# block 1

==> block_1/route_heat.png <==
Bar = 10 um. 9 x 17 tiles, from dark blue (low) to red (high), scaled to the fullest tile. Values are wire area over tile area, all layers added.
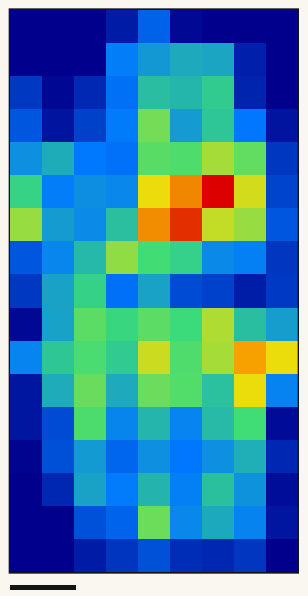

## config.mk

```make
export PLATFORM = sky130hd
export DESIGN_NAME = frame_minmax_tracker
export DESIGN_NICKNAME = d
export VERILOG_FILES = /design/src/rtl/frame_minmax_tracker.sv
export SDC_FILE = /design/constraint.sdc
export NUM_CORES = 1
export LEC_CHECK = 0
export ABC_CLOCK_PERIOD_IN_PS = 3090
export CELL_PAD_IN_SITES_DETAIL_PLACEMENT = 1
export CELL_PAD_IN_SITES_GLOBAL_PLACEMENT = 2
export CORE_ASPECT_RATIO = 2
export CORE_UTILIZATION = 42
export CTS_BUF_LIST = sky130_fd_sc_hd__clkbuf_8 sky130_fd_sc_hd__clkbuf_16
export DETAILED_ROUTE_END_ITERATION = 16
export DONT_BUFFER_PORTS = 1
export PLACE_DENSITY = 0.9
export SLEW_MARGIN = 10
export SYNTH_ARGS = -nofsm -noshare
export SYNTH_HDL_FRONTEND = slang
export SYNTH_SLANG_ARGS = --single-unit
```

## constraint.sdc

```tcl
create_clock -name clk -period 3.09 [get_ports clk]
set_input_delay 0.618 -clock clk [delete_from_list [all_inputs] [get_ports clk]]
set_output_delay 0.618 -clock clk [all_outputs]
set_load 0.01 [all_outputs]
```

## src/rtl/frame_minmax_tracker.sv

```systemverilog
// Running max/min/count tracker over valid/ready sample frames; result held until accepted.
// Optional MINMAX_INDEX_EN adds max_idx/min_idx (zero-based position of first extreme).
module frame_minmax_tracker #(
  parameter int unsigned WIDTH     = 4,
  parameter int unsigned FRAME_LEN = 8
) (
  input  logic                               clk,
  input  logic                               rst,
  input  logic                               in_valid,
  output logic                               in_ready,
  input  logic [WIDTH-1:0]                   in_data,
  input  logic                               in_last,
  output logic                               out_valid,
  input  logic                               out_ready,
  output logic [WIDTH-1:0]                   max,
  output logic [WIDTH-1:0]                   min,
`ifdef MINMAX_INDEX_EN
  output logic [((FRAME_LEN > 1) ? $clog2(FRAME_LEN) : 1)-1:0] max_idx,
  output logic [((FRAME_LEN > 1) ? $clog2(FRAME_LEN) : 1)-1:0] min_idx,
`endif
  output logic [$clog2(FRAME_LEN+1)-1:0]     count
);

  localparam int unsigned CW = $clog2(FRAME_LEN + 1);
  localparam int unsigned IW = (FRAME_LEN > 1) ? $clog2(FRAME_LEN) : 1;

  typedef enum logic {ACCUM = 1'b0, HOLD = 1'b1} state_t;

  state_t           state, state_n;
  logic             first, first_n;
  logic [WIDTH-1:0] run_max, run_max_n, run_min, run_min_n;
  logic [CW-1:0]    run_cnt, run_cnt_n;
  logic             in_ready_n, out_valid_n;
  logic [WIDTH-1:0] max_n, min_n;
  logic [CW-1:0]    count_n;
  logic             accept, close;
  logic [WIDTH-1:0] cur_max, cur_min;
  logic [CW-1:0]    cur_cnt;
`ifdef MINMAX_INDEX_EN
  logic [IW-1:0]    run_max_idx, run_max_idx_n, run_min_idx, run_min_idx_n;
  logic [IW-1:0]    cur_max_idx, cur_min_idx;
  logic [IW-1:0]    max_idx_n, min_idx_n;
`endif

  // Accumulators as they stand including the sample on the input this cycle
  always_comb begin
    accept  = in_valid && (state == ACCUM);
    cur_max = (first || (in_data > run_max)) ? in_data : run_max;
    cur_min = (first || (in_data < run_min)) ? in_data : run_min;
    cur_cnt = first ? CW'(1) : run_cnt + CW'(1);
    close   = accept && (in_last || (cur_cnt == CW'(FRAME_LEN)));
`ifdef MINMAX_INDEX_EN
    cur_max_idx = (first || (in_data > run_max)) ? IW'(run_cnt) : run_max_idx;
    cur_min_idx = (first || (in_data < run_min)) ? IW'(run_cnt) : run_min_idx;
`endif
  end

  // Next-state and output decode
  always_comb begin
    state_n     = state;
    first_n     = first;
    run_max_n   = run_max;
    run_min_n   = run_min;
    run_cnt_n   = run_cnt;
    out_valid_n = out_valid;
    max_n       = max;
    min_n       = min;
    count_n     = count;
`ifdef MINMAX_INDEX_EN
    run_max_idx_n = run_max_idx;
    run_min_idx_n = run_min_idx;
    max_idx_n     = max_idx;
    min_idx_n     = min_idx;
`endif
    case (state)
      ACCUM: begin
        if (accept) begin
          first_n   = 1'b0;
          run_max_n = cur_max;
          run_min_n = cur_min;
          run_cnt_n = cur_cnt;
`ifdef MINMAX_INDEX_EN
          run_max_idx_n = cur_max_idx;
          run_min_idx_n = cur_min_idx;
`endif
          if (close) begin
            max_n       = cur_max;
            min_n       = cur_min;
            count_n     = cur_cnt;
            out_valid_n = 1'b1;
            state_n     = HOLD;
`ifdef MINMAX_INDEX_EN
            max_idx_n = cur_max_idx;
            min_idx_n = cur_min_idx;
`endif
          end
        end
      end
      HOLD: begin
        if (out_valid && out_ready) begin
          out_valid_n = 1'b0;
          first_n     = 1'b1;
          run_max_n   = '0;
          run_min_n   = '0;
          run_cnt_n   = '0;
          state_n     = ACCUM;
`ifdef MINMAX_INDEX_EN
          run_max_idx_n = '0;
          run_min_idx_n = '0;
`endif
        end
      end
      default: state_n = ACCUM;
    endcase
    in_ready_n = (state_n == ACCUM);
  end

  always_ff @(posedge clk or posedge rst) begin
    if (rst) begin
      state     <= ACCUM;
      first     <= 1'b1;
      run_max   <= '0;
      run_min   <= '0;
      run_cnt   <= '0;
      in_ready  <= 1'b1;
      out_valid <= 1'b0;
      max       <= '0;
      min       <= '0;
      count     <= '0;
`ifdef MINMAX_INDEX_EN
      run_max_idx <= '0;
      run_min_idx <= '0;
      max_idx     <= '0;
      min_idx     <= '0;
`endif
    end else begin
      state     <= state_n;
      first     <= first_n;
      run_max   <= run_max_n;
      run_min   <= run_min_n;
      run_cnt   <= run_cnt_n;
      in_ready  <= in_ready_n;
      out_valid <= out_valid_n;
      max       <= max_n;
      min       <= min_n;
      count     <= count_n;
`ifdef MINMAX_INDEX_EN
      run_max_idx <= run_max_idx_n;
      run_min_idx <= run_min_idx_n;
      max_idx     <= max_idx_n;
      min_idx     <= min_idx_n;
`endif
    end
  end

endmodule

```

# block 2

$ cat config.mk
export PLATFORM = sky130hd
export DESIGN_NAME = cd_spi_slave
export DESIGN_NICKNAME = d
export VERILOG_FILES = /design/src/rtl/cd_spi_slave.sv
export SDC_FILE = /design/constraint.sdc
export NUM_CORES = 1
export LEC_CHECK = 0
export CAP_MARGIN = 15
export CORE_MARGIN = 3
export CORE_UTILIZATION = 25
export CTS_CLUSTER_SIZE = 16
export DETAILED_ROUTE_END_ITERATION = 12
export MAX_ROUTING_LAYER = met4
export PLACE_DENSITY = 0.4
export SYNTH_ARGS = -nofsm -noshare
export SYNTH_HDL_FRONTEND = slang
export SYNTH_SLANG_ARGS = --single-unit
$ cat constraint.sdc
create_clock -name clk -period 2.14 [get_ports clk]
set_input_delay 0.428 -clock clk [delete_from_list [all_inputs] [get_ports clk]]
set_output_delay 0.428 -clock clk [all_outputs]
set_load 0.005 [all_outputs]
$ cat src/rtl/cd_spi_slave.sv
`default_nettype none
// +-------------------------------------------------------------------------+
// | Module      : cd_spi_slave                                              |
// | Description : Oversampled SPI (mode 0) slave bridging host frames to    |
// |               single-cycle CSR read/write strobes. Optional macro       |
// |               CD_SPI_AUTOINC_EN enables header-controlled address       |
// |               auto-increment.                                           |
// | Revision    : 1.0 - initial release                                     |
// +-------------------------------------------------------------------------+
module cd_spi_slave #(
  parameter int SYNC_STAGES = 2
) (
  input  logic       clk,
  input  logic       reset_n,
  input  logic       spi_sck,
  input  logic       spi_nss,
  input  logic       spi_mosi,
  output logic       spi_miso,
  output logic       spi_miso_oe,
  output logic       chip_select,
  output logic [4:0] csr_address,
  output logic       csr_read,
  input  logic [7:0] csr_readdata,
  output logic       csr_write,
  output logic [7:0] csr_writedata
);

  typedef enum logic [1:0] {
    ST_IDLE = 2'd0,
    ST_HDR  = 2'd1,
    ST_WR   = 2'd2,
    ST_RD   = 2'd3
  } state_t;

  state_t r_state;
  state_t w_state_nxt;

  logic [SYNC_STAGES-1:0] r_sck_sync;
  logic [SYNC_STAGES-1:0] r_nss_sync;
  logic [SYNC_STAGES-1:0] r_mosi_sync;
  logic [SYNC_STAGES-1:0] r_flush;
  logic                   r_sck_prev;
  logic                   r_armed;

  logic [2:0] r_bit_cnt;
  logic [6:0] r_rx;
  logic [7:0] r_tx;
  logic       r_miso;
  logic       r_rd_pend;
  logic [4:0] r_csr_address;
  logic       r_csr_read;
  logic       r_csr_write;
  logic [7:0] r_csr_writedata;
`ifdef CD_SPI_AUTOINC_EN
  logic       r_autoinc;
`endif

  logic       w_sck;
  logic       w_nss;
  logic       w_mosi;
  logic       w_flushed;
  logic       w_rise;
  logic       w_fall;
  logic       w_active;
  logic       w_byte_done;
  logic [7:0] w_byte;

  // r_flush tracks when the synchronizers hold real pin samples after reset.
  always_ff @(posedge clk or negedge reset_n) begin
    if (!reset_n) begin
      r_sck_sync  <= '0;
      r_nss_sync  <= '1;
      r_mosi_sync <= '0;
      r_flush     <= '0;
      r_sck_prev  <= 1'b0;
      r_armed     <= 1'b0;
    end else begin
      r_sck_sync  <= {r_sck_sync[SYNC_STAGES-2:0], spi_sck};
      r_nss_sync  <= {r_nss_sync[SYNC_STAGES-2:0], spi_nss};
      r_mosi_sync <= {r_mosi_sync[SYNC_STAGES-2:0], spi_mosi};
      r_flush     <= {r_flush[SYNC_STAGES-2:0], 1'b1};
      r_sck_prev  <= w_sck;
      if (w_flushed && w_nss) begin
        r_armed <= 1'b1;
      end
    end
  end

  assign w_sck       = r_sck_sync[SYNC_STAGES-1];
  assign w_nss       = r_nss_sync[SYNC_STAGES-1];
  assign w_mosi      = r_mosi_sync[SYNC_STAGES-1];
  assign w_flushed   = r_flush[SYNC_STAGES-1];
  assign w_rise      = w_sck & ~r_sck_prev;
  assign w_fall      = ~w_sck & r_sck_prev;
  assign w_active    = (r_state != ST_IDLE) & ~w_nss;
  assign w_byte      = {r_rx, w_mosi};
  assign w_byte_done = w_active & w_rise & (r_bit_cnt == 3'd7);

  always_ff @(posedge clk or negedge reset_n) begin
    if (!reset_n) begin
      r_state <= ST_IDLE;
    end else begin
      r_state <= w_state_nxt;
    end
  end

  // A frame only starts once nss has been seen high after reset.
  always_comb begin
    w_state_nxt = r_state;
    case (r_state)
      ST_IDLE: begin
        if (r_armed && !w_nss) begin
          w_state_nxt = ST_HDR;
        end
      end
      ST_HDR: begin
        if (w_nss) begin
          w_state_nxt = ST_IDLE;
        end else if (w_byte_done) begin
          w_state_nxt = w_byte[7] ? ST_WR : ST_RD;
        end
      end
      default: begin
        if (w_nss) begin
          w_state_nxt = ST_IDLE;
        end
      end
    endcase
  end

  always_ff @(posedge clk or negedge reset_n) begin
    if (!reset_n) begin
      r_bit_cnt       <= 3'd0;
      r_rx            <= 7'd0;
      r_tx            <= 8'd0;
      r_miso          <= 1'b0;
      r_rd_pend       <= 1'b0;
      r_csr_address   <= 5'd0;
      r_csr_read      <= 1'b0;
      r_csr_write     <= 1'b0;
      r_csr_writedata <= 8'd0;
`ifdef CD_SPI_AUTOINC_EN
      r_autoinc       <= 1'b0;
`endif
    end else begin
      r_csr_read  <= 1'b0;
      r_csr_write <= 1'b0;
      r_rd_pend   <= r_csr_read;

      if (!w_active) begin
        r_bit_cnt <= 3'd0;
      end else if (w_rise) begin
        r_bit_cnt <= r_bit_cnt + 3'd1;
        r_rx      <= w_byte[6:0];
      end

      if (w_byte_done) begin
        case (r_state)
          ST_HDR: begin
            r_csr_address <= w_byte[4:0];
            r_csr_read    <= ~w_byte[7];
`ifdef CD_SPI_AUTOINC_EN
            r_autoinc     <= w_byte[6];
`endif
          end
          ST_WR: begin
            r_csr_write     <= 1'b1;
            r_csr_writedata <= w_byte;
          end
          ST_RD: begin
            // Speculative fetch for the next byte; it targets the next address.
            r_csr_read <= 1'b1;
`ifdef CD_SPI_AUTOINC_EN
            if (r_autoinc) begin
              r_csr_address <= r_csr_address + 5'd1;
            end
`endif
          end
          default: begin
          end
        endcase
      end

`ifdef CD_SPI_AUTOINC_EN
      if (r_csr_write && r_autoinc) begin
        r_csr_address <= r_csr_address + 5'd1;
      end
`endif

      if (r_rd_pend) begin
        r_tx <= csr_readdata;
      end else if (w_fall && (r_state == ST_RD)) begin
        r_tx <= {r_tx[6:0], 1'b0};
      end

      if (r_state != ST_RD) begin
        r_miso <= 1'b0;
      end else if (w_fall) begin
        r_miso <= r_tx[7];
      end
    end
  end

  assign spi_miso      = r_miso;
  assign spi_miso_oe   = w_active;
  assign chip_select   = ~w_nss;
  assign csr_address   = r_csr_address;
  assign csr_read      = r_csr_read;
  assign csr_write     = r_csr_write;
  assign csr_writedata = r_csr_writedata;

endmodule
`default_nettype wire

# block 3

[config.mk]
export PLATFORM = sky130hd
export DESIGN_NAME = alu_sequencer
export DESIGN_NICKNAME = d
export VERILOG_FILES = /design/src/rtl/typedefs_pkg.sv /design/src/rtl/alu_sequencer.sv
export SDC_FILE = /design/constraint.sdc
export NUM_CORES = 1
export LEC_CHECK = 0
export ABC_CLOCK_PERIOD_IN_PS = 3600
export CORE_AREA = 2 2 130 94
export CTS_BUF_LIST = sky130_fd_sc_hd__clkbuf_8
export CTS_CLUSTER_SIZE = 8
export DETAILED_ROUTE_END_ITERATION = 8
export DIE_AREA = 0 0 132 96
export GPL_ROUTABILITY_DRIVEN = 0
export PLACE_DENSITY = 0.84
export SLEW_MARGIN = 10
export SYNTH_ARGS = -nofsm -noshare
export SYNTH_HDL_FRONTEND = slang
export SYNTH_SLANG_ARGS = --single-unit
[constraint.sdc]
create_clock -name clk -period 3.6 [get_ports clk]
set_input_delay 0.9 -clock clk [delete_from_list [all_inputs] [get_ports clk]]
set_output_delay 0.9 -clock clk [all_outputs]
set_load 0.03 [all_outputs]
[src/rtl/typedefs_pkg.sv]
// Shared types for the register_bank -> mux -> alu datapath and its sequencer.
package typedefs_pkg;

   localparam int SEQ_AWIDTH = 3;
   localparam int SEQ_DWIDTH = 32;

   typedef enum logic [3:0] {
      AND  = 4'd0,
      OR   = 4'd1,
      XOR  = 4'd2,
      ADD  = 4'd3,
      SUB  = 4'd4,
      SLT  = 4'd5,
      SLTU = 4'd6,
      SLL  = 4'd7,
      SRL  = 4'd8,
      SRA  = 4'd9
   } aluop_sel_t;

   typedef enum logic [1:0] {
      IDLE = 2'd0,
      EXEC = 2'd1,
      WB   = 2'd2,
      RESP = 2'd3
   } seq_state_t;

   typedef struct packed {
      aluop_sel_t            op;
      logic [SEQ_AWIDTH-1:0] rd;
      logic [SEQ_AWIDTH-1:0] rs1;
      logic [SEQ_AWIDTH-1:0] rs2;
      logic [SEQ_DWIDTH-1:0] imm;
      logic                  use_imm;
   } alu_cmd_t;

endpackage

[src/rtl/alu_sequencer.sv]
// One-command-at-a-time controller: reads operands, lets the ALU evaluate,
// writes the result back to rd and returns it on the response channel.
module alu_sequencer
   import typedefs_pkg::*;
#(
   parameter int AWIDTH = SEQ_AWIDTH,
   parameter int DWIDTH = SEQ_DWIDTH
) (
   input  logic              clk,
   input  logic              rst,
   input  logic              cmd_valid,
   output logic              cmd_ready,
   input  aluop_sel_t        cmd_op,
   input  logic [AWIDTH-1:0] cmd_rd,
   input  logic [AWIDTH-1:0] cmd_rs1,
   input  logic [AWIDTH-1:0] cmd_rs2,
   input  logic [DWIDTH-1:0] cmd_imm,
   input  logic              cmd_use_imm,
   output logic [AWIDTH-1:0] raddr1,
   output logic [AWIDTH-1:0] raddr2,
   output logic              mux_sel,
   output logic [DWIDTH-1:0] imm_out,
   output aluop_sel_t        alu_sel,
   input  logic [DWIDTH-1:0] alu_res,
   input  logic              alu_res_is_0,
   output logic [AWIDTH-1:0] waddr,
   output logic [DWIDTH-1:0] wdata,
   output logic              wen,
   output logic              rsp_valid,
   input  logic              rsp_ready,
   output logic [DWIDTH-1:0] rsp_data,
   output logic              rsp_zero,
   output logic [15:0]       ops_done
);

   seq_state_t        state_r;
   alu_cmd_t          cmd_r;
   logic [DWIDTH-1:0] res_r;
   logic              res_zero_r;

   // The command latch doubles as the datapath control: it holds outside EXEC.
   assign raddr1   = cmd_r.rs1;
   assign raddr2   = cmd_r.rs2;
   assign mux_sel  = cmd_r.use_imm;
   assign imm_out  = cmd_r.imm;
   assign alu_sel  = cmd_r.op;
   assign waddr    = cmd_r.rd;
   assign wdata    = res_r;
   assign rsp_data = res_r;
   assign rsp_zero = res_zero_r;

   // Sequencer FSM; handshake and write-enable outputs are registered alongside the state.
   always_ff @(posedge clk or posedge rst) begin
      if (rst) begin
         state_r    <= IDLE;
         cmd_r      <= '0;
         res_r      <= '0;
         res_zero_r <= 1'b0;
         cmd_ready  <= 1'b1;
         wen        <= 1'b0;
         rsp_valid  <= 1'b0;
         ops_done   <= 16'd0;
      end else begin
         case (state_r)
            IDLE: begin
               if (cmd_valid) begin
                  cmd_r.op      <= cmd_op;
                  cmd_r.rd      <= cmd_rd;
                  cmd_r.rs1     <= cmd_rs1;
                  cmd_r.rs2     <= cmd_rs2;
                  cmd_r.imm     <= cmd_imm;
                  cmd_r.use_imm <= cmd_use_imm;
                  cmd_ready     <= 1'b0;
                  state_r       <= EXEC;
               end
            end
            EXEC: begin
               res_r      <= alu_res;
               res_zero_r <= alu_res_is_0;
               // r0 is hardwired to zero, so a write to it is simply never issued.
               wen        <= (cmd_r.rd != '0);
               state_r    <= WB;
            end
            WB: begin
               wen       <= 1'b0;
               rsp_valid <= 1'b1;
               state_r   <= RESP;
            end
            RESP: begin
               if (rsp_ready) begin
                  rsp_valid <= 1'b0;
                  cmd_ready <= 1'b1;
                  ops_done  <= ops_done + 16'd1;
                  state_r   <= IDLE;
               end
            end
            default: begin
               wen       <= 1'b0;
               rsp_valid <= 1'b0;
               cmd_ready <= 1'b1;
               state_r   <= IDLE;
            end
         endcase
      end
   end

endmodule

# block 4

`src/rtl/clk_pkg.sv`:
```
`default_nettype none
// ============================================================================
//  Module   : clk_pkg
//  Purpose  : Shared state encoding and constants for divided-clock monitors.
//  Revision : 1.0  initial release
// ============================================================================
package clk_pkg;

    // Monitor state encoding, 3 bits wide.
    typedef enum logic [2:0] {
        IDLE    = 3'd0,
        ACQUIRE = 3'd1,
        MEASURE = 3'd2,
        LOCKED  = 3'd3,
        LOST    = 3'd4
    } mon_state_e;

    // Width of the saturating error-event counter.
    localparam int ERR_CNT_W = 8;

endpackage : clk_pkg
`default_nettype wire

```
`src/rtl/sync_edge_det.sv`:
```
`default_nettype none
// ============================================================================
//  Module   : sync_edge_det
//  Purpose  : Two-flop synchroniser plus history flop for a slow asynchronous
//             signal. Gives rise/fall pulses and the synchronised level.
//  Revision : 1.0  initial release
// ============================================================================
module sync_edge_det (
    input  logic clk_i,
    input  logic rst,
    input  logic din,
    output logic rise,
    output logic fall,
    output logic level
);

    logic meta;
    logic sync;
    logic hist;

    // Shift the raw input through the metastability pair and into the history flop.
    always_ff @(posedge clk_i or posedge rst) begin
        if (rst) begin
            meta <= 1'b0;
            sync <= 1'b0;
            hist <= 1'b0;
        end else begin
            meta <= din;
            sync <= meta;
            hist <= sync;
        end
    end

    // Pulses are decoded from flop outputs only, so they are glitch-free.
    assign rise  = sync & ~hist;
    assign fall  = ~sync & hist;
    assign level = sync;

endmodule : sync_edge_det
`default_nettype wire

```
`src/rtl/clk_div_monitor.sv`:
```
`default_nettype none
// ============================================================================
//  Module   : clk_div_monitor
//  Purpose  : Checks a divided clock in the clk_i domain: edge strobes,
//             half/full period measurement, lock, error and loss detection.
//  Revision : 1.0  initial release
// ============================================================================
module clk_div_monitor
    import clk_pkg::*;
#(
    parameter int EXP_HALF = 5,
    parameter int TOL      = 1,
    parameter int LOCK_CNT = 4,
    parameter int TIMEOUT  = 64,
    parameter int CNT_W    = 16
) (
    input  logic                 clk_i,
    input  logic                 rst,
    input  logic                 mon_clk_i,
    input  logic                 en_i,
    output logic                 rise_o,
    output logic                 fall_o,
    output logic [CNT_W-1:0]     period_o,
    output logic                 period_vld_o,
    output logic                 lock_o,
    output logic                 err_o,
    output logic                 loss_o,
    output logic [ERR_CNT_W-1:0] err_cnt_o
);

    localparam int GOOD_W = $clog2(LOCK_CNT + 1);
    localparam int LO_INT = (EXP_HALF > TOL) ? (EXP_HALF - TOL) : 0;
    localparam logic [CNT_W:0]     LO_BOUND  = (CNT_W+1)'(LO_INT);
    localparam logic [CNT_W:0]     HI_BOUND  = (CNT_W+1)'(EXP_HALF + TOL);
    localparam logic [CNT_W-1:0]   TIMEOUT_C = CNT_W'(TIMEOUT);
    localparam logic [GOOD_W-1:0]  LOCK_C    = GOOD_W'(LOCK_CNT);
    localparam logic [GOOD_W-1:0]  GOOD_ONE  = GOOD_W'(1);

    logic                 s_rise;
    logic                 s_fall;
    logic                 s_level;
    logic                 edge_any;
    logic                 is_rise;
    logic [CNT_W-1:0]     seg_cnt;
    logic [CNT_W:0]       len_ext;
    logic                 half_good;
    logic                 timed_out;
    logic [CNT_W:0]       period_sum;
    logic [CNT_W-1:0]     period_sat;
    mon_state_e           state;
    logic [GOOD_W-1:0]    good_cnt;
    logic [CNT_W-1:0]     high_len;
    logic                 high_seen;

    sync_edge_det u_sync (
        .clk_i (clk_i),
        .rst   (rst),
        .din   (mon_clk_i),
        .rise  (s_rise),
        .fall  (s_fall),
        .level (s_level)
    );

    assign edge_any  = s_rise | s_fall;
    assign is_rise   = s_level;

    // The half just ended is the pre-update segment count; compare one bit wider.
    assign len_ext   = {1'b0, seg_cnt};
    assign half_good = (len_ext >= LO_BOUND) && (len_ext <= HI_BOUND);
    assign timed_out = (seg_cnt >= TIMEOUT_C);

    // At a rise the low half is the current segment, so the period needs only the latched high half.
    assign period_sum = {1'b0, high_len} + len_ext;
    assign period_sat = period_sum[CNT_W] ? {CNT_W{1'b1}} : period_sum[CNT_W-1:0];

    // Segment counter: restarts at 1 on every edge, saturates at all-ones.
    always_ff @(posedge clk_i or posedge rst) begin
        if (rst) begin
            seg_cnt <= '0;
        end else if (!en_i) begin
            seg_cnt <= '0;
        end else if (edge_any) begin
            seg_cnt <= CNT_W'(1);
        end else if (seg_cnt != {CNT_W{1'b1}}) begin
            seg_cnt <= seg_cnt + CNT_W'(1);
        end
    end

    // Monitor FSM with registered strobes, status, period latch and error counter.
    always_ff @(posedge clk_i or posedge rst) begin
        if (rst) begin
            state        <= IDLE;
            good_cnt     <= '0;
            high_len     <= '0;
            high_seen    <= 1'b0;
            rise_o       <= 1'b0;
            fall_o       <= 1'b0;
            period_o     <= '0;
            period_vld_o <= 1'b0;
            lock_o       <= 1'b0;
            err_o        <= 1'b0;
            loss_o       <= 1'b0;
            err_cnt_o    <= '0;
        end else begin
            rise_o       <= edge_any & is_rise;
            fall_o       <= edge_any & ~is_rise;
            period_vld_o <= 1'b0;
            err_o        <= 1'b0;
            if (!en_i) begin
                state     <= IDLE;
                good_cnt  <= '0;
                high_len  <= '0;
                high_seen <= 1'b0;
                period_o  <= '0;
                lock_o    <= 1'b0;
                loss_o    <= 1'b0;
                err_cnt_o <= '0;
            end else begin
                case (state)
                    IDLE: begin
                        state <= ACQUIRE;
                    end
                    ACQUIRE, LOST: begin
                        // First edge only gives a phase reference; its partial half is never judged.
                        if (edge_any) begin
                            state     <= MEASURE;
                            good_cnt  <= '0;
                            high_seen <= 1'b0;
                            loss_o    <= 1'b0;
                        end else if (state == ACQUIRE && timed_out) begin
                            state    <= LOST;
                            loss_o   <= 1'b1;
                            good_cnt <= '0;
                        end
                    end
                    MEASURE, LOCKED: begin
                        if (edge_any) begin
                            if (is_rise) begin
                                if (high_seen) begin
                                    period_o     <= period_sat;
                                    period_vld_o <= 1'b1;
                                end
                            end else begin
                                high_len  <= seg_cnt;
                                high_seen <= 1'b1;
                            end
                            if (half_good) begin
                                if (state == MEASURE) begin
                                    if (good_cnt + GOOD_ONE == LOCK_C) begin
                                        state    <= LOCKED;
                                        lock_o   <= 1'b1;
                                        good_cnt <= '0;
                                    end else begin
                                        good_cnt <= good_cnt + GOOD_ONE;
                                    end
                                end
                            end else begin
                                good_cnt <= '0;
                                if (state == LOCKED) begin
                                    state  <= MEASURE;
                                    lock_o <= 1'b0;
                                    err_o  <= 1'b1;
                                    if (err_cnt_o != {ERR_CNT_W{1'b1}}) begin
                                        err_cnt_o <= err_cnt_o + ERR_CNT_W'(1);
                                    end
                                end
                            end
                        end else if (timed_out) begin
                            state    <= LOST;
                            loss_o   <= 1'b1;
                            lock_o   <= 1'b0;
                            good_cnt <= '0;
                        end
                    end
                    default: begin
                        state <= IDLE;
                    end
                endcase
            end
        end
    end

endmodule : clk_div_monitor
`default_nettype wire
```
`config.mk`:
```
export PLATFORM = sky130hd
export DESIGN_NAME = clk_div_monitor
export DESIGN_NICKNAME = d
export VERILOG_FILES = /design/src/rtl/clk_pkg.sv /design/src/rtl/sync_edge_det.sv /design/src/rtl/clk_div_monitor.sv
export SDC_FILE = /design/constraint.sdc
export NUM_CORES = 1
export LEC_CHECK = 0
export CORE_ASPECT_RATIO = 1.25
export CORE_MARGIN = 2
export CORE_UTILIZATION = 53
export DETAILED_ROUTE_END_ITERATION = 12
export GPL_TIMING_DRIVEN = 0
export HOLD_SLACK_MARGIN = 0.02
export PLACE_DENSITY = 0.73
export SLEW_MARGIN = 20
export SYNTH_ARGS = -nofsm -noshare
export SYNTH_HDL_FRONTEND = slang
export SYNTH_SLANG_ARGS = --single-unit
export TNS_END_PERCENT = 100
```
`constraint.sdc`:
```
create_clock -name clk_i -period 2.5 [get_ports clk_i]
set_clock_uncertainty 0.15 [all_clocks]
set_input_delay 0.5 -clock clk_i [delete_from_list [all_inputs] [get_ports clk_i]]
set_output_delay 0.5 -clock clk_i [all_outputs]
set_load 0.02 [all_outputs]
```
==> block_1/closeup.png <==
Window x 0 to 25, y 9 to 34 um. Cells in gray, sequential cells in the stronger gray; small squares are vias.
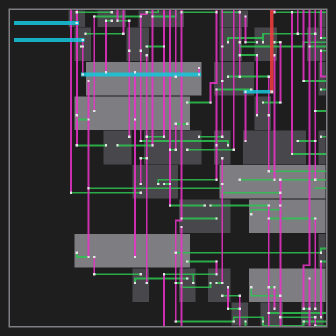
[M1] green
[M2] magenta
[M3] cyan
[M4] red
netlist names of flops here include: `count` (2), `min` (2), `run_cnt` (2)
most frequent: dfrtp_1 (6), nand2_1 (5), o21ai_1 (4)
cells with their middle in the window: 25
sequential cells in the window: 6

Notes on block_1/route_heat.png above:
mean over tiles: 0.15
nearly empty tiles: 14%
emptiest ninth of the die: north-west
densest ninth of the die: center
tiles over half the peak: 21%
fullest tile: 0.48

==> run notes, block 1 <==
Implementation results.

The checks that failed: design-rule violations. The maximum ir drop on the vdd rail is 485 uV. The largest clock skew in the final design is 4.64 ps. The initial core utilization is 43.5%.

The clock edge transition at the registers on the reported setup and hold paths is 90 ps. The count of nets left with antenna violations once routing finished came out at 0. The flow ran to the end, but the final reports show violations. The first global-routing pass estimated 5830 um of wire. As reported, the later end of the worst-skew pair has a clock insertion delay of 270 ps. Looking at the critical path, the single cell with the biggest stage delay is a31oi_4. The fraction of the core area covered by cells at the end of the flow is 46.0%. The number of design rule violations left after detail routing is 2. The largest single stage delay on the critical path is 470 ps. The critical register-to-register path startpoint is run_cnt[0]. The synthesized netlist net count is 157. The leakage power figure is 0.000684 uW. For the pin with the worst max-slew slack, the measured transition is 1060 ps. The post-synthesis simple-gate area fraction is 14.7%. According to the finish report, the design has a final net count of 159.

After filler insertion, the fill cell instance count of the layout stands at 390.
-- block 1: worst paths after layout --
kind / slack (ps) / cells after the start / endpoint
hold / removal: 480 / 1 / count[0]
setup reg to reg: 1100 / 5 / count[0]
max in group asynchronous: 1960 / 1 / max[1]
min in group clk: 500 / 2 / max[2]
hold reg to reg: 510 / 2 / run_cnt[3]
setup / recovery: 1100 / 5 / count[0]
-- block 1: where the power goes --
| group | internal, uW | switching, uW |
|---|---|---|
| clock network | 114 | 111 |
| logic | 292 | 374 |
| registers | 538 | 196 |
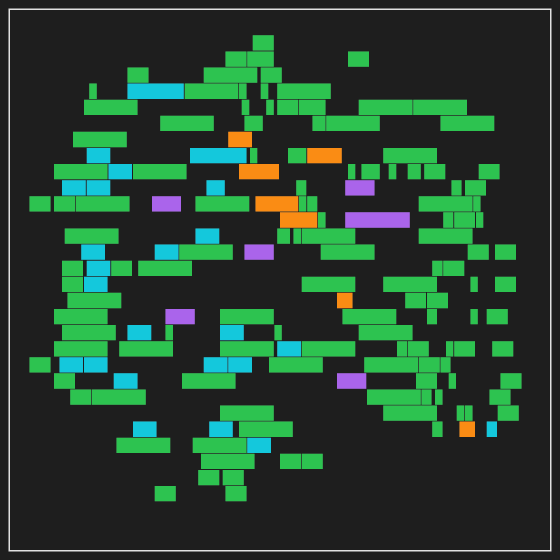
(block_2/sizing.png)
[x2] cyan | cells: 24
[x6 and larger] purple | cells: 6
[x3 and x4] orange | cells: 7
[x1 and smaller] green | cells: 124

==> run notes, block 2 <==
Implementation results.

The run finished with clean final reports. The count of antenna diodes in the layout is 0. The maximum ir drop on the vdd rail is 334 uV.

The horizontal die dimension reported for this design is 91.2 um. The post-route utilization of the core is recorded as 33.7%. The Yosys warning count is 0. The destination of the worst register-to-register timing path is csr_writedata[0].

Endpoints with negative setup slack in the final report add up to 0. The share of flip-flops with an asynchronous set or reset is 100%. The sequential fraction of total cell area is 50.6%. Summing the areas of all xor and xnor instances in the mapped netlist gives 0.482% of the synthesized area. Per the breakdown, switching nets consume 20.7% of all power. RePlAce ended its routability-driven mode at a weighted congestion of 0.689.

The final report gives the standard cell area, fillers excluded, as 2330 um^2. The fraction of layout instances using a drive strength above 1 is 23.0%. Input and output buffers added on the ports amount to 30. Non-clock buffering takes up 13.0% of total cell area after layout. For this run, the number of standard cells in the final layout without fillers is 257. The proportion of power drawn by flip-flops and latches is 57.5%. The library cell with the highest instance count after synthesis is dfrtp_1. The number of placed instances, taps included is 249. The number of logged tool warnings is 26. Counting every sink on the clock net gives 47.

The worst setup timing slack at the placement stage is 481 ps. The placement row count is 30. The share of cell area taken by multi-input logic gates is 25.8%. The max-slew violation count is 0. Yosys reports that the leading cell type by area covers 62.0% of the netlist area. The cell-mix breakdown from Yosys lists the simple-gate area share as 8.40%.
[block 2: routing by layer]
layer / routed length, um / GRT usage (%)
met1: 1560 / 11.3
met2: 1470 / 12.9
met3: 180 / 3.23
met4: 31 / 4.15
met5: 0 / -
[block 2: state kept, by name, summed over array words and instances (netlist names)]
register,count
r_tx,8
r_mosi_sync,2
r_flush,2
csr_write,1
csr_address,5
r_armed,1
r_sck_prev,1
csr_read,1
r_state,2
spi_miso,1
csr_writedata,8
r_bit_cnt,3
r_sck_sync,2
r_rd_pend,1
r_nss_sync,2
r_rx,7
==> block_3/congestion_map.png <==
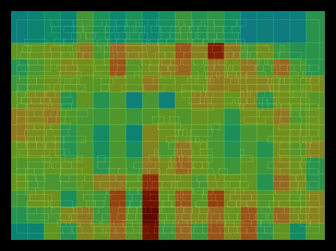
busiest grt layer: met2
post-layout util: 55.8%
average wire per standard cell: 15.2 um
GR Util All Layers: 15.5%

==> run notes, block 3 <==
Implementation results.

The launch point of the worst path is cmd_ready. Clock tree synthesis found a total of 100 sinks. The clock tree from TritonCTS is done.

Per the synthesis report, the simple-gate share of the synthesized area is 4.50%. The number of buffers between clock root and the deepest sink is 2. The report puts the cell count of the worst reg-to-reg path at 5.

The sequential fraction of total cell area is 39.3%. The number of nets in the final layout is 561. After layout, the worst path uses 69.3% of the clock period. The number of hold buffers added after CTS was 0. The area used by multi-input combinational logic is 1330 um^2. The most common flop cell mapped by yosys is dfrtp_1.

Measured against its own limit, the worst slew margin works out to 45.2%. The floorplan step records an initial core utilization of 36.2%. The netlist area before placement is 4140 um^2.

The share of total power dissipated in the clock network is 9.9%. The switching component of the power was reported as 2810 uW. Per the post-synthesis report, the number of cells in the design is 287.

The die is 132 um wide. The termination of the worst setup path is cmd_ready. The number of non-filler instances in the completed layout is 635. Nets still carrying antenna violations after routing amount to 0. The relative contribution of combinational cells to total power is 59.3%. The final layout report lists a clock buffer count of 9. The commonest cells after synthesis are 99 x dfrtp_1, 81 x mux2_2, 32 x buf_4, 10 x nand2_1. The initial antenna violation count was 0. The instance area after placement is 6210 um^2.

The flow ran to the end, and the final reports show no timing, DRC or antenna violations. Summed over all cells, the static leakage comes to 0.00270 uW. The final hold violation count recorded for this run is 0.
==> block 3: layer usage <==
layer | track usage (%) | share of wire, % | vias to the layer above
li1 | - | - | 1312
met1 | 17.5 | 38 | 1395
met2 | 27.9 | 54 | 97
met3 | 5.16 | 6.3 | 10
met4 | 5.43 | 1.4 | 0
met5 | 0 | 0 | -
==> block 3: metrics by stage <==
stage	setup slack, ps	hold slack [ps]
after floorplan	82.9	528
after global placement	832	460
after detailed placement	792	462
after CTS	1050	480
after global routing	1030	502
final	1110	476
==> block_4/sizing.png <==
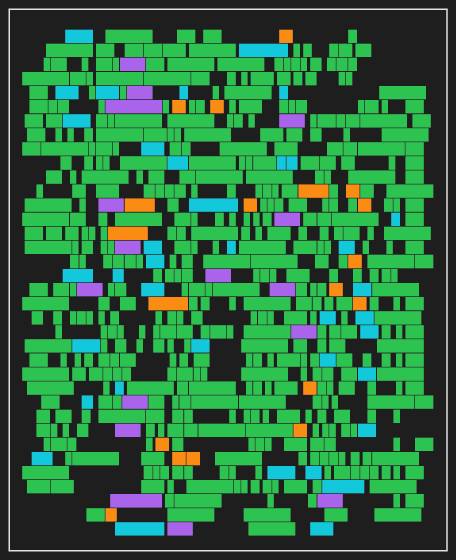
[x6 and larger] purple | cells: 16
[x3 and x4] orange | cells: 19
[x2] cyan | cells: 37
[x1 and smaller] green | cells: 478

==> run notes, block 4 <==
Implementation results.

The reported max-cap violation count is 0. In the final layout, the fill cell count is 664. The critical register-to-register path startpoint is seg_cnt[0]. The count of hold buffers inserted by post-cts repair is 0. The remaining global-route overflow is 0.

Per the synthesis report, the single largest cell type by area occupies 42.2% of cell area. The clock buffer count from CTS is 9. The mux share of post-synthesis cell area is 0.967%. In this run the full chip footprint comes out at 8800 um^2.

The run finished with clean final reports. Clock network power for this build is 961 uW. Across the whole layout, multi-input logic makes up 47.1% of the cell area. Counting every net in the synthesized netlist gives 520. The critical path ends at period_o[2]. The dominant kind of cell is logic gates. Global routing used 23.0% of the available tracks.

The final layout contains a sequential cell count of 72. Looking at the clock tree report, the root buffer type is clkbuf_8. Summed over all instances, the cell type with the most area after synthesis is dfrtp_1. The non-clock buffer count in the final layout is 63.

Setup slack on the worst path after placement came out at -302 ps. Per the run report, area growth between synthesis and finish was 21.0%. For this design the static power due to leakage is 0.00216 uW.
==> block 4: through the flow <==
step,util [%],setup TNS (ps),cell area [um^2],total power [uW]
4_1_cts,64.1,0,5000,2520
2_1_floorplan,-,0,4270,1450
3_3_place_gp,60.6,-88980,4720,1540
3_5_place_dp,61.0,-6220,4750,1550
5_1_grt,66.3,-0.164,5170,2630
6_report,66.3,0,5170,2520
==> block 4: cell families (layout without fill, tap and decap cells) <==
group | Yosys count | after routing
mux | 4 | 4
compound gates | 119 | 119
fa+ha+maj | 24 | 24
simple gates | 210 | 210
flops | 72 | 72
xor+xnor | 28 | 28
buf+inv | 35 | 93

==> layout pictures side by side <==
Wire density map.
Plate I
Bar = 50 um. 26 x 19 tiles, from dark blue (low) to red (high), scaled to the fullest tile. Values are wire area over tile area, all layers added.
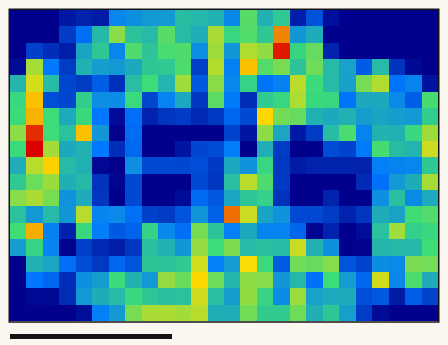
Plate II
Bar = 20 um. 17 x 21 tiles, from dark blue (low) to red (high), scaled to the fullest tile. Values are wire area over tile area, all layers added.
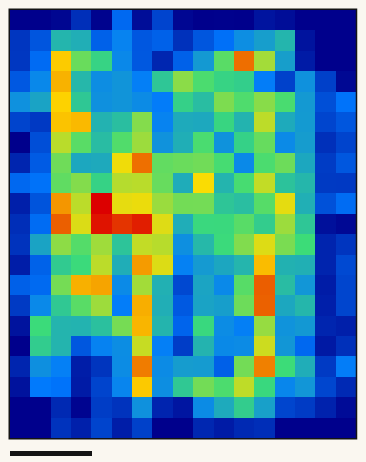
Plate III
Bar = 20 um. 18 x 18 tiles, from dark blue (low) to red (high), scaled to the fullest tile. Values are wire area over tile area, all layers added.
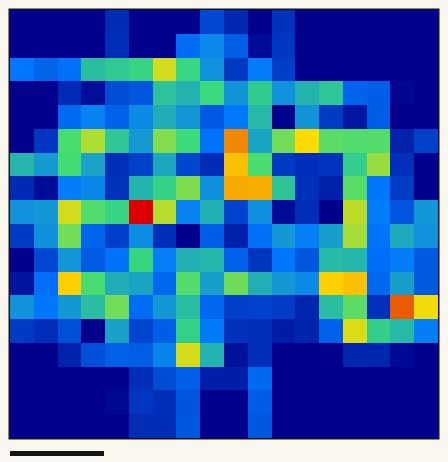
block 4 -> Plate II
block 3 -> Plate I
block 2 -> Plate III
Of these, largest die: Plate I


# block 5

==> block_5/route_heat.png <==
Bar = 20 um. 21 x 17 tiles, from dark blue (low) to red (high), scaled to the fullest tile. Values are wire area over tile area, all layers added.
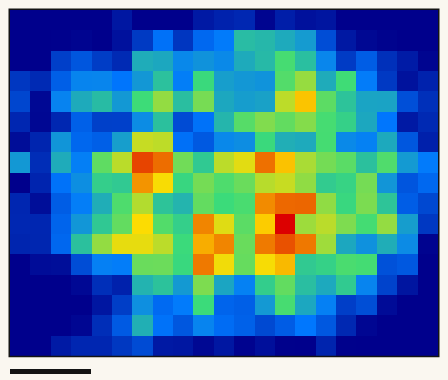

## config.mk

```make
export PLATFORM = sky130hd
export DESIGN_NAME = uart_tx_sequencer
export DESIGN_NICKNAME = d
export VERILOG_FILES = /design/src/rtl/uart_tx_sequencer.sv
export SDC_FILE = /design/constraint.sdc
export NUM_CORES = 1
export LEC_CHECK = 0
export CORE_ASPECT_RATIO = 0.8
export CORE_MARGIN = 2
export CORE_UTILIZATION = 45
export CTS_CLUSTER_SIZE = 40
export DETAILED_ROUTE_END_ITERATION = 6
export PLACE_DENSITY = 0.76
export SLEW_MARGIN = 20
export SYNTH_ARGS = -nofsm -noshare
export SYNTH_HDL_FRONTEND = slang
export SYNTH_SLANG_ARGS = --single-unit
```

## constraint.sdc

```tcl
create_clock -name ACLK -period 2.7 [get_ports ACLK]
set_input_delay 0.81 -clock ACLK [delete_from_list [all_inputs] [get_ports ACLK]]
set_output_delay 0.81 -clock ACLK [all_outputs]
set_load 0.02 [all_outputs]
```

## src/rtl/uart_tx_sequencer.sv

```systemverilog
// UART transmit sequencer: accepts one byte per AXI-Stream handshake and serialises
// it as start / data (LSB first) / optional parity / one or two stop bits on TXD.
module uart_tx_sequencer #(
    parameter int DATA_BITS = 8
) (
    input  logic        ACLK,
    input  logic        ARESET,
    input  logic [7:0]  S_AXIS_TDATA,
    input  logic        S_AXIS_TVALID,
    output logic        S_AXIS_TREADY,
    input  logic [15:0] PR_DIV,
    input  logic        STOP_BITS,
    input  logic [2:0]  PARITY,
    input  logic        TX_EN,
    output logic        TXD,
    output logic        TXB,
    output logic        FRAME_DONE,
    output logic [2:0]  dbg_state
);

    // Handshake: a byte is transferred on a rising ACLK edge where both
    // S_AXIS_TVALID and S_AXIS_TREADY are high; TREADY never depends on TVALID.

    typedef enum logic [2:0] {
        IDLE  = 3'd0,
        START = 3'd1,
        DATA  = 3'd2,
        PAR   = 3'd3,
        STOP  = 3'd4
    } state_e;

    localparam logic [7:0] DATA_MASK = 8'((1 << DATA_BITS) - 1);
    localparam logic [2:0] LAST_BIT  = 3'(DATA_BITS - 1);

    state_e      state_q, state_d;
    logic [16:0] cnt_q, cnt_d;
    logic [2:0]  bit_q, bit_d;
    logic [7:0]  data_q, data_d;
    logic [15:0] div_q, div_d;
    logic        stop_q, stop_d;
    logic [2:0]  par_mode_q, par_mode_d;
    logic        txd_q, txd_d;
    logic        txb_q, txb_d;
    logic        done_q, done_d;

    logic        accept;
    logic        cnt_end;
    logic        par_en;

    function automatic logic parity_bit(input logic [7:0] d, input logic [2:0] mode);
        case (mode)
            3'b001:  parity_bit = ~^d;
            3'b010:  parity_bit = ^d;
            3'b011:  parity_bit = 1'b1;
            default: parity_bit = 1'b0;
        endcase
    endfunction

    assign S_AXIS_TREADY = (state_q == IDLE) && TX_EN && !ARESET;
    assign accept        = S_AXIS_TVALID && S_AXIS_TREADY;
    // 17-bit compare keeps PR_DIV = 0xFFFF free of any wrap at the bit boundary.
    assign cnt_end       = (cnt_q == {1'b0, div_q});
    assign par_en        = (par_mode_q >= 3'b001) && (par_mode_q <= 3'b100);

    always_comb begin
        state_d    = state_q;
        cnt_d      = cnt_q;
        bit_d      = bit_q;
        data_d     = data_q;
        div_d      = div_q;
        stop_d     = stop_q;
        par_mode_d = par_mode_q;

        if (state_q == IDLE) begin
            if (accept) begin
                state_d    = START;
                cnt_d      = 17'd0;
                bit_d      = 3'd0;
                data_d     = S_AXIS_TDATA & DATA_MASK;
                div_d      = PR_DIV;
                stop_d     = STOP_BITS;
                par_mode_d = PARITY;
            end
        end else if (!cnt_end) begin
            cnt_d = cnt_q + 17'd1;
        end else begin
            cnt_d = 17'd0;
            case (state_q)
                START: begin
                    state_d = DATA;
                    bit_d   = 3'd0;
                end
                DATA: begin
                    if (bit_q == LAST_BIT) begin
                        bit_d   = 3'd0;
                        state_d = par_en ? PAR : STOP;
                    end else begin
                        bit_d = bit_q + 3'd1;
                    end
                end
                PAR: begin
                    state_d = STOP;
                    bit_d   = 3'd0;
                end
                STOP: begin
                    if (bit_q[0] == stop_q) begin
                        state_d = IDLE;
                        bit_d   = 3'd0;
                    end else begin
                        bit_d = bit_q + 3'd1;
                    end
                end
                default: begin
                    state_d = IDLE;
                    bit_d   = 3'd0;
                end
            endcase
        end

        // Outputs are registered from the next-state values so they align with state_q.
        case (state_d)
            START:   txd_d = 1'b0;
            DATA:    txd_d = data_d[bit_d];
            PAR:     txd_d = parity_bit(data_d, par_mode_d);
            default: txd_d = 1'b1;
        endcase
        txb_d  = (state_d != IDLE);
        done_d = (state_d == STOP) && (cnt_d == {1'b0, div_d}) && (bit_d[0] == stop_d);
    end

    always_ff @(posedge ACLK) begin
        if (ARESET) begin
            state_q    <= IDLE;
            cnt_q      <= 17'd0;
            bit_q      <= 3'd0;
            data_q     <= 8'd0;
            div_q      <= 16'd0;
            stop_q     <= 1'b0;
            par_mode_q <= 3'd0;
            txd_q      <= 1'b1;
            txb_q      <= 1'b0;
            done_q     <= 1'b0;
        end else begin
            state_q    <= state_d;
            cnt_q      <= cnt_d;
            bit_q      <= bit_d;
            data_q     <= data_d;
            div_q      <= div_d;
            stop_q     <= stop_d;
            par_mode_q <= par_mode_d;
            txd_q      <= txd_d;
            txb_q      <= txb_d;
            done_q     <= done_d;
        end
    end

    assign TXD        = txd_q;
    assign TXB        = txb_q;
    assign FRAME_DONE = done_q;
    assign dbg_state  = state_q;

endmodule

```

# block 6

## src/rtl/text_buffer_dumper.sv

```systemverilog
// ============================================================================
//  Module   : text_buffer_dumper
//  Purpose  : Scans the glyph-index text buffer and streams the decoded
//             character codes, with optional CR/LF per row, to a byte sink.
//  Revision : 1.0
// ============================================================================
`default_nettype none

module text_buffer_dumper #(
    parameter int COLS   = 20,
    parameter int ROWS   = 7,
    parameter bit EOL_EN = 1'b1
) (
    input  logic       clk,
    input  logic       reset,
    input  logic       start,
    input  logic       abort,
    output logic [3:0] rd_r,
    output logic [5:0] rd_c,
    input  logic [7:0] rd_data,
    output logic [7:0] tx_data,
    output logic       tx_valid,
    input  logic       tx_ready,
    output logic       busy,
    output logic       done
);

    localparam logic [2:0] c_st_idle   = 3'd0;
    localparam logic [2:0] c_st_addr   = 3'd1;
    localparam logic [2:0] c_st_fetch  = 3'd2;
    localparam logic [2:0] c_st_send   = 3'd3;
    localparam logic [2:0] c_st_eol_cr = 3'd4;
    localparam logic [2:0] c_st_eol_lf = 3'd5;
    localparam logic [2:0] c_st_fin    = 3'd6;

    localparam logic [3:0] c_last_row = 4'(ROWS - 1);
    localparam logic [5:0] c_last_col = 6'(COLS - 1);

    logic [2:0] r_state;
    logic [2:0] w_next;
    logic [3:0] r_row;
    logic [5:0] r_col;
    logic [7:0] r_char;
    logic [7:0] w_char;
    logic       w_xfer;
    logic       w_col_last;
    logic       w_row_last;
    logic       w_abort;

    assign w_xfer     = tx_valid & tx_ready;
    assign w_col_last = (r_col >= c_last_col);
    assign w_row_last = (r_row >= c_last_row);
    assign w_abort    = abort & (r_state != c_st_idle);
    assign rd_r       = r_row;
    assign rd_c       = r_col;

    // Inverse of the feeder's character-to-glyph map
    always_comb begin
        if (rd_data <= 8'd9) begin
            w_char = rd_data + 8'd48;
        end else if (rd_data <= 8'd35) begin
            w_char = rd_data + 8'd55;
        end else if (rd_data <= 8'd61) begin
            w_char = rd_data + 8'd61;
        end else if (rd_data <= 8'd129) begin
            w_char = rd_data + 8'd66;
        end else if (rd_data == 8'd255) begin
            w_char = 8'h20;
        end else begin
            w_char = 8'h3F;
        end
    end

    always_ff @(posedge clk) begin
        if (!reset) begin
            r_state <= c_st_idle;
        end else begin
            r_state <= w_next;
        end
    end

    always_comb begin
        w_next = r_state;
        if (w_abort) begin
            w_next = c_st_idle;
        end else begin
            case (r_state)
                c_st_idle:   if (start) w_next = c_st_addr;
                c_st_addr:   w_next = c_st_fetch;
                c_st_fetch:  w_next = c_st_send;
                c_st_send: begin
                    if (w_xfer) begin
                        if (!w_col_last)     w_next = c_st_addr;
                        else if (EOL_EN)     w_next = c_st_eol_cr;
                        else if (!w_row_last) w_next = c_st_addr;
                        else                 w_next = c_st_fin;
                    end
                end
                c_st_eol_cr: if (w_xfer) w_next = c_st_eol_lf;
                c_st_eol_lf: if (w_xfer) w_next = w_row_last ? c_st_fin : c_st_addr;
                c_st_fin:    w_next = c_st_idle;
                default:     w_next = c_st_idle;
            endcase
        end
    end

    // Address walk and decoded-character holding register
    always_ff @(posedge clk) begin
        if (!reset) begin
            r_row  <= 4'd0;
            r_col  <= 6'd0;
            r_char <= 8'd0;
        end else if (w_abort) begin
            r_row <= 4'd0;
            r_col <= 6'd0;
        end else begin
            case (r_state)
                c_st_idle: begin
                    if (start) begin
                        r_row <= 4'd0;
                        r_col <= 6'd0;
                    end
                end
                c_st_fetch: r_char <= w_char;
                c_st_send: begin
                    if (w_xfer) begin
                        if (!w_col_last) begin
                            r_col <= r_col + 6'd1;
                        end else if (!EOL_EN && !w_row_last) begin
                            r_col <= 6'd0;
                            r_row <= r_row + 4'd1;
                        end
                    end
                end
                c_st_eol_lf: begin
                    if (w_xfer && !w_row_last) begin
                        r_col <= 6'd0;
                        r_row <= r_row + 4'd1;
                    end
                end
                c_st_fin: begin
                    r_row <= 4'd0;
                    r_col <= 6'd0;
                end
                default: ;
            endcase
        end
    end

    // FIN reports completion: done pulses while busy has already dropped
    always_comb begin
        tx_valid = 1'b0;
        tx_data  = r_char;
        busy     = 1'b1;
        done     = 1'b0;
        case (r_state)
            c_st_idle:   busy = 1'b0;
            c_st_send:   tx_valid = 1'b1;
            c_st_eol_cr: begin
                tx_valid = 1'b1;
                tx_data  = 8'h0D;
            end
            c_st_eol_lf: begin
                tx_valid = 1'b1;
                tx_data  = 8'h0A;
            end
            c_st_fin: begin
                busy = 1'b0;
                done = 1'b1;
            end
            default: ;
        endcase
    end

endmodule

`default_nettype wire

```

## config.mk

```make
export PLATFORM = sky130hd
export DESIGN_NAME = text_buffer_dumper
export DESIGN_NICKNAME = d
export VERILOG_FILES = /design/src/rtl/text_buffer_dumper.sv
export SDC_FILE = /design/constraint.sdc
export NUM_CORES = 1
export LEC_CHECK = 0
export CAP_MARGIN = 20
export CORE_AREA = 2 2 49 86
export CTS_BUF_LIST = sky130_fd_sc_hd__clkbuf_8
export DETAILED_ROUTE_END_ITERATION = 16
export DIE_AREA = 0 0 51 88
export GPL_TIMING_DRIVEN = 0
export PLACE_DENSITY_LB_ADDON = 0.2
export SLEW_MARGIN = 10
export SYNTH_ARGS = -nofsm -noshare
export SYNTH_HDL_FRONTEND = slang
export SYNTH_SLANG_ARGS = --single-unit
```

## constraint.sdc

```tcl
create_clock -name clk -period 2.8 [get_ports clk]
set_input_delay 0.56 -clock clk [delete_from_list [all_inputs] [get_ports clk]]
set_output_delay 0.56 -clock clk [all_outputs]
set_load 0.005 [all_outputs]
```

# block 7

### config.mk
export PLATFORM = sky130hd
export DESIGN_NAME = amba_axi_read_flat
export DESIGN_NICKNAME = d
export VERILOG_FILES = /design/src/rtl/amba_axi_read_if.sv /design/src/rtl/amba_axi_read.sv /design/src/flat_wrapper.sv
export SDC_FILE = /design/constraint.sdc
export NUM_CORES = 1
export LEC_CHECK = 0
export CORE_MARGIN = 2
export CORE_UTILIZATION = 36
export DETAILED_ROUTE_END_ITERATION = 10
export PLACE_DENSITY = 0.76
export RECOVER_POWER = 50
export SKIP_CTS_REPAIR_TIMING = 1
export SLEW_MARGIN = 40
export SYNTH_ARGS = -nofsm -noshare
export SYNTH_HDL_FRONTEND = slang
export SYNTH_SLANG_ARGS = --single-unit
### constraint.sdc
create_clock -name aclk -period 1.4 [get_ports aclk]
set_input_delay 0.21 -clock aclk [delete_from_list [all_inputs] [get_ports aclk]]
set_output_delay 0.21 -clock aclk [all_outputs]
set_load 0.01 [all_outputs]
### src/rtl/amba_axi_read_if.sv
// Bus bundle for the AAC AXI3 read master: core request/stream side plus AR and R channels.
// The master modport is the read master's view; slave is the core + memory side.
interface amba_axi_read_if;
  logic [31:0] aacaddr;
  logic [3:0]  aaclen;
  logic        aacreq;
  logic        aacbusy;
  logic [31:0] aacdata;
  logic        aacdatavalid;
  logic        aacdatalast;
  logic        aacerr;

  logic [3:0]  arid;
  logic [31:0] araddr;
  logic [3:0]  arlen;
  logic [2:0]  arsize;
  logic [1:0]  arburst;
  logic [1:0]  arlock;
  logic [3:0]  arcache;
  logic [2:0]  arprot;
  logic        arvalid;
  logic        arready;

  logic [3:0]  rid;
  logic [31:0] rdata;
  logic [1:0]  rresp;
  logic        rlast;
  logic        rvalid;
  logic        rready;

  modport master (
    input  aacaddr, aaclen, aacreq,
    output aacbusy, aacdata, aacdatavalid, aacdatalast, aacerr,
    output arid, araddr, arlen, arsize, arburst, arlock, arcache, arprot, arvalid,
    input  arready,
    input  rid, rdata, rresp, rlast, rvalid,
    output rready
  );

  modport slave (
    output aacaddr, aaclen, aacreq,
    input  aacbusy, aacdata, aacdatavalid, aacdatalast, aacerr,
    input  arid, araddr, arlen, arsize, arburst, arlock, arcache, arprot, arvalid,
    output arready,
    output rid, rdata, rresp, rlast, rvalid,
    input  rready
  );
endinterface

### src/rtl/amba_axi_read.sv
// AXI3 read master: one INCR burst per core request, R beats forwarded as a registered
// valid/data/last stream with a sticky error flag for slave errors and rlast mismatches.
//
// state | meaning
// IDLE  | waiting for aacreq; rejects bursts crossing a 4 KB page
// ADDR  | arvalid high, araddr/arlen held until arready
// DATA  | rready high, forwarding beats (or dropping surplus beats after a missing rlast)
module amba_axi_read #(
  parameter logic [3:0] RID_VALUE = 4'b0000
) (
  input  logic aclk,
  input  logic aresetn,
  amba_axi_read_if.master bus
);

  typedef enum logic [1:0] {
    ST_IDLE = 2'd0,
    ST_ADDR = 2'd1,
    ST_DATA = 2'd2
  } state_t;

  state_t      state_q, state_d;
  logic [31:0] araddr_q, araddr_d;
  logic [3:0]  arlen_q, arlen_d;
  logic [3:0]  cnt_q, cnt_d;
  logic        drop_q, drop_d;
  logic [31:0] data_q, data_d;
  logic        dvalid_q, dvalid_d;
  logic        dlast_q, dlast_d;
  logic        err_q, err_d;

  logic [10:0] end_word;
  logic        crosses_4k;
  logic        r_hs;
  logic        beat_bad;

  // Last word index of the burst within its 4 KB page; beyond 1023 the burst leaves the page.
  assign end_word   = {1'b0, bus.aacaddr[11:2]} + {7'd0, bus.aaclen};
  assign crosses_4k = (end_word > 11'd1023);
  assign r_hs       = bus.rvalid && (state_q == ST_DATA);
  assign beat_bad   = bus.rresp[1] || (bus.rid != RID_VALUE);

  always_ff @(posedge aclk or negedge aresetn) begin
    if (!aresetn) begin
      state_q  <= ST_IDLE;
      araddr_q <= 32'd0;
      arlen_q  <= 4'd0;
      cnt_q    <= 4'd0;
      drop_q   <= 1'b0;
      data_q   <= 32'd0;
      dvalid_q <= 1'b0;
      dlast_q  <= 1'b0;
      err_q    <= 1'b0;
    end else begin
      state_q  <= state_d;
      araddr_q <= araddr_d;
      arlen_q  <= arlen_d;
      cnt_q    <= cnt_d;
      drop_q   <= drop_d;
      data_q   <= data_d;
      dvalid_q <= dvalid_d;
      dlast_q  <= dlast_d;
      err_q    <= err_d;
    end
  end

  always_comb begin
    state_d  = state_q;
    araddr_d = araddr_q;
    arlen_d  = arlen_q;
    cnt_d    = cnt_q;
    drop_d   = drop_q;
    data_d   = data_q;
    dvalid_d = 1'b0;
    dlast_d  = 1'b0;
    err_d    = err_q;

    case (state_q)
      ST_IDLE: begin
        if (bus.aacreq) begin
          if (crosses_4k) begin
            err_d = 1'b1;
          end else begin
            araddr_d = {bus.aacaddr[31:2], 2'b00};
            arlen_d  = bus.aaclen;
            cnt_d    = bus.aaclen;
            err_d    = 1'b0;
            drop_d   = 1'b0;
            state_d  = ST_ADDR;
          end
        end
      end

      ST_ADDR: begin
        if (bus.arready) state_d = ST_DATA;
      end

      ST_DATA: begin
        if (r_hs) begin
          if (drop_q) begin
            // Surplus beats after a missing rlast are swallowed until the slave ends the burst.
            if (bus.rlast) begin
              drop_d  = 1'b0;
              state_d = ST_IDLE;
            end
          end else begin
            data_d   = bus.rdata;
            dvalid_d = 1'b1;
            cnt_d    = cnt_q - 4'd1;
            if (beat_bad) err_d = 1'b1;
            if (cnt_q == 4'd0) begin
              dlast_d = 1'b1;
              if (bus.rlast) begin
                state_d = ST_IDLE;
              end else begin
                err_d  = 1'b1;
                drop_d = 1'b1;
              end
            end else if (bus.rlast) begin
              err_d   = 1'b1;
              dlast_d = 1'b1;
              state_d = ST_IDLE;
            end
          end
        end
      end

      default: state_d = ST_IDLE;
    endcase
  end

  assign bus.aacbusy      = (state_q != ST_IDLE);
  assign bus.aacdata      = data_q;
  assign bus.aacdatavalid = dvalid_q;
  assign bus.aacdatalast  = dlast_q;
  assign bus.aacerr       = err_q;

  assign bus.arid    = RID_VALUE;
  assign bus.araddr  = araddr_q;
  assign bus.arlen   = arlen_q;
  assign bus.arsize  = 3'b010;
  assign bus.arburst = 2'b01;
  assign bus.arlock  = 2'b00;
  assign bus.arcache = 4'b0001;
  assign bus.arprot  = 3'b010;
  assign bus.arvalid = (state_q == ST_ADDR);
  assign bus.rready  = (state_q == ST_DATA);

endmodule

### src/flat_wrapper.sv
// flat-port wrapper written by rule: the top's interface ports become plain ports
module amba_axi_read_flat 
#(
  parameter logic [3:0] RID_VALUE = 4'b0000
)
  (aclk, aresetn, bus_aacaddr, bus_aaclen, bus_aacreq, bus_aacbusy, bus_aacdata, bus_aacdatavalid, bus_aacdatalast, bus_aacerr, bus_arid, bus_araddr, bus_arlen, bus_arsize, bus_arburst, bus_arlock, bus_arcache, bus_arprot, bus_arvalid, bus_arready, bus_rid, bus_rdata, bus_rresp, bus_rlast, bus_rvalid, bus_rready);
  amba_axi_read_if bus_i ();
  input  logic aclk;
  input  logic aresetn;
  input wire logic [$bits(bus_i.aacaddr)-1:0] bus_aacaddr;
  input wire logic [$bits(bus_i.aaclen)-1:0] bus_aaclen;
  input wire logic [$bits(bus_i.aacreq)-1:0] bus_aacreq;
  output wire logic [$bits(bus_i.aacbusy)-1:0] bus_aacbusy;
  output wire logic [$bits(bus_i.aacdata)-1:0] bus_aacdata;
  output wire logic [$bits(bus_i.aacdatavalid)-1:0] bus_aacdatavalid;
  output wire logic [$bits(bus_i.aacdatalast)-1:0] bus_aacdatalast;
  output wire logic [$bits(bus_i.aacerr)-1:0] bus_aacerr;
  output wire logic [$bits(bus_i.arid)-1:0] bus_arid;
  output wire logic [$bits(bus_i.araddr)-1:0] bus_araddr;
  output wire logic [$bits(bus_i.arlen)-1:0] bus_arlen;
  output wire logic [$bits(bus_i.arsize)-1:0] bus_arsize;
  output wire logic [$bits(bus_i.arburst)-1:0] bus_arburst;
  output wire logic [$bits(bus_i.arlock)-1:0] bus_arlock;
  output wire logic [$bits(bus_i.arcache)-1:0] bus_arcache;
  output wire logic [$bits(bus_i.arprot)-1:0] bus_arprot;
  output wire logic [$bits(bus_i.arvalid)-1:0] bus_arvalid;
  input wire logic [$bits(bus_i.arready)-1:0] bus_arready;
  input wire logic [$bits(bus_i.rid)-1:0] bus_rid;
  input wire logic [$bits(bus_i.rdata)-1:0] bus_rdata;
  input wire logic [$bits(bus_i.rresp)-1:0] bus_rresp;
  input wire logic [$bits(bus_i.rlast)-1:0] bus_rlast;
  input wire logic [$bits(bus_i.rvalid)-1:0] bus_rvalid;
  output wire logic [$bits(bus_i.rready)-1:0] bus_rready;
  assign bus_i.aacaddr = bus_aacaddr;
  assign bus_i.aaclen = bus_aaclen;
  assign bus_i.aacreq = bus_aacreq;
  assign bus_aacbusy = bus_i.aacbusy;
  assign bus_aacdata = bus_i.aacdata;
  assign bus_aacdatavalid = bus_i.aacdatavalid;
  assign bus_aacdatalast = bus_i.aacdatalast;
  assign bus_aacerr = bus_i.aacerr;
  assign bus_arid = bus_i.arid;
  assign bus_araddr = bus_i.araddr;
  assign bus_arlen = bus_i.arlen;
  assign bus_arsize = bus_i.arsize;
  assign bus_arburst = bus_i.arburst;
  assign bus_arlock = bus_i.arlock;
  assign bus_arcache = bus_i.arcache;
  assign bus_arprot = bus_i.arprot;
  assign bus_arvalid = bus_i.arvalid;
  assign bus_i.arready = bus_arready;
  assign bus_i.rid = bus_rid;
  assign bus_i.rdata = bus_rdata;
  assign bus_i.rresp = bus_rresp;
  assign bus_i.rlast = bus_rlast;
  assign bus_i.rvalid = bus_rvalid;
  assign bus_rready = bus_i.rready;
  amba_axi_read #(.RID_VALUE(RID_VALUE)) u_core (.aclk(aclk), .aresetn(aresetn), .bus(bus_i));
endmodule
==> block_6/sizing.png <==
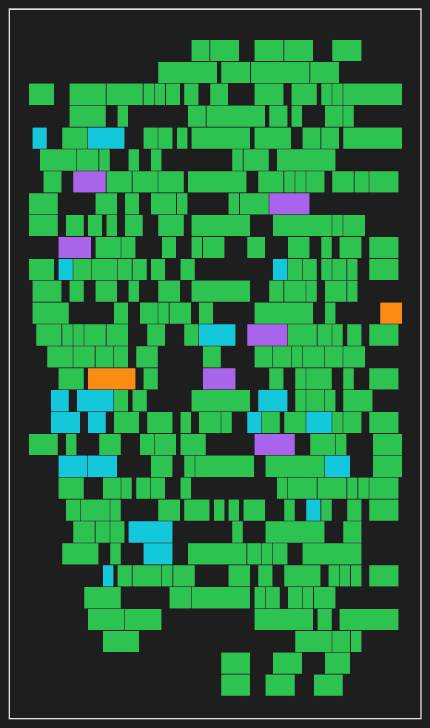
[x2] cyan | cells: 19
[x3 and x4] orange | cells: 2
[x6 and larger] purple | cells: 6
[x1 and smaller] green | cells: 251

==> block_6/route_heat.png <==
Bar = 20 um. 10 x 18 tiles, from dark blue (low) to red (high), scaled to the fullest tile. Values are wire area over tile area, all layers added.
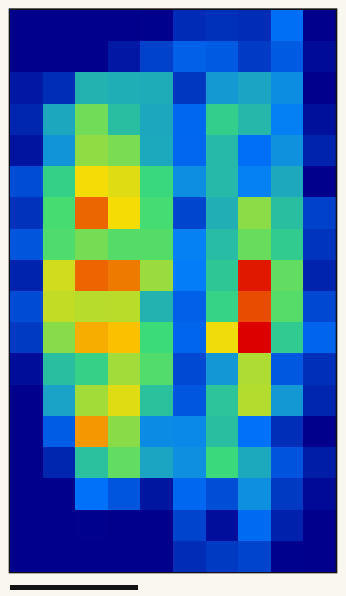
densest ninth of the die: west
nearly empty tiles: 17%
tiles over half the peak: 22%

==> run notes, block 6 <==
Implementation results.

The global-route wire length before repair is 8140 um. Switching power as a fraction of the total was reported as 39.1%. Of all flip-flops after synthesis, the portion carrying an async set or reset was 0%.

The clock network contribution to total cell area is 2.03%. The flow ran to the end, and the final reports show no timing, DRC or antenna violations. Per the TritonCTS log, the buffer count is 3. In the layout the tool counted multi-input logic cells amounting to 198. Sorting the Yosys area breakdown by cell type puts at the top dfxtp_1. The number of design rule violations left after detail routing is 0. Per the placement log, port buffering inserted 32 buffers. The placed instances occupy a cell area of 2230 um^2. Global routing used 1.37% of the available met3 tracks. The number of nets in the final layout is 306. Per the CTS log, the buffer count on the longest clock path is 2. The tally of nets with antenna violations remaining after routing is 0. The cell-mix breakdown from Yosys lists the XOR/XNOR area share as 4.27%. Yosys reports a chip area of 1850 um^2.

Per the summary, power density relative to cell area is 528 nW/um^2. Per the final report, the share of cell area in non-clock buffers is 16.8%. The slowest cell on the critical path is a211o_1. Summing all multi-input logic gate instances after layout gives 1330 um^2. The flow measured a signed area growth from synthesis to layout of 23.4%. The setup check on the worst reg-to-reg path leaves a slack of 730 ps. In the final layout, excluding clock buffers the buffer count is 43. The post-synthesis simple-gate area fraction is 24.2%. For this run, the slowest stage of the critical path takes 380 ps.
## block 6: tightest hold or removal path, stage by stage, from the launching register on
cell and delay [ps]:
dfxtp_1 320, nand2_1 50, a21boi_1 50
## block 6: path summary, 6_finish.rpt
kind / startpoint / endpoint / depth (start not counted)
setup / recovery: rd_data[1] / r_char[3] / 9
hold / removal: r_char[0] / r_char[0] / 2
setup reg to reg: rd_r[0] / rd_c[4] / 8
hold reg to reg: r_char[0] / r_char[0] / 2
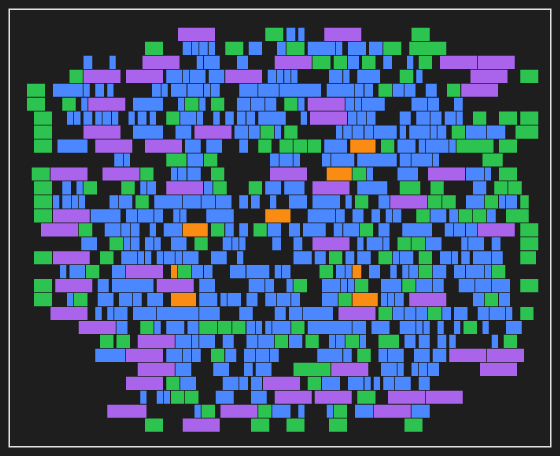
(block_5/class_map.png)
[remaining logic cells] blue | cells: 382
[registers] purple | cells: 54
[clock drivers and dummy loads] orange | cells: 8
[remaining buffers and delay cells] green | cells: 131

==> block_5/util_map.png <==
Bar = 20 um. 11 x 9 tiles, from dark blue (low) to red (high), 0 to 100% covered.
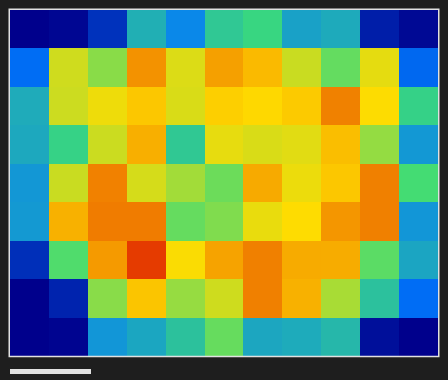
fullest tile: 93%
emptiest ninth of the die: south-west
nearly empty tiles: 7.1%

## Picture notes: block_5/route_heat.png
mean over tiles: 0.23
nearly empty tiles: 17%
tiles over half the peak: 24%
densest ninth of the die: center
fullest tile: 0.75

==> run notes, block 5 <==
Implementation results.

The run finished with clean final reports. The count of hold buffers inserted by post-cts repair is 0. At the pin with the least slew margin, the transition time is 565 ps. The sequential fraction of total cell area is 21.4%. The dominant kind of cell is logic gates. The critical register-to-register path startpoint is cnt_q[1].

After detailed routing, the met3 layer carries 1120 um of wire. Clock tree buffers and inverters occupy 1.81% of the routed design's cell area. The fraction of the core area covered by cells at the end of the flow is 63.6%.

Across the whole layout, storage elements account for 1080 um^2. The tally of filler cells in the layout is 688. The count of antenna diodes in the layout is 0. The library cell used most frequently in the layout, excluding fill and tap cells, is buf_4. Sorting the synthesized cells by area gives the leading types as dfxtp_1 29%, xnor2_1 8.1%, nand2_1 5.6%. The placed instances occupy a cell area of 4690 um^2.

The fraction of layout instances using a drive strength above 1 is 25.9%. For the combinational group, total power comes out at 643 uW. The netlist area before placement is 3690 um^2.

On the final layout, the worst hold slack is 497 ps. The final clock period utilization by the worst path is 97.4%. Non-clock buffers make up 22.4% of the layout cell area.

The critical path ends at FRAME_DONE. The relative area change from synthesis to final layout is 36.8%.
-- block 5: state kept, by name, indices dropped and copies added (netlist names) --
| signal | count |
|---|---|
| cnt_q | 17 |
| div_q | 16 |
| data_q | 8 |
| bit_q | 3 |
| dbg_state | 3 |
| par_mode_q | 3 |
| FRAME_DONE | 1 |
| TXB | 1 |
| TXD | 1 |
| stop_q | 1 |
-- block 5: routing by layer --
metal / global-route usage, % / vias up
li1: - / 1906
met1: 38.8 / 1881
met2: 40.1 / 202
met3: 5.68 / 27
met4: 8.73 / 0
met5: 0 / -
==> block_7/congestion_map.png <==
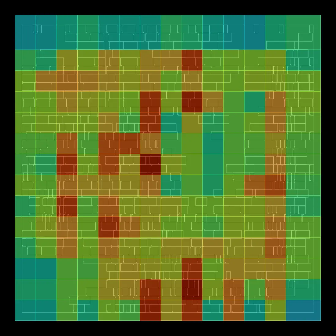
global routing usage on met2: 27.8%
busiest grt layer: met2
met1 global-route usage: 19.5%
average wire per standard cell: 16.2 um
grt met3 use: 4.21%

==> run notes, block 7 <==
Implementation results.

The number of logged tool warnings is 33. Registers represent a cell area share of 31.5%. The clock network power share is 15.2%. Leaving out fill and tap cells, the most frequent cells in the layout are 110 x nand2_1, 76 x dlymetal6s2s_1, 76 x dfrtp_1.

The final reports fail on negative setup slack. The tally of nets with antenna violations remaining after routing is 0. In the post-route analysis, the smallest setup slack over all paths is -138 ps.

For this run, the final setup violation count is recorded as 69. The run finished, with violations left. The die width is 101 um. The most common flop cell mapped by yosys is dfrtp_1.

Per the post-synthesis stats, the area per cell is 10.7 um^2. The instance area after placement is 5080 um^2. The final-layout non-clock buffer area share is 37.5%. Counting the inverters off the clock network in the layout gives 8. Signal nets in the final route climb as high as met4. The number of sequential cells reported for the layout is 76. The netlist area before placement is 3400 um^2. The post-synthesis xor/xnor area fraction is 0.258%.
-- block 7: worst max-delay path by stage --
stage,endpoint,slack [ps],depth (start not counted)
2_1_floorplan,u_core.bus.araddr[12],-290,7
3_3_place_gp,u_core.bus.araddr[3],-810,8
3_5_place_dp,u_core.bus.araddr[3],-850,8
4_1_cts,bus_arvalid,-510,4
5_1_grt,u_core.bus.araddr[4],-180,6
6_report,u_core.bus.araddr[26],-140,9
-- block 7: flip-flops by register name, indices dropped and copies added, names as in the netlist, 2 cells and up --
signal              count
u_core.bus.arlen        4
u_core.cnt_q            4
u_core.state_q          2
u_core.bus.aacdata     32
u_core.bus.araddr      30

# block 8

==> block_8/util_map.png <==
Bar = 20 um. 9 x 9 tiles, from dark blue (low) to red (high), 0 to 100% covered.
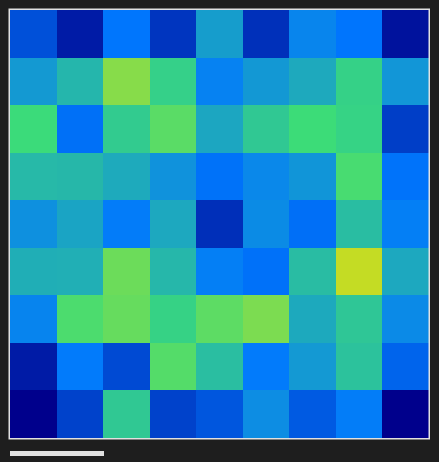

$ cat src/rtl/rf_dbg_pkg.sv
// Shared types and constants for register-file debug readers.
package rf_dbg_pkg;

  localparam int unsigned RF_ADDR_W = 5;
  localparam int unsigned RF_DATA_W = 32;
  localparam int unsigned RF_DEPTH  = 32;

  // Dump walker states.
  typedef enum logic [1:0] {
    StIdle,
    StFetch,
    StSend
  } dump_state_e;

endpackage

$ cat src/rtl/regfile_dump_reader.sv
// Register-file dump reader: walks FIRST_ADDR..LAST_ADDR on one read port, snapshots
// each word and streams {addr, data, last} out over a valid/ready handshake.
module regfile_dump_reader
  import rf_dbg_pkg::*;
#(
  parameter int unsigned ADDR_W     = RF_ADDR_W,
  parameter int unsigned DATA_W     = RF_DATA_W,
  parameter int unsigned FIRST_ADDR = 0,
  parameter int unsigned LAST_ADDR  = RF_DEPTH - 1
) (
  input  logic              clk,
  input  logic              reset,
  input  logic              start,
  input  logic              abort,
  output logic              busy,
  output logic              done,
  output logic [ADDR_W-1:0] rf_rd_addr,
  input  logic [DATA_W-1:0] rf_rd_data,
  output logic              dump_valid,
  input  logic              dump_ready,
  output logic [DATA_W-1:0] dump_data,
  output logic [ADDR_W-1:0] dump_addr,
  output logic              dump_last
);

  localparam logic [ADDR_W-1:0] FirstAddr = ADDR_W'(FIRST_ADDR);
  localparam logic [ADDR_W-1:0] LastAddr  = ADDR_W'(LAST_ADDR);

  dump_state_e       state_q, state_d;
  logic [ADDR_W-1:0] addr_q, addr_d;
  logic [DATA_W-1:0] data_q, data_d;
  logic [ADDR_W-1:0] beat_addr_q, beat_addr_d;
  logic              last_q, last_d;
  logic              valid_q, valid_d;
  logic              done_q, done_d;

  // Next-state logic: FSM walk, address counter and beat capture.
  always_comb begin
    state_d     = state_q;
    addr_d      = addr_q;
    data_d      = data_q;
    beat_addr_d = beat_addr_q;
    last_d      = last_q;
    valid_d     = valid_q;
    done_d      = 1'b0;

    unique case (state_q)
      StIdle: begin
        // abort outranks start even while idle.
        if (start && !abort) begin
          state_d = StFetch;
          addr_d  = FirstAddr;
        end
      end
      StFetch: begin
        if (abort) begin
          state_d = StIdle;
          valid_d = 1'b0;
          addr_d  = FirstAddr;
        end else begin
          // Read data is combinational from the register file, so capture now.
          data_d      = rf_rd_data;
          beat_addr_d = addr_q;
          last_d      = (addr_q == LastAddr);
          valid_d     = 1'b1;
          state_d     = StSend;
        end
      end
      StSend: begin
        if (abort) begin
          // Pending beat is dropped even if dump_ready is high this cycle.
          state_d = StIdle;
          valid_d = 1'b0;
          addr_d  = FirstAddr;
        end else if (valid_q && dump_ready) begin
          valid_d = 1'b0;
          if (last_q) begin
            done_d  = 1'b1;
            state_d = StIdle;
            addr_d  = FirstAddr;
          end else begin
            addr_d  = addr_q + ADDR_W'(1);
            state_d = StFetch;
          end
        end
      end
      default: begin
        state_d = StIdle;
        valid_d = 1'b0;
        addr_d  = FirstAddr;
      end
    endcase
  end

  // State and output registers; synchronous reset wins over everything.
  always_ff @(posedge clk) begin
    if (reset) begin
      state_q     <= StIdle;
      addr_q      <= FirstAddr;
      data_q      <= '0;
      beat_addr_q <= '0;
      last_q      <= 1'b0;
      valid_q     <= 1'b0;
      done_q      <= 1'b0;
    end else begin
      state_q     <= state_d;
      addr_q      <= addr_d;
      data_q      <= data_d;
      beat_addr_q <= beat_addr_d;
      last_q      <= last_d;
      valid_q     <= valid_d;
      done_q      <= done_d;
    end
  end

  // Outputs come straight from registers; done only fires from IDLE so never overlaps busy.
  always_comb begin
    busy       = (state_q != StIdle);
    done       = done_q;
    rf_rd_addr = addr_q;
    dump_valid = valid_q;
    dump_data  = data_q;
    dump_addr  = beat_addr_q;
    dump_last  = last_q;
  end

endmodule

$ cat config.mk
export PLATFORM = sky130hd
export DESIGN_NAME = regfile_dump_reader
export DESIGN_NICKNAME = d
export VERILOG_FILES = /design/src/rtl/rf_dbg_pkg.sv /design/src/rtl/regfile_dump_reader.sv
export SDC_FILE = /design/constraint.sdc
export NUM_CORES = 1
export LEC_CHECK = 0
export CAP_MARGIN = 0
export CELL_PAD_IN_SITES_DETAIL_PLACEMENT = 0
export CELL_PAD_IN_SITES_GLOBAL_PLACEMENT = 1
export CORE_AREA = 2 2 87 89
export DETAILED_ROUTE_END_ITERATION = 6
export DIE_AREA = 0 0 89 91
export GPL_TIMING_DRIVEN = 0
export MAX_ROUTING_LAYER = met4
export PLACE_DENSITY_LB_ADDON = 0.12
export SKIP_LAST_GASP = 1
export SLEW_MARGIN = 20
export SYNTH_ARGS = -nofsm -noshare
export SYNTH_HDL_FRONTEND = slang
export SYNTH_SLANG_ARGS = --single-unit
$ cat constraint.sdc
create_clock -name clk -period 1.4 [get_ports clk]
set_input_delay 0.35 -clock clk [delete_from_list [all_inputs] [get_ports clk]]
set_output_delay 0.35 -clock clk [all_outputs]
set_load 0.05 [all_outputs]
# block 9

## config.mk

```make
export PLATFORM = sky130hd
export DESIGN_NAME = apb_master_mc_flat
export DESIGN_NICKNAME = d
export VERILOG_FILES = /design/src/rtl/apb_master_mc_if.sv /design/src/rtl/apb_master_mc.sv /design/src/flat_wrapper.sv
export SDC_FILE = /design/constraint.sdc
export NUM_CORES = 1
export LEC_CHECK = 0
export CORE_MARGIN = 2
export CORE_UTILIZATION = 41
export DETAILED_ROUTE_END_ITERATION = 10
export PLACE_DENSITY = 0.84
export REMOVE_ABC_BUFFERS = 1
export SLEW_MARGIN = 20
export SYNTH_ARGS = -nofsm -noshare
export SYNTH_HDL_FRONTEND = slang
export SYNTH_SLANG_ARGS = --single-unit
```

## constraint.sdc

```tcl
create_clock -name pclk -period 2.3 [get_ports pclk]
set_input_delay 0.23 -clock pclk [delete_from_list [all_inputs] [get_ports pclk]]
set_output_delay 0.23 -clock pclk [all_outputs]
set_load 0.03 [all_outputs]
```

## src/rtl/apb_master_mc_if.sv

```systemverilog
// Command, response and APB bus signals of apb_master_mc, bundled for both sides.
// Handshake: a command transfers on a rising pclk edge where cmd_valid and cmd_ready are both
// high; the requester holds cmd_* stable while cmd_valid is high and not yet accepted.
// rsp_valid is a one-cycle pulse with no backpressure.
interface apb_master_mc_if #(
    parameter int ADDR_W  = 8,
    parameter int DATA_W  = 8,
    parameter int NUM_SLV = 4
);
    localparam int STRB_W = DATA_W / 8;

    logic              cmd_valid;
    logic              cmd_ready;
    logic              cmd_write;
    logic [ADDR_W-1:0] cmd_addr;
    logic [DATA_W-1:0] cmd_wdata;
    logic [STRB_W-1:0] cmd_strb;

    logic              rsp_valid;
    logic [DATA_W-1:0] rsp_rdata;
    logic              rsp_err;

    logic [NUM_SLV-1:0] psel;
    logic               penable;
    logic               pwrite;
    logic [ADDR_W-1:0]  paddr;
    logic [DATA_W-1:0]  pwdata;
    logic [STRB_W-1:0]  pstrb;
    logic [DATA_W-1:0]  prdata;
    logic               pready;
    logic               pslverr;

    modport master (
        input  cmd_valid, cmd_write, cmd_addr, cmd_wdata, cmd_strb,
        input  prdata, pready, pslverr,
        output cmd_ready, rsp_valid, rsp_rdata, rsp_err,
        output psel, penable, pwrite, paddr, pwdata, pstrb
    );

    modport slave (
        output cmd_valid, cmd_write, cmd_addr, cmd_wdata, cmd_strb,
        output prdata, pready, pslverr,
        input  cmd_ready, rsp_valid, rsp_rdata, rsp_err,
        input  psel, penable, pwrite, paddr, pwdata, pstrb
    );
endinterface

```

## src/rtl/apb_master_mc.sv

```systemverilog
// APB4 master: valid/ready command port, one-cycle response pulse, N-way psel decode.
// Optional ACCESS wait timeout is built only when APB_MC_TIMEOUT_EN is defined.
module apb_master_mc #(
    parameter int ADDR_W      = 8,
    parameter int DATA_W      = 8,
    parameter int NUM_SLV     = 4,
    parameter int TIMEOUT_CYC = 16
) (
    input  logic            pclk,
    input  logic            prst,
    apb_master_mc_if.master bus,
    output logic [1:0]      dbg_state
);
    localparam int SEL_W  = $clog2(NUM_SLV);
    localparam int STRB_W = DATA_W / 8;

    localparam logic [1:0] ST_IDLE   = 2'd0;
    localparam logic [1:0] ST_SETUP  = 2'd1;
    localparam logic [1:0] ST_ACCESS = 2'd2;

    localparam logic [SEL_W:0]     SLV_LIM = (SEL_W + 1)'(NUM_SLV);
    localparam logic [NUM_SLV-1:0] SEL_ONE = {{(NUM_SLV - 1){1'b0}}, 1'b1};

    if ((DATA_W % 8) != 0 || NUM_SLV < 2 || NUM_SLV > 16 || TIMEOUT_CYC < 1) begin : g_bad_cfg
        $error("apb_master_mc: unsupported parameter set");
    end

    logic [1:0]         state;
    logic [1:0]         state_nxt;
    logic [NUM_SLV-1:0] psel_q;
    logic [NUM_SLV-1:0] psel_nxt;
    logic               penable_q;
    logic               pwrite_q;
    logic [ADDR_W-1:0]  paddr_q;
    logic [DATA_W-1:0]  pwdata_q;
    logic [STRB_W-1:0]  pstrb_q;
    logic               rsp_valid_q;
    logic               rsp_err_q;
    logic [DATA_W-1:0]  rsp_rdata_q;
    logic               err_pend;

    logic [SEL_W-1:0]   cmd_idx;
    logic               idx_ok;
    logic               bus_done;
    logic               timeout;
    logic               xfer_end;
    logic               cmd_ready_c;
    logic               accept;
    logic               acc_ok;
    logic               acc_err;

    assign cmd_idx = bus.cmd_addr[ADDR_W-1 -: SEL_W];
    assign idx_ok  = {1'b0, cmd_idx} < SLV_LIM;

`ifdef APB_MC_TIMEOUT_EN
    localparam int CNT_W = $clog2(TIMEOUT_CYC + 1);

    logic [CNT_W-1:0] wait_cnt;

    // Fires on the wait cycle that brings the count up to TIMEOUT_CYC.
    assign timeout = (state == ST_ACCESS) && !bus.pready &&
                     (wait_cnt == CNT_W'(TIMEOUT_CYC - 1));

    always_ff @(posedge pclk) begin
        if (!prst) begin
            wait_cnt <= '0;
        end else if (state != ST_ACCESS) begin
            wait_cnt <= '0;
        end else if (!bus.pready) begin
            wait_cnt <= wait_cnt + 1'b1;
        end
    end
`else
    assign timeout = 1'b0;
`endif

    assign bus_done    = (state == ST_ACCESS) && bus.pready;
    assign xfer_end    = bus_done || timeout;
    assign cmd_ready_c = (state == ST_IDLE) || xfer_end;
    assign accept      = bus.cmd_valid && cmd_ready_c;
    assign acc_ok      = accept && idx_ok;
    assign acc_err     = accept && !idx_ok;

    always_comb begin
        state_nxt = state;
        case (state)
            ST_IDLE:   if (acc_ok) state_nxt = ST_SETUP;
            ST_SETUP:  state_nxt = ST_ACCESS;
            ST_ACCESS: if (xfer_end) state_nxt = acc_ok ? ST_SETUP : ST_IDLE;
            default:   state_nxt = ST_IDLE;
        endcase
    end

    // psel is registered and only changes on a new accept or when the bus goes idle,
    // so it stays high across back-to-back transfers to the same slave.
    always_comb begin
        psel_nxt = psel_q;
        if (acc_ok) begin
            psel_nxt = SEL_ONE << cmd_idx;
        end else if (state_nxt == ST_IDLE) begin
            psel_nxt = '0;
        end
    end

    always_ff @(posedge pclk) begin
        if (!prst) begin
            state     <= ST_IDLE;
            psel_q    <= '0;
            penable_q <= 1'b0;
            pwrite_q  <= 1'b0;
            paddr_q   <= '0;
            pwdata_q  <= '0;
            pstrb_q   <= '0;
        end else begin
            state     <= state_nxt;
            psel_q    <= psel_nxt;
            penable_q <= (state_nxt == ST_ACCESS);
            if (acc_ok) begin
                paddr_q  <= bus.cmd_addr;
                pwrite_q <= bus.cmd_write;
                pstrb_q  <= bus.cmd_write ? bus.cmd_strb : '0;
                if (bus.cmd_write) begin
                    pwdata_q <= bus.cmd_wdata;
                end
            end
        end
    end

    // A bus completion owns the response slot of its edge; a decode error accepted on that
    // same edge is parked in err_pend and answered one cycle later.
    always_ff @(posedge pclk) begin
        if (!prst) begin
            rsp_valid_q <= 1'b0;
            rsp_err_q   <= 1'b0;
            rsp_rdata_q <= '0;
            err_pend    <= 1'b0;
        end else begin
            rsp_valid_q <= 1'b0;
            rsp_err_q   <= 1'b0;
            rsp_rdata_q <= '0;
            if (xfer_end) begin
                rsp_valid_q <= 1'b1;
                rsp_err_q   <= timeout || bus.pslverr;
                if (bus_done && !pwrite_q && !bus.pslverr) begin
                    rsp_rdata_q <= bus.prdata;
                end
                err_pend <= err_pend || acc_err;
            end else if (err_pend || acc_err) begin
                rsp_valid_q <= 1'b1;
                rsp_err_q   <= 1'b1;
                err_pend    <= err_pend && acc_err;
            end
        end
    end

    assign bus.cmd_ready = cmd_ready_c;
    assign bus.rsp_valid = rsp_valid_q;
    assign bus.rsp_err   = rsp_err_q;
    assign bus.rsp_rdata = rsp_rdata_q;
    assign bus.psel      = psel_q;
    assign bus.penable   = penable_q;
    assign bus.pwrite    = pwrite_q;
    assign bus.paddr     = paddr_q;
    assign bus.pwdata    = pwdata_q;
    assign bus.pstrb     = pstrb_q;
    assign dbg_state     = state;
endmodule
```

## src/flat_wrapper.sv

```systemverilog
// flat-port wrapper written by rule: the top's interface ports become plain ports
module apb_master_mc_flat 
#(
    parameter int ADDR_W      = 8,
    parameter int DATA_W      = 8,
    parameter int NUM_SLV     = 4,
    parameter int TIMEOUT_CYC = 16
)
  (pclk, prst, dbg_state, bus_cmd_valid, bus_cmd_write, bus_cmd_addr, bus_cmd_wdata, bus_cmd_strb, bus_prdata, bus_pready, bus_pslverr, bus_cmd_ready, bus_rsp_valid, bus_rsp_rdata, bus_rsp_err, bus_psel, bus_penable, bus_pwrite, bus_paddr, bus_pwdata, bus_pstrb);
  apb_master_mc_if #(.ADDR_W(ADDR_W), .DATA_W(DATA_W), .NUM_SLV(NUM_SLV)) bus_i ();
  input  logic pclk;
  input  logic prst;
  output logic [1:0] dbg_state;
  input wire logic [$bits(bus_i.cmd_valid)-1:0] bus_cmd_valid;
  input wire logic [$bits(bus_i.cmd_write)-1:0] bus_cmd_write;
  input wire logic [$bits(bus_i.cmd_addr)-1:0] bus_cmd_addr;
  input wire logic [$bits(bus_i.cmd_wdata)-1:0] bus_cmd_wdata;
  input wire logic [$bits(bus_i.cmd_strb)-1:0] bus_cmd_strb;
  input wire logic [$bits(bus_i.prdata)-1:0] bus_prdata;
  input wire logic [$bits(bus_i.pready)-1:0] bus_pready;
  input wire logic [$bits(bus_i.pslverr)-1:0] bus_pslverr;
  output wire logic [$bits(bus_i.cmd_ready)-1:0] bus_cmd_ready;
  output wire logic [$bits(bus_i.rsp_valid)-1:0] bus_rsp_valid;
  output wire logic [$bits(bus_i.rsp_rdata)-1:0] bus_rsp_rdata;
  output wire logic [$bits(bus_i.rsp_err)-1:0] bus_rsp_err;
  output wire logic [$bits(bus_i.psel)-1:0] bus_psel;
  output wire logic [$bits(bus_i.penable)-1:0] bus_penable;
  output wire logic [$bits(bus_i.pwrite)-1:0] bus_pwrite;
  output wire logic [$bits(bus_i.paddr)-1:0] bus_paddr;
  output wire logic [$bits(bus_i.pwdata)-1:0] bus_pwdata;
  output wire logic [$bits(bus_i.pstrb)-1:0] bus_pstrb;
  assign bus_i.cmd_valid = bus_cmd_valid;
  assign bus_i.cmd_write = bus_cmd_write;
  assign bus_i.cmd_addr = bus_cmd_addr;
  assign bus_i.cmd_wdata = bus_cmd_wdata;
  assign bus_i.cmd_strb = bus_cmd_strb;
  assign bus_i.prdata = bus_prdata;
  assign bus_i.pready = bus_pready;
  assign bus_i.pslverr = bus_pslverr;
  assign bus_cmd_ready = bus_i.cmd_ready;
  assign bus_rsp_valid = bus_i.rsp_valid;
  assign bus_rsp_rdata = bus_i.rsp_rdata;
  assign bus_rsp_err = bus_i.rsp_err;
  assign bus_psel = bus_i.psel;
  assign bus_penable = bus_i.penable;
  assign bus_pwrite = bus_i.pwrite;
  assign bus_paddr = bus_i.paddr;
  assign bus_pwdata = bus_i.pwdata;
  assign bus_pstrb = bus_i.pstrb;
  apb_master_mc #(.ADDR_W(ADDR_W), .DATA_W(DATA_W), .NUM_SLV(NUM_SLV), .TIMEOUT_CYC(TIMEOUT_CYC)) u_core (.pclk(pclk), .prst(prst), .bus(bus_i), .dbg_state(dbg_state));
endmodule
```

# block 10

## src/rtl/timer_pkg.sv

```systemverilog
// Shared types for the programmable timer: mode encoding, run states
// and default widths.
package timer_pkg;

    localparam int CNT_W_DEF   = 32;
    localparam int PRESC_W_DEF = 8;

    typedef enum logic [1:0] {
        OFF      = 2'b00,
        ONE_SHOT = 2'b01,
        PERIODIC = 2'b10,
        PWM      = 2'b11
    } timer_mode_e;

    typedef enum logic [1:0] {
        IDLE = 2'd0,
        RUN  = 2'd1,
        DONE = 2'd2
    } tmr_state_e;

    function automatic logic is_pwm(input logic [1:0] m);
        return timer_mode_e'(m) == PWM;
    endfunction

endpackage

```

## src/rtl/timer_count_core_prescaler.sv

```systemverilog
// Clock divider for the timer: one tick every prescale+1 clocks while
// not held in clear.
module timer_prescaler
    import timer_pkg::*;
#(
    parameter int PRESC_W = PRESC_W_DEF
) (
    input  logic               clk,
    input  logic               rst_n,
    input  logic               clear,
    input  logic [PRESC_W-1:0] prescale,
    output logic               tick
);

    logic [PRESC_W-1:0] presc_cnt;

    assign tick = !clear && (presc_cnt == prescale);

    always_ff @(posedge clk or negedge rst_n) begin
        if (!rst_n) begin
            presc_cnt <= '0;
        end else if (clear || tick) begin
            presc_cnt <= '0;
        end else begin
            presc_cnt <= presc_cnt + PRESC_W'(1);
        end
    end

endmodule

```

## src/rtl/timer_count_core.sv

```systemverilog
// Counting engine of the programmable timer: down-counter, reload,
// run state machine, expiry pulse and PWM waveform.
module timer_count_core
    import timer_pkg::*;
#(
    parameter int CNT_W   = CNT_W_DEF,
    parameter int PRESC_W = PRESC_W_DEF
) (
    input  logic               clk,
    input  logic               rst_n,
    input  logic               enable,
    input  logic [1:0]         mode,
    input  logic [PRESC_W-1:0] prescale,
    input  logic [CNT_W-1:0]   load_value,
    input  logic               load_strobe,
    input  logic               one_shot,
    input  logic               periodic,
    input  logic               pwm_match,
    input  logic               off_signal,
    output logic [CNT_W-1:0]   current_count,
    output logic               irq,
    output logic               pwm_out,
    output logic               running,
    output logic               done
);

    tmr_state_e       state_q, state_d;
    logic [CNT_W-1:0] count_q, count_d;
    logic [CNT_W-1:0] reload_q, reload_d;
    logic             pwm_q, pwm_d;
    logic             irq_q, irq_d;
    logic             tick;
    logic             stop_req;
    logic             count_zero;

    timer_prescaler #(
        .PRESC_W (PRESC_W)
    ) u_presc (
        .clk      (clk),
        .rst_n    (rst_n),
        .clear    (!running),
        .prescale (prescale),
        .tick     (tick)
    );

    assign stop_req   = !enable || off_signal;
    assign count_zero = (count_q == '0);

    always_comb begin
        state_d  = state_q;
        count_d  = count_q;
        reload_d = reload_q;
        pwm_d    = pwm_q;
        irq_d    = 1'b0;
        if (load_strobe) begin
            reload_d = load_value;
        end
        unique case (state_q)
            IDLE: begin
                if (load_strobe) begin
                    count_d = load_value;
                end
                if (!stop_req) begin
                    state_d = RUN;
                    count_d = reload_q;
                    pwm_d   = is_pwm(mode);
                end
            end
            RUN: begin
                // Stop is honoured every clock; events only on ticks.
                if (stop_req) begin
                    state_d = IDLE;
                    pwm_d   = 1'b0;
                end else if (tick) begin
                    if (one_shot) begin
                        state_d = DONE;
                        irq_d   = 1'b1;
                    end else if (periodic) begin
                        count_d = reload_q;
                        irq_d   = 1'b1;
                    end else if (is_pwm(mode) && count_zero) begin
                        count_d = reload_q;
                        pwm_d   = 1'b1;
                        irq_d   = 1'b1;
                    end else begin
                        if (pwm_match) begin
                            pwm_d = 1'b0;
                        end
                        count_d = count_q - CNT_W'(1);
                    end
                end
            end
            DONE: begin
                if (load_strobe) begin
                    count_d = load_value;
                end
                if (!enable) begin
                    state_d = IDLE;
                end
            end
            default: begin
                state_d = IDLE;
            end
        endcase
    end

    always_ff @(posedge clk or negedge rst_n) begin
        if (!rst_n) begin
            state_q  <= IDLE;
            count_q  <= '0;
            reload_q <= '0;
            pwm_q    <= 1'b0;
            irq_q    <= 1'b0;
        end else begin
            state_q  <= state_d;
            count_q  <= count_d;
            reload_q <= reload_d;
            pwm_q    <= pwm_d;
            irq_q    <= irq_d;
        end
    end

    assign current_count = count_q;
    assign irq           = irq_q;
    assign pwm_out       = pwm_q;
    assign running       = (state_q == RUN);
    assign done          = (state_q == DONE);

endmodule

```

## config.mk

```make
export PLATFORM = sky130hd
export DESIGN_NAME = timer_count_core
export DESIGN_NICKNAME = d
export VERILOG_FILES = /design/src/rtl/timer_pkg.sv /design/src/rtl/timer_count_core_prescaler.sv /design/src/rtl/timer_count_core.sv
export SDC_FILE = /design/constraint.sdc
export NUM_CORES = 1
export LEC_CHECK = 0
export CAP_MARGIN = 20
export CORE_AREA = 2 2 103 105
export DETAILED_ROUTE_END_ITERATION = 8
export DIE_AREA = 0 0 105 107
export PLACE_DENSITY = 0.8
export SLEW_MARGIN = 20
export SYNTH_ARGS = -nofsm -noshare
export SYNTH_HDL_FRONTEND = slang
export SYNTH_HIERARCHICAL = 1
export SYNTH_SLANG_ARGS = --single-unit
```

## constraint.sdc

```tcl
create_clock -name clk -period 4.02 [get_ports clk]
set_input_delay 1.005 -clock clk [delete_from_list [all_inputs] [get_ports clk]]
set_output_delay 1.005 -clock clk [all_outputs]
set_load 0.03 [all_outputs]
```

==> block_9/route_heat.png <==
Bar = 20 um. 12 x 12 tiles, from dark blue (low) to red (high), scaled to the fullest tile. Values are wire area over tile area, all layers added.
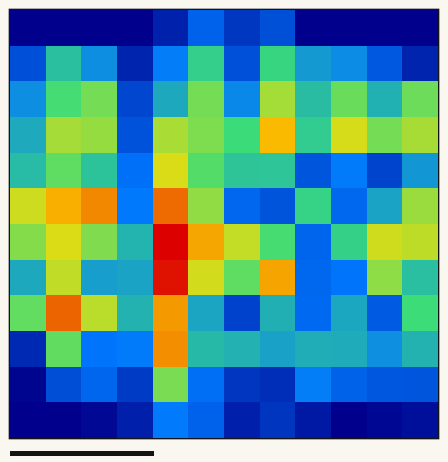
mean over tiles: 0.15
tiles over half the peak: 32%
emptiest ninth of the die: south-east
fullest tile: 0.40
densest ninth of the die: center

==> block_9/util_map.png <==
Bar = 20 um. 12 x 12 tiles, from dark blue (low) to red (high), 0 to 100% covered.
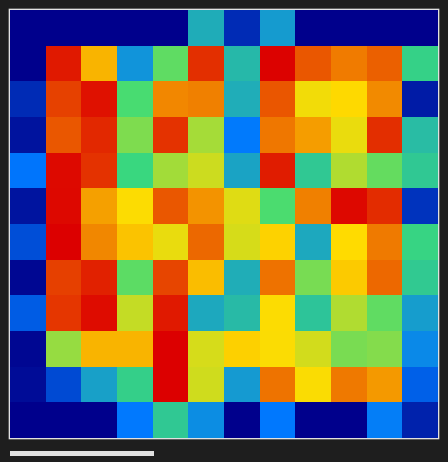
fullest tile: 100%
nearly empty tiles: 13%
emptiest ninth of the die: south-west

==> run notes, block 9 <==
Implementation results.

The max-slew violation count is 0. Looking at the reg2reg group, the worst path ends at u_core.bus.pwdata[0]. During tapcell insertion the tool placed 33 well taps. The total of endpoints with negative setup slack in the final report is 0. The floorplan has 20 rows. The clock network contribution to total cell area is 2.69%.

The termination of the worst setup path is bus_cmd_ready. In this run the post-CTS setup repair buffer count came out at 0. The final-layout non-clock buffer area share is 34.5%. The required time of the worst setup path is 2070 ps. The number of inverters outside the clock class in the layout is 2. The post-synthesis xor/xnor area fraction is 0%. The global route stage reports its total congestion overflow as 0. The first global-routing pass estimated 4890 um of wire. The number of nets in the final layout is 224. For this run the detailed placement stage logged an HPWL of 2400 um. The total cell area reported by yosys after synthesis is 1260 um^2. In this run the tool buffered the top-level ports with 66 buffer cells. The script computed the net switching share of total power as 27.0%.

The reported max-cap violation count is 0. The flop count is 35. Per STA, the worst path accumulates the most delay in the family buffers and inverters. Entering global routing, the biggest net connects 24 pins.

The final clock period utilization by the worst path is 80.1%. Post-synth the commonest register cell is dfxtp_1. The critical path depth in cells is 3.

The registers of the reported paths see a clock transition of 110 ps. According to the floorplan report, the die width is 59.4 um. The flow ran to the end, and the final reports show no timing, DRC or antenna violations. The synthesized netlist occupies a cell area of 1260 um^2.
-- block 9: sequential cells by signal, indices dropped and copies added, names as in the netlist --
signal / cells
u_core.dbg_state: 2
u_core.bus.pstrb: 1
u_core.bus.rsp_err: 1
u_core.bus.psel: 4
u_core.bus.penable: 1
u_core.bus.rsp_rdata: 8
u_core.bus.pwdata: 8
u_core.bus.rsp_valid: 1
u_core.bus.pwrite: 1
u_core.bus.paddr: 8
-- block 9: layer usage --
metal,part of all wire [%],track usage [%],up-vias
met5,0,0,-
met4,0.94,5.84,0
met3,13,13.3,4
met2,48,32.2,57
met1,38,19.1,524
li1,-,-,560
==> block_8/congestion_map.png <==
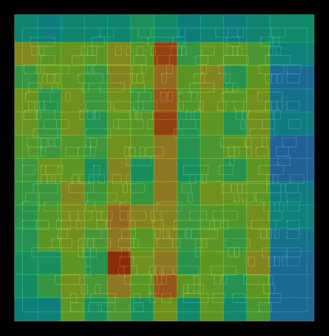
met1 global-route usage: 17.8%
GR Util All Layers: 13.0%
busiest grt layer: met2
grt met3 use: 3.64%
post-layout util: 39.0%

About block_8/util_map.png:
nearly empty tiles: 2.5%
fullest tile: 68%
mean over tiles: 33%

==> run notes, block 8 <==
Implementation results.

The post-synthesis xor/xnor area fraction is 0%. The mux share of post-synthesis cell area is 1.14%. The report shows a maximum critical-path fanout of 5. The run finished, with violations left. The completed layout was analyzed and its total power is 2540 uW. The number of antenna diodes in the final layout is 0.

Counting flops with an async set or reset pin after synthesis yields a share of 0%. The worst slew margin relative to its limit is 63.6%. The total length of routed wires is 5000 um. The final reports fail on negative setup slack.

For this configuration, the core starts out at a cell density of 24.6%. The post-synthesis cell count is 219. The launch point of the worst path is state_q[0]. The end of the worst hold path is state_q[0].

The clock network contribution to total cell area is 2.92%. The placement row count is 31. The slowest cell on the critical path is or4b_4. The longest incremental delay of any stage on the critical path is reported as 520 ps.

The remaining global-route overflow is 0. The highest routing layer actually used is met4. After layout, the worst setup slack is -60.2 ps. The via count of the first global-routing pass is 1,648. The largest clock skew in the final design is 5.89 ps. The transition time of the tightest slew-check pin is 546 ps.

Final hold analysis gives a worst-case slack of 261 ps. The total of endpoints with negative setup slack in the final report is 2. The tool flagged a number of max-cap violations equal to 0. The area fraction in full adders, half adders and majority gates is 1.42%.
-- block 8: state kept, by name (all words and copies together) (netlist names) --
| signal | count |
|---|---|
| state_q | 2 |
| done | 1 |
| dump_addr | 5 |
| dump_valid | 1 |
| dump_data | 32 |
| rf_rd_addr | 5 |
| dump_last | 1 |
-- block 8: power by group --
group / internal [uW] / switching (uW)
Clock: 352 / 442
Combinational: 165 / 197
Sequential: 1360 / 20.8
Total: 1880 / 660
==> block_10/sizing.png <==
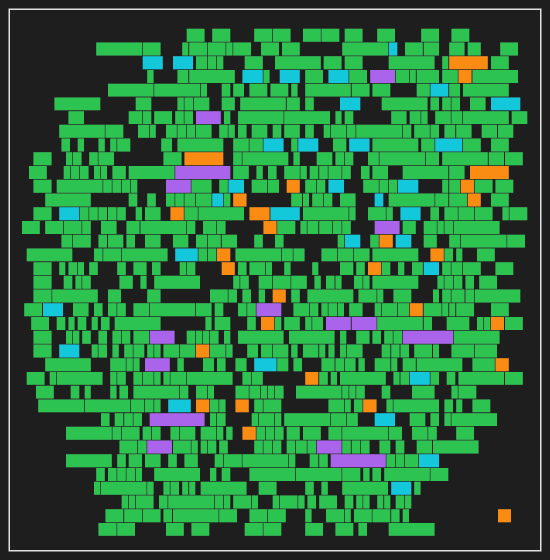
[x1 and smaller] green | cells: 668
[x3 and x4] orange | cells: 28
[x2] cyan | cells: 33
[x6 and larger] purple | cells: 15

==> run notes, block 10 <==
Implementation results.

The run finished with clean final reports. The netlist area before placement is 5460 um^2. In this run the VDD rail shows a maximum IR drop of 424 uV. The total core area is 10,100 um^2. Measured along the y axis, the die boundary spans 107 um.

The most common logic cells in the final layout are 83 x clkdlybuf4s50_1, 76 x dfrtp_1, 72 x o21ai_0. The initial antenna violation count was 0. The count of hold buffers inserted by post-cts repair is 0. The initial utilization of the core area, before any placement, comes to 54.1%. The die area is 11,200 um^2. The number of placed instances, taps included is 863.

The worst setup timing slack at the placement stage is 437 ps. The count of endpoints failing hold in the final timing report is 0. Post-CTS repair ended up resizing 0 cells.

For reference, the top cells by count after synthesis are 76 x dfrtp_1, 72 x o21ai_0, 67 x a21oi_1, 50 x nand2_1, 47 x inv_1. In the final layout, the fill cell count is 871. The tightest hold path in the finished design has a slack of 509 ps.

The placement row count is 37. STA classifies the critical path startpoint as a register. The overall via count from detail_route is 5,726. The count of pins on the block boundary is 86.

The clock tree from TritonCTS is done. The internal portion of the total power is 2760 uW. Per the synthesis report, the single largest cell type by area occupies 34.8% of cell area.

The non-clock buffer count in the final layout is 109. The leakage power figure is 0.00273 uW. The number of non-filler instances in the completed layout is 880. The worst register-to-register path has a setup slack of 680 ps.

The total routing usage reported by global routing is 30.4%.
-- block 10: final timing paths --
kind / endpoint / cells past startpoint
max: current_count[1] / 9
min: current_count[15] / 1
max reg2reg: current_count[1] / 9
min reg2reg: pwm_out / 1
max in group asynchronous: current_count[12] / 2
min in group clk: pwm_out / 1
-- block 10: per-layer routing --
layer	global-route usage [%]	up-vias	routed length, um
met5	0	-	0
met4	15.4	0	539
met3	6.14	55	1470
met2	49.1	309	8000
met1	38.9	2772	6890
li1	-	2590	-

## Gallery

Placed cells, one color a class.
picture 1
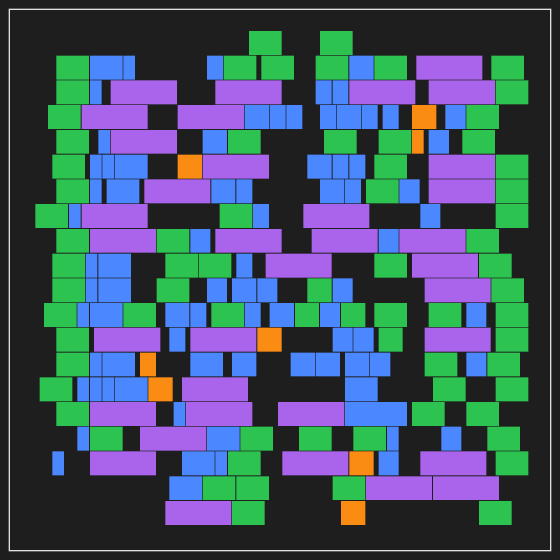
picture 2
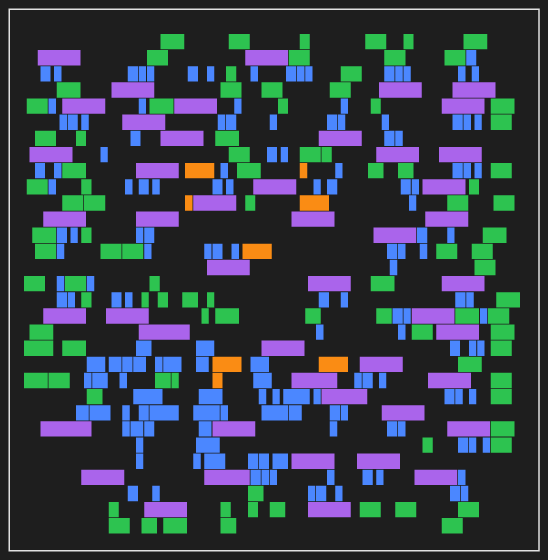
picture 3
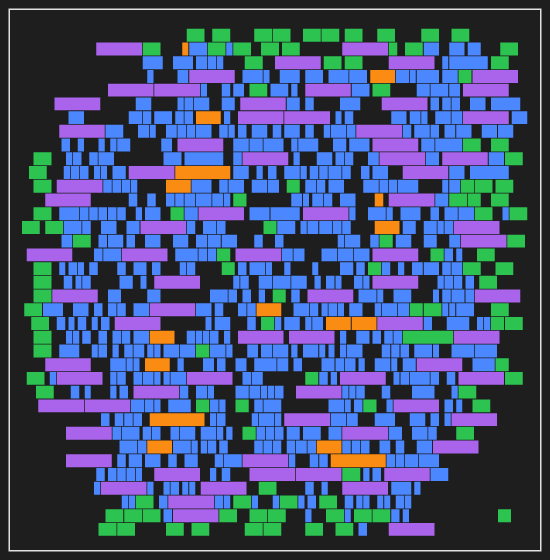
picture 3: block 10
picture 1: block 9
picture 2: block 8
The one with the fewest cells is picture 1.


# block 11

==> block_11/sizing.png <==
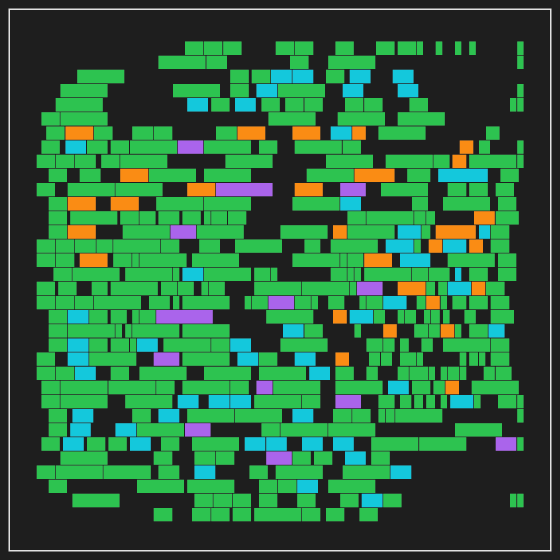
==> block_11/congestion_map.png <==
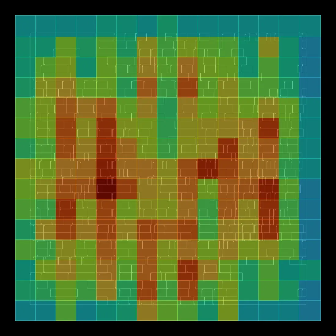
[config.mk]
export PLATFORM = sky130hd
export DESIGN_NAME = spine_rx_arbiter_flat
export DESIGN_NICKNAME = d
export VERILOG_FILES = /design/src/rtl/spine_rx_arbiter_pkg.sv /design/src/rtl/spine_rx_arbiter_if.sv /design/src/rtl/spine_rx_arbiter_rr_pick.sv /design/src/rtl/spine_rx_arbiter.sv /design/src/flat_wrapper.sv
export SDC_FILE = /design/constraint.sdc
export NUM_CORES = 1
export LEC_CHECK = 0
export CORE_MARGIN = 5
export CORE_UTILIZATION = 50
export CTS_BUF_LIST = sky130_fd_sc_hd__clkbuf_4 sky130_fd_sc_hd__clkbuf_8
export DETAILED_ROUTE_END_ITERATION = 6
export PLACE_DENSITY = 0.93
export SETUP_SLACK_MARGIN = 0.4
export SLEW_MARGIN = 20
export SYNTH_ARGS = -nofsm -noshare
export SYNTH_HDL_FRONTEND = slang
export SYNTH_SLANG_ARGS = --single-unit
[constraint.sdc]
create_clock -name ACLK -period 4.3 [get_ports ACLK]
set_clock_uncertainty 0.1 [all_clocks]
set_input_delay 0.86 -clock ACLK [delete_from_list [all_inputs] [get_ports ACLK]]
set_output_delay 0.86 -clock ACLK [all_outputs]
set_load 0.02 [all_outputs]
[src/rtl/spine_rx_arbiter_pkg.sv]
// Shared constants and types for the spine ingress arbiter.
package spine_rx_arbiter_pkg;
    localparam int FLIT_W    = 16;
    localparam int DEST_MSB  = 15;
    localparam int DEST_LSB  = 10;
    localparam int NUM_SPINE = 4;

    typedef enum logic {IDLE, BURST} state_t;

    function automatic logic [2:0] count4(input logic [3:0] v);
        return 3'(v[0]) + 3'(v[1]) + 3'(v[2]) + 3'(v[3]);
    endfunction
endpackage

[src/rtl/spine_rx_arbiter_if.sv]
// Spine ingress / NI egress bundle for the arbiter.
interface spine_rx_arbiter_if #(
    parameter int DWIDTH    = 16,
    parameter int NUM_PORTS = 4
);
    logic [NUM_PORTS-1:0][DWIDTH-1:0] sp_in_data;
    logic [NUM_PORTS-1:0]             sp_in_valid;
    logic [NUM_PORTS-1:0]             sp_in_ready;
    logic [DWIDTH-1:0]                out_data;
    logic                             out_valid;
    logic                             out_ready;
    logic [1:0]                       grant_port;
    logic                             busy;
    logic [15:0]                      drop_count;

    modport master (
        output sp_in_data, sp_in_valid, out_ready,
        input  sp_in_ready, out_data, out_valid, grant_port, busy, drop_count
    );
    modport slave (
        input  sp_in_data, sp_in_valid, out_ready,
        output sp_in_ready, out_data, out_valid, grant_port, busy, drop_count
    );
endinterface

[src/rtl/spine_rx_arbiter_rr_pick.sv]
// Round-robin picker: first set request at or after start, wrapping mod 4.
module spine_rx_arbiter_rr_pick (
    input  logic [3:0] req,
    input  logic [1:0] start,
    output logic       found,
    output logic [1:0] winner
);
    logic [1:0] idx;

    // Scan from the far end so the nearest request to start is written last.
    always_comb begin
        found  = 1'b0;
        winner = start;
        idx    = start;
        for (int k = 3; k >= 0; k--) begin
            idx = start + 2'(k);
            if (req[idx]) begin
                found  = 1'b1;
                winner = idx;
            end
        end
    end
endmodule

[src/rtl/spine_rx_arbiter.sv]
// Four spine ports -> one registered GPU egress, burst round-robin.
// Optional destination filter: define SPINE_DEST_FILTER_EN.
module spine_rx_arbiter
    import spine_rx_arbiter_pkg::*;
#(
    parameter int DWIDTH    = FLIT_W,
    parameter int NUM_PORTS = NUM_SPINE,
    parameter int GPU_ID    = 28,
    parameter int MAX_BURST = 4
) (
    input  logic               ACLK,
    input  logic               ARESETn,
    spine_rx_arbiter_if.slave  bus
);
    logic [DWIDTH-1:0]    fbuf [NUM_PORTS];
    logic [NUM_PORTS-1:0] buf_vld, drain, ready, hs, keep;
    logic [DWIDTH-1:0]    out_q;
    logic                 out_vld_q;
    state_t               state, state_n;
    logic [1:0]           rr_ptr, rr_ptr_n, grant, grant_n, pick_start, pick_w, win;
    logic [3:0]           cnt, cnt_n;
    logic                 lo, pick_found, win_vld;
    logic [15:0]          drop_q;

    assign lo         = !out_vld_q || bus.out_ready;
    assign pick_start = (state == BURST) ? grant + 2'd1 : rr_ptr;

    spine_rx_arbiter_rr_pick u_pick (
        .req    (buf_vld),
        .start  (pick_start),
        .found  (pick_found),
        .winner (pick_w)
    );

    always_comb begin
        state_n  = state;
        rr_ptr_n = rr_ptr;
        grant_n  = grant;
        cnt_n    = cnt;
        win_vld  = 1'b0;
        win      = grant;
        if (lo) begin
            if (state == BURST && buf_vld[grant] && cnt < 4'(MAX_BURST)) begin
                win_vld = 1'b1;
                cnt_n   = cnt + 4'd1;
            end else begin
                // Releasing a burst moves the pointer past the holder before re-arbitrating.
                if (state == BURST) rr_ptr_n = grant + 2'd1;
                if (pick_found) begin
                    win_vld = 1'b1;
                    win     = pick_w;
                    grant_n = pick_w;
                    cnt_n   = 4'd1;
                    state_n = BURST;
                end else begin
                    state_n = IDLE;
                end
            end
        end
    end

    assign drain = win_vld ? (NUM_PORTS'(1) << win) : '0;
    assign ready = ~buf_vld | drain;
    assign hs    = bus.sp_in_valid & ready;

`ifdef SPINE_DEST_FILTER_EN
    localparam logic [5:0] GPU_DEST = 6'(GPU_ID);
    logic [NUM_PORTS-1:0] drops;
    logic [16:0]          drop_sum;
    always_comb begin
        keep = '0;
        for (int i = 0; i < NUM_PORTS; i++)
            keep[i] = hs[i] && (bus.sp_in_data[i][DEST_MSB:DEST_LSB] == GPU_DEST);
    end
    assign drops    = hs & ~keep;
    assign drop_sum = {1'b0, drop_q} + 17'(count4(drops));
    always_ff @(posedge ACLK or negedge ARESETn) begin
        if (!ARESETn)         drop_q <= '0;
        else if (drop_sum[16]) drop_q <= 16'hFFFF;
        else                   drop_q <= drop_sum[15:0];
    end
`else
    assign keep   = hs;
    assign drop_q = '0;
`endif

    // A refill wins over a drain, so a port streaming back-to-back stays valid.
    always_ff @(posedge ACLK or negedge ARESETn) begin
        if (!ARESETn) begin
            for (int i = 0; i < NUM_PORTS; i++) fbuf[i] <= '0;
            buf_vld <= '0;
        end else begin
            for (int i = 0; i < NUM_PORTS; i++) begin
                if (keep[i]) begin
                    fbuf[i]    <= bus.sp_in_data[i];
                    buf_vld[i] <= 1'b1;
                end else if (drain[i]) begin
                    buf_vld[i] <= 1'b0;
                end
            end
        end
    end

    always_ff @(posedge ACLK or negedge ARESETn) begin
        if (!ARESETn) begin
            out_q     <= '0;
            out_vld_q <= 1'b0;
            state     <= IDLE;
            rr_ptr    <= '0;
            grant     <= '0;
            cnt       <= '0;
        end else begin
            if (lo) begin
                out_vld_q <= win_vld;
                if (win_vld) out_q <= fbuf[win];
            end
            state  <= state_n;
            rr_ptr <= rr_ptr_n;
            grant  <= grant_n;
            cnt    <= cnt_n;
        end
    end

    assign bus.sp_in_ready = ready;
    assign bus.out_data    = out_q;
    assign bus.out_valid   = out_vld_q;
    assign bus.grant_port  = grant;
    assign bus.busy        = (state == BURST);
    assign bus.drop_count  = drop_q;
endmodule

[src/flat_wrapper.sv]
// flat-port wrapper written by rule: the top's interface ports become plain ports
module spine_rx_arbiter_flat import spine_rx_arbiter_pkg::*;
#(
    parameter int DWIDTH    = FLIT_W,
    parameter int NUM_PORTS = NUM_SPINE,
    parameter int GPU_ID    = 28,
    parameter int MAX_BURST = 4
)
  (ACLK, ARESETn, bus_sp_in_data, bus_sp_in_valid, bus_out_ready, bus_sp_in_ready, bus_out_data, bus_out_valid, bus_grant_port, bus_busy, bus_drop_count);
  spine_rx_arbiter_if #(.DWIDTH(DWIDTH), .NUM_PORTS(NUM_PORTS)) bus_i ();
  input  logic ACLK;
  input  logic ARESETn;
  input wire logic [$bits(bus_i.sp_in_data)-1:0] bus_sp_in_data;
  input wire logic [$bits(bus_i.sp_in_valid)-1:0] bus_sp_in_valid;
  input wire logic [$bits(bus_i.out_ready)-1:0] bus_out_ready;
  output wire logic [$bits(bus_i.sp_in_ready)-1:0] bus_sp_in_ready;
  output wire logic [$bits(bus_i.out_data)-1:0] bus_out_data;
  output wire logic [$bits(bus_i.out_valid)-1:0] bus_out_valid;
  output wire logic [$bits(bus_i.grant_port)-1:0] bus_grant_port;
  output wire logic [$bits(bus_i.busy)-1:0] bus_busy;
  output wire logic [$bits(bus_i.drop_count)-1:0] bus_drop_count;
  assign bus_i.sp_in_data = bus_sp_in_data;
  assign bus_i.sp_in_valid = bus_sp_in_valid;
  assign bus_i.out_ready = bus_out_ready;
  assign bus_sp_in_ready = bus_i.sp_in_ready;
  assign bus_out_data = bus_i.out_data;
  assign bus_out_valid = bus_i.out_valid;
  assign bus_grant_port = bus_i.grant_port;
  assign bus_busy = bus_i.busy;
  assign bus_drop_count = bus_i.drop_count;
  spine_rx_arbiter #(.DWIDTH(DWIDTH), .NUM_PORTS(NUM_PORTS), .GPU_ID(GPU_ID), .MAX_BURST(MAX_BURST)) u_core (.ACLK(ACLK), .ARESETn(ARESETn), .bus(bus_i));
endmodule
==> run notes <==
Implementation results.

The total length of routed wires is 10,500 um. The register with the most flip-flops is u_core.fbuf. The number of non-filler instances in the completed layout is 540.

The power report puts the net switching power at 1730 uW. The final-layout non-clock buffer area share is 18.1%. The clock network contribution to total cell area is 3.82%.

The run finished with clean final reports. The overall via count from detail_route is 3,029. After the first detailed-routing iteration, the DRC count stood at 166. The data arrival time reported for the critical path is 2860 ps.

The count of antenna diodes in the layout is 0. Sequential cells consume a total of 1660 uW. The dominant kind of cell is flip-flops and latches.

The total power per unit cell area is 809 nW/um^2. The area fraction of the largest cell type after synthesis is 53.3%.
Notes on block_11/sizing.png above:
[x6 and larger] purple | cells: 13
[x3 and x4] orange | cells: 28
[x1 and smaller] green | cells: 336
[x2] cyan | cells: 55

Notes on block_11/congestion_map.png above:
post-layout util: 64.9%
average wire per standard cell: 19.4 um

-- repair_timing --
| action | CTS | global route |
|---|---|---|
| buffers inserted | 0 | 3 |
| endpoints found under the setup margin | 4 | 4 |
| resized | 4 | 4 |
| cloned | 0 | 0 |
| pin swaps | 0 | 1 |
-- worst max-delay path: stages (launching register included) --
cell and delay (ps):
dfrtp_1 540, mux2_4 360, a22oi_4 300, nand2_1 100, o41a_1 470, buf_4 170
o31ai_4 210, clkdlybuf4s15_1 340


==> gallery <==
Sizing map.
(a)
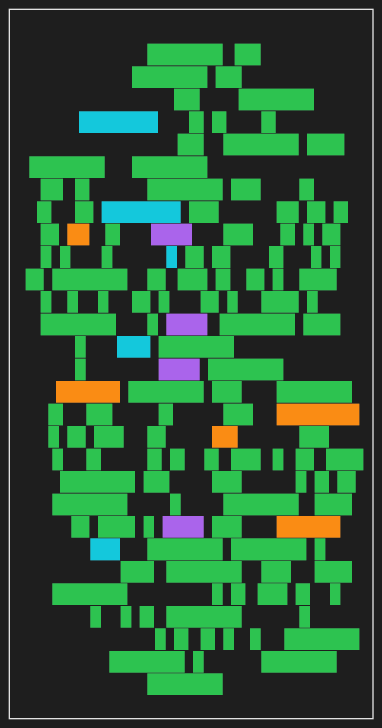
(b)
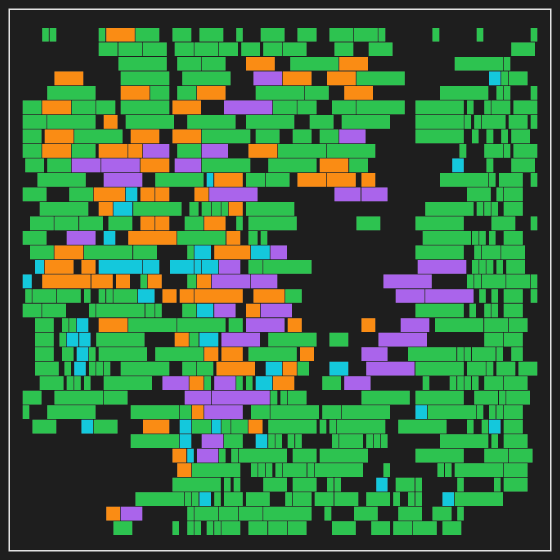
(c)
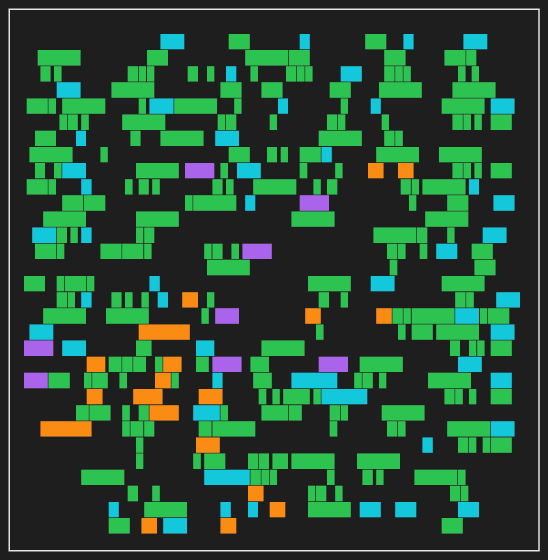
(d)
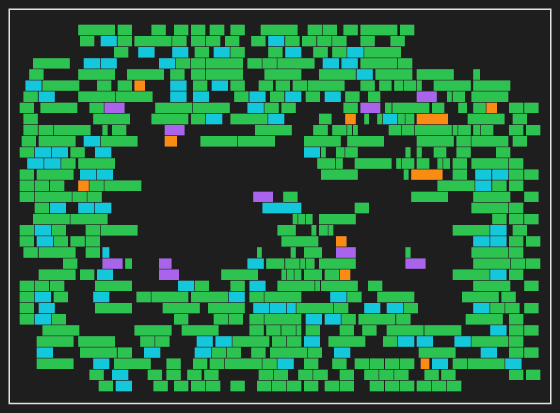
(e)
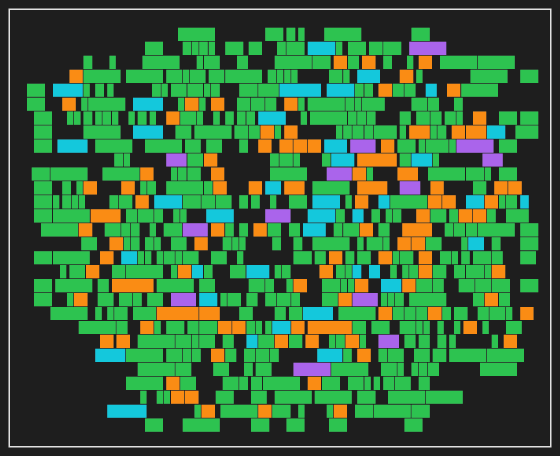
(f)
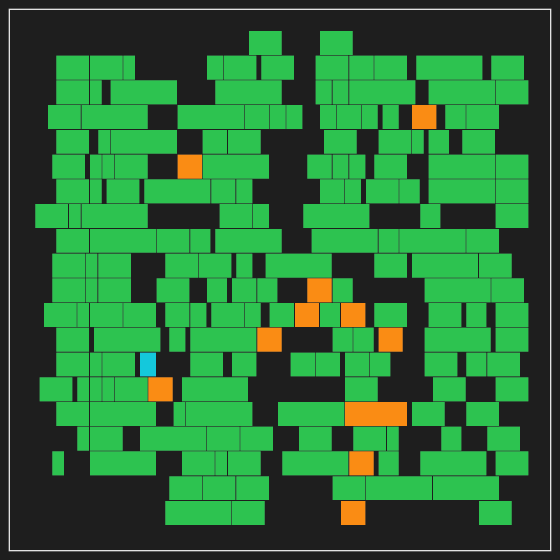
The one with the fewest cells is (a).
- (f) = block 9
- (b) = block 7
- (a) = block 1
- (d) = block 3
- (c) = block 8
- (e) = block 5

Key to (d):
[x3 and x4] orange | cells: 10
[x2] cyan | cells: 85
[x1 and smaller] green | cells: 373
[x6 and larger] purple | cells: 10


==> notes/layouts.md <==
Pictures saved along the way, in no particular order.

Wire density map.
panel A
Bar = 20 um. 18 x 18 tiles, from dark blue (low) to red (high), scaled to the fullest tile. Values are wire area over tile area, all layers added.
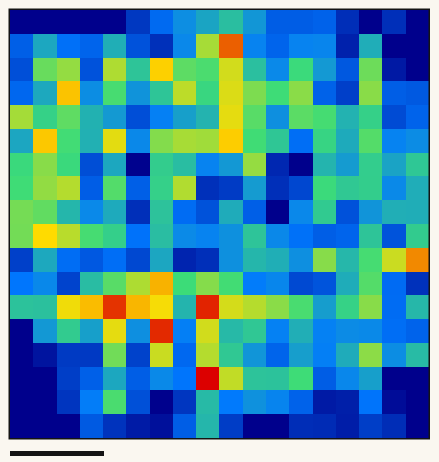
panel B
Bar = 20 um. 21 x 21 tiles, from dark blue (low) to red (high), scaled to the fullest tile. Values are wire area over tile area, all layers added.
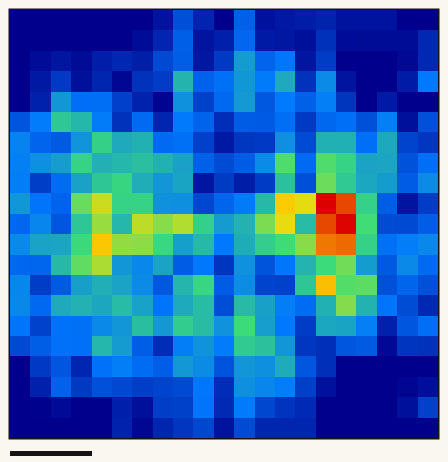
panel C
Bar = 20 um. 20 x 20 tiles, from dark blue (low) to red (high), scaled to the fullest tile. Values are wire area over tile area, all layers added.
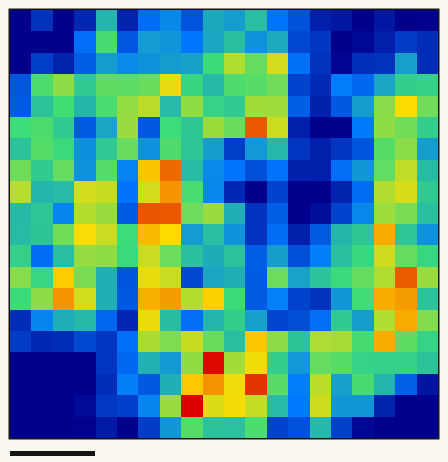
panel D
Bar = 20 um. 21 x 21 tiles, from dark blue (low) to red (high), scaled to the fullest tile. Values are wire area over tile area, all layers added.
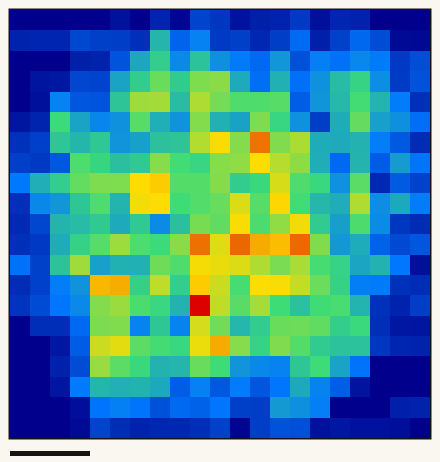
- block 7 = panel C
- block 11 = panel B
- block 8 = panel A
- block 10 = panel D
- smallest die: panel A

Key to panel A:
fullest tile: 0.29
mean over tiles: 0.098
densest ninth of the die: north

Power is estimated from default activity; no workload was simulated.
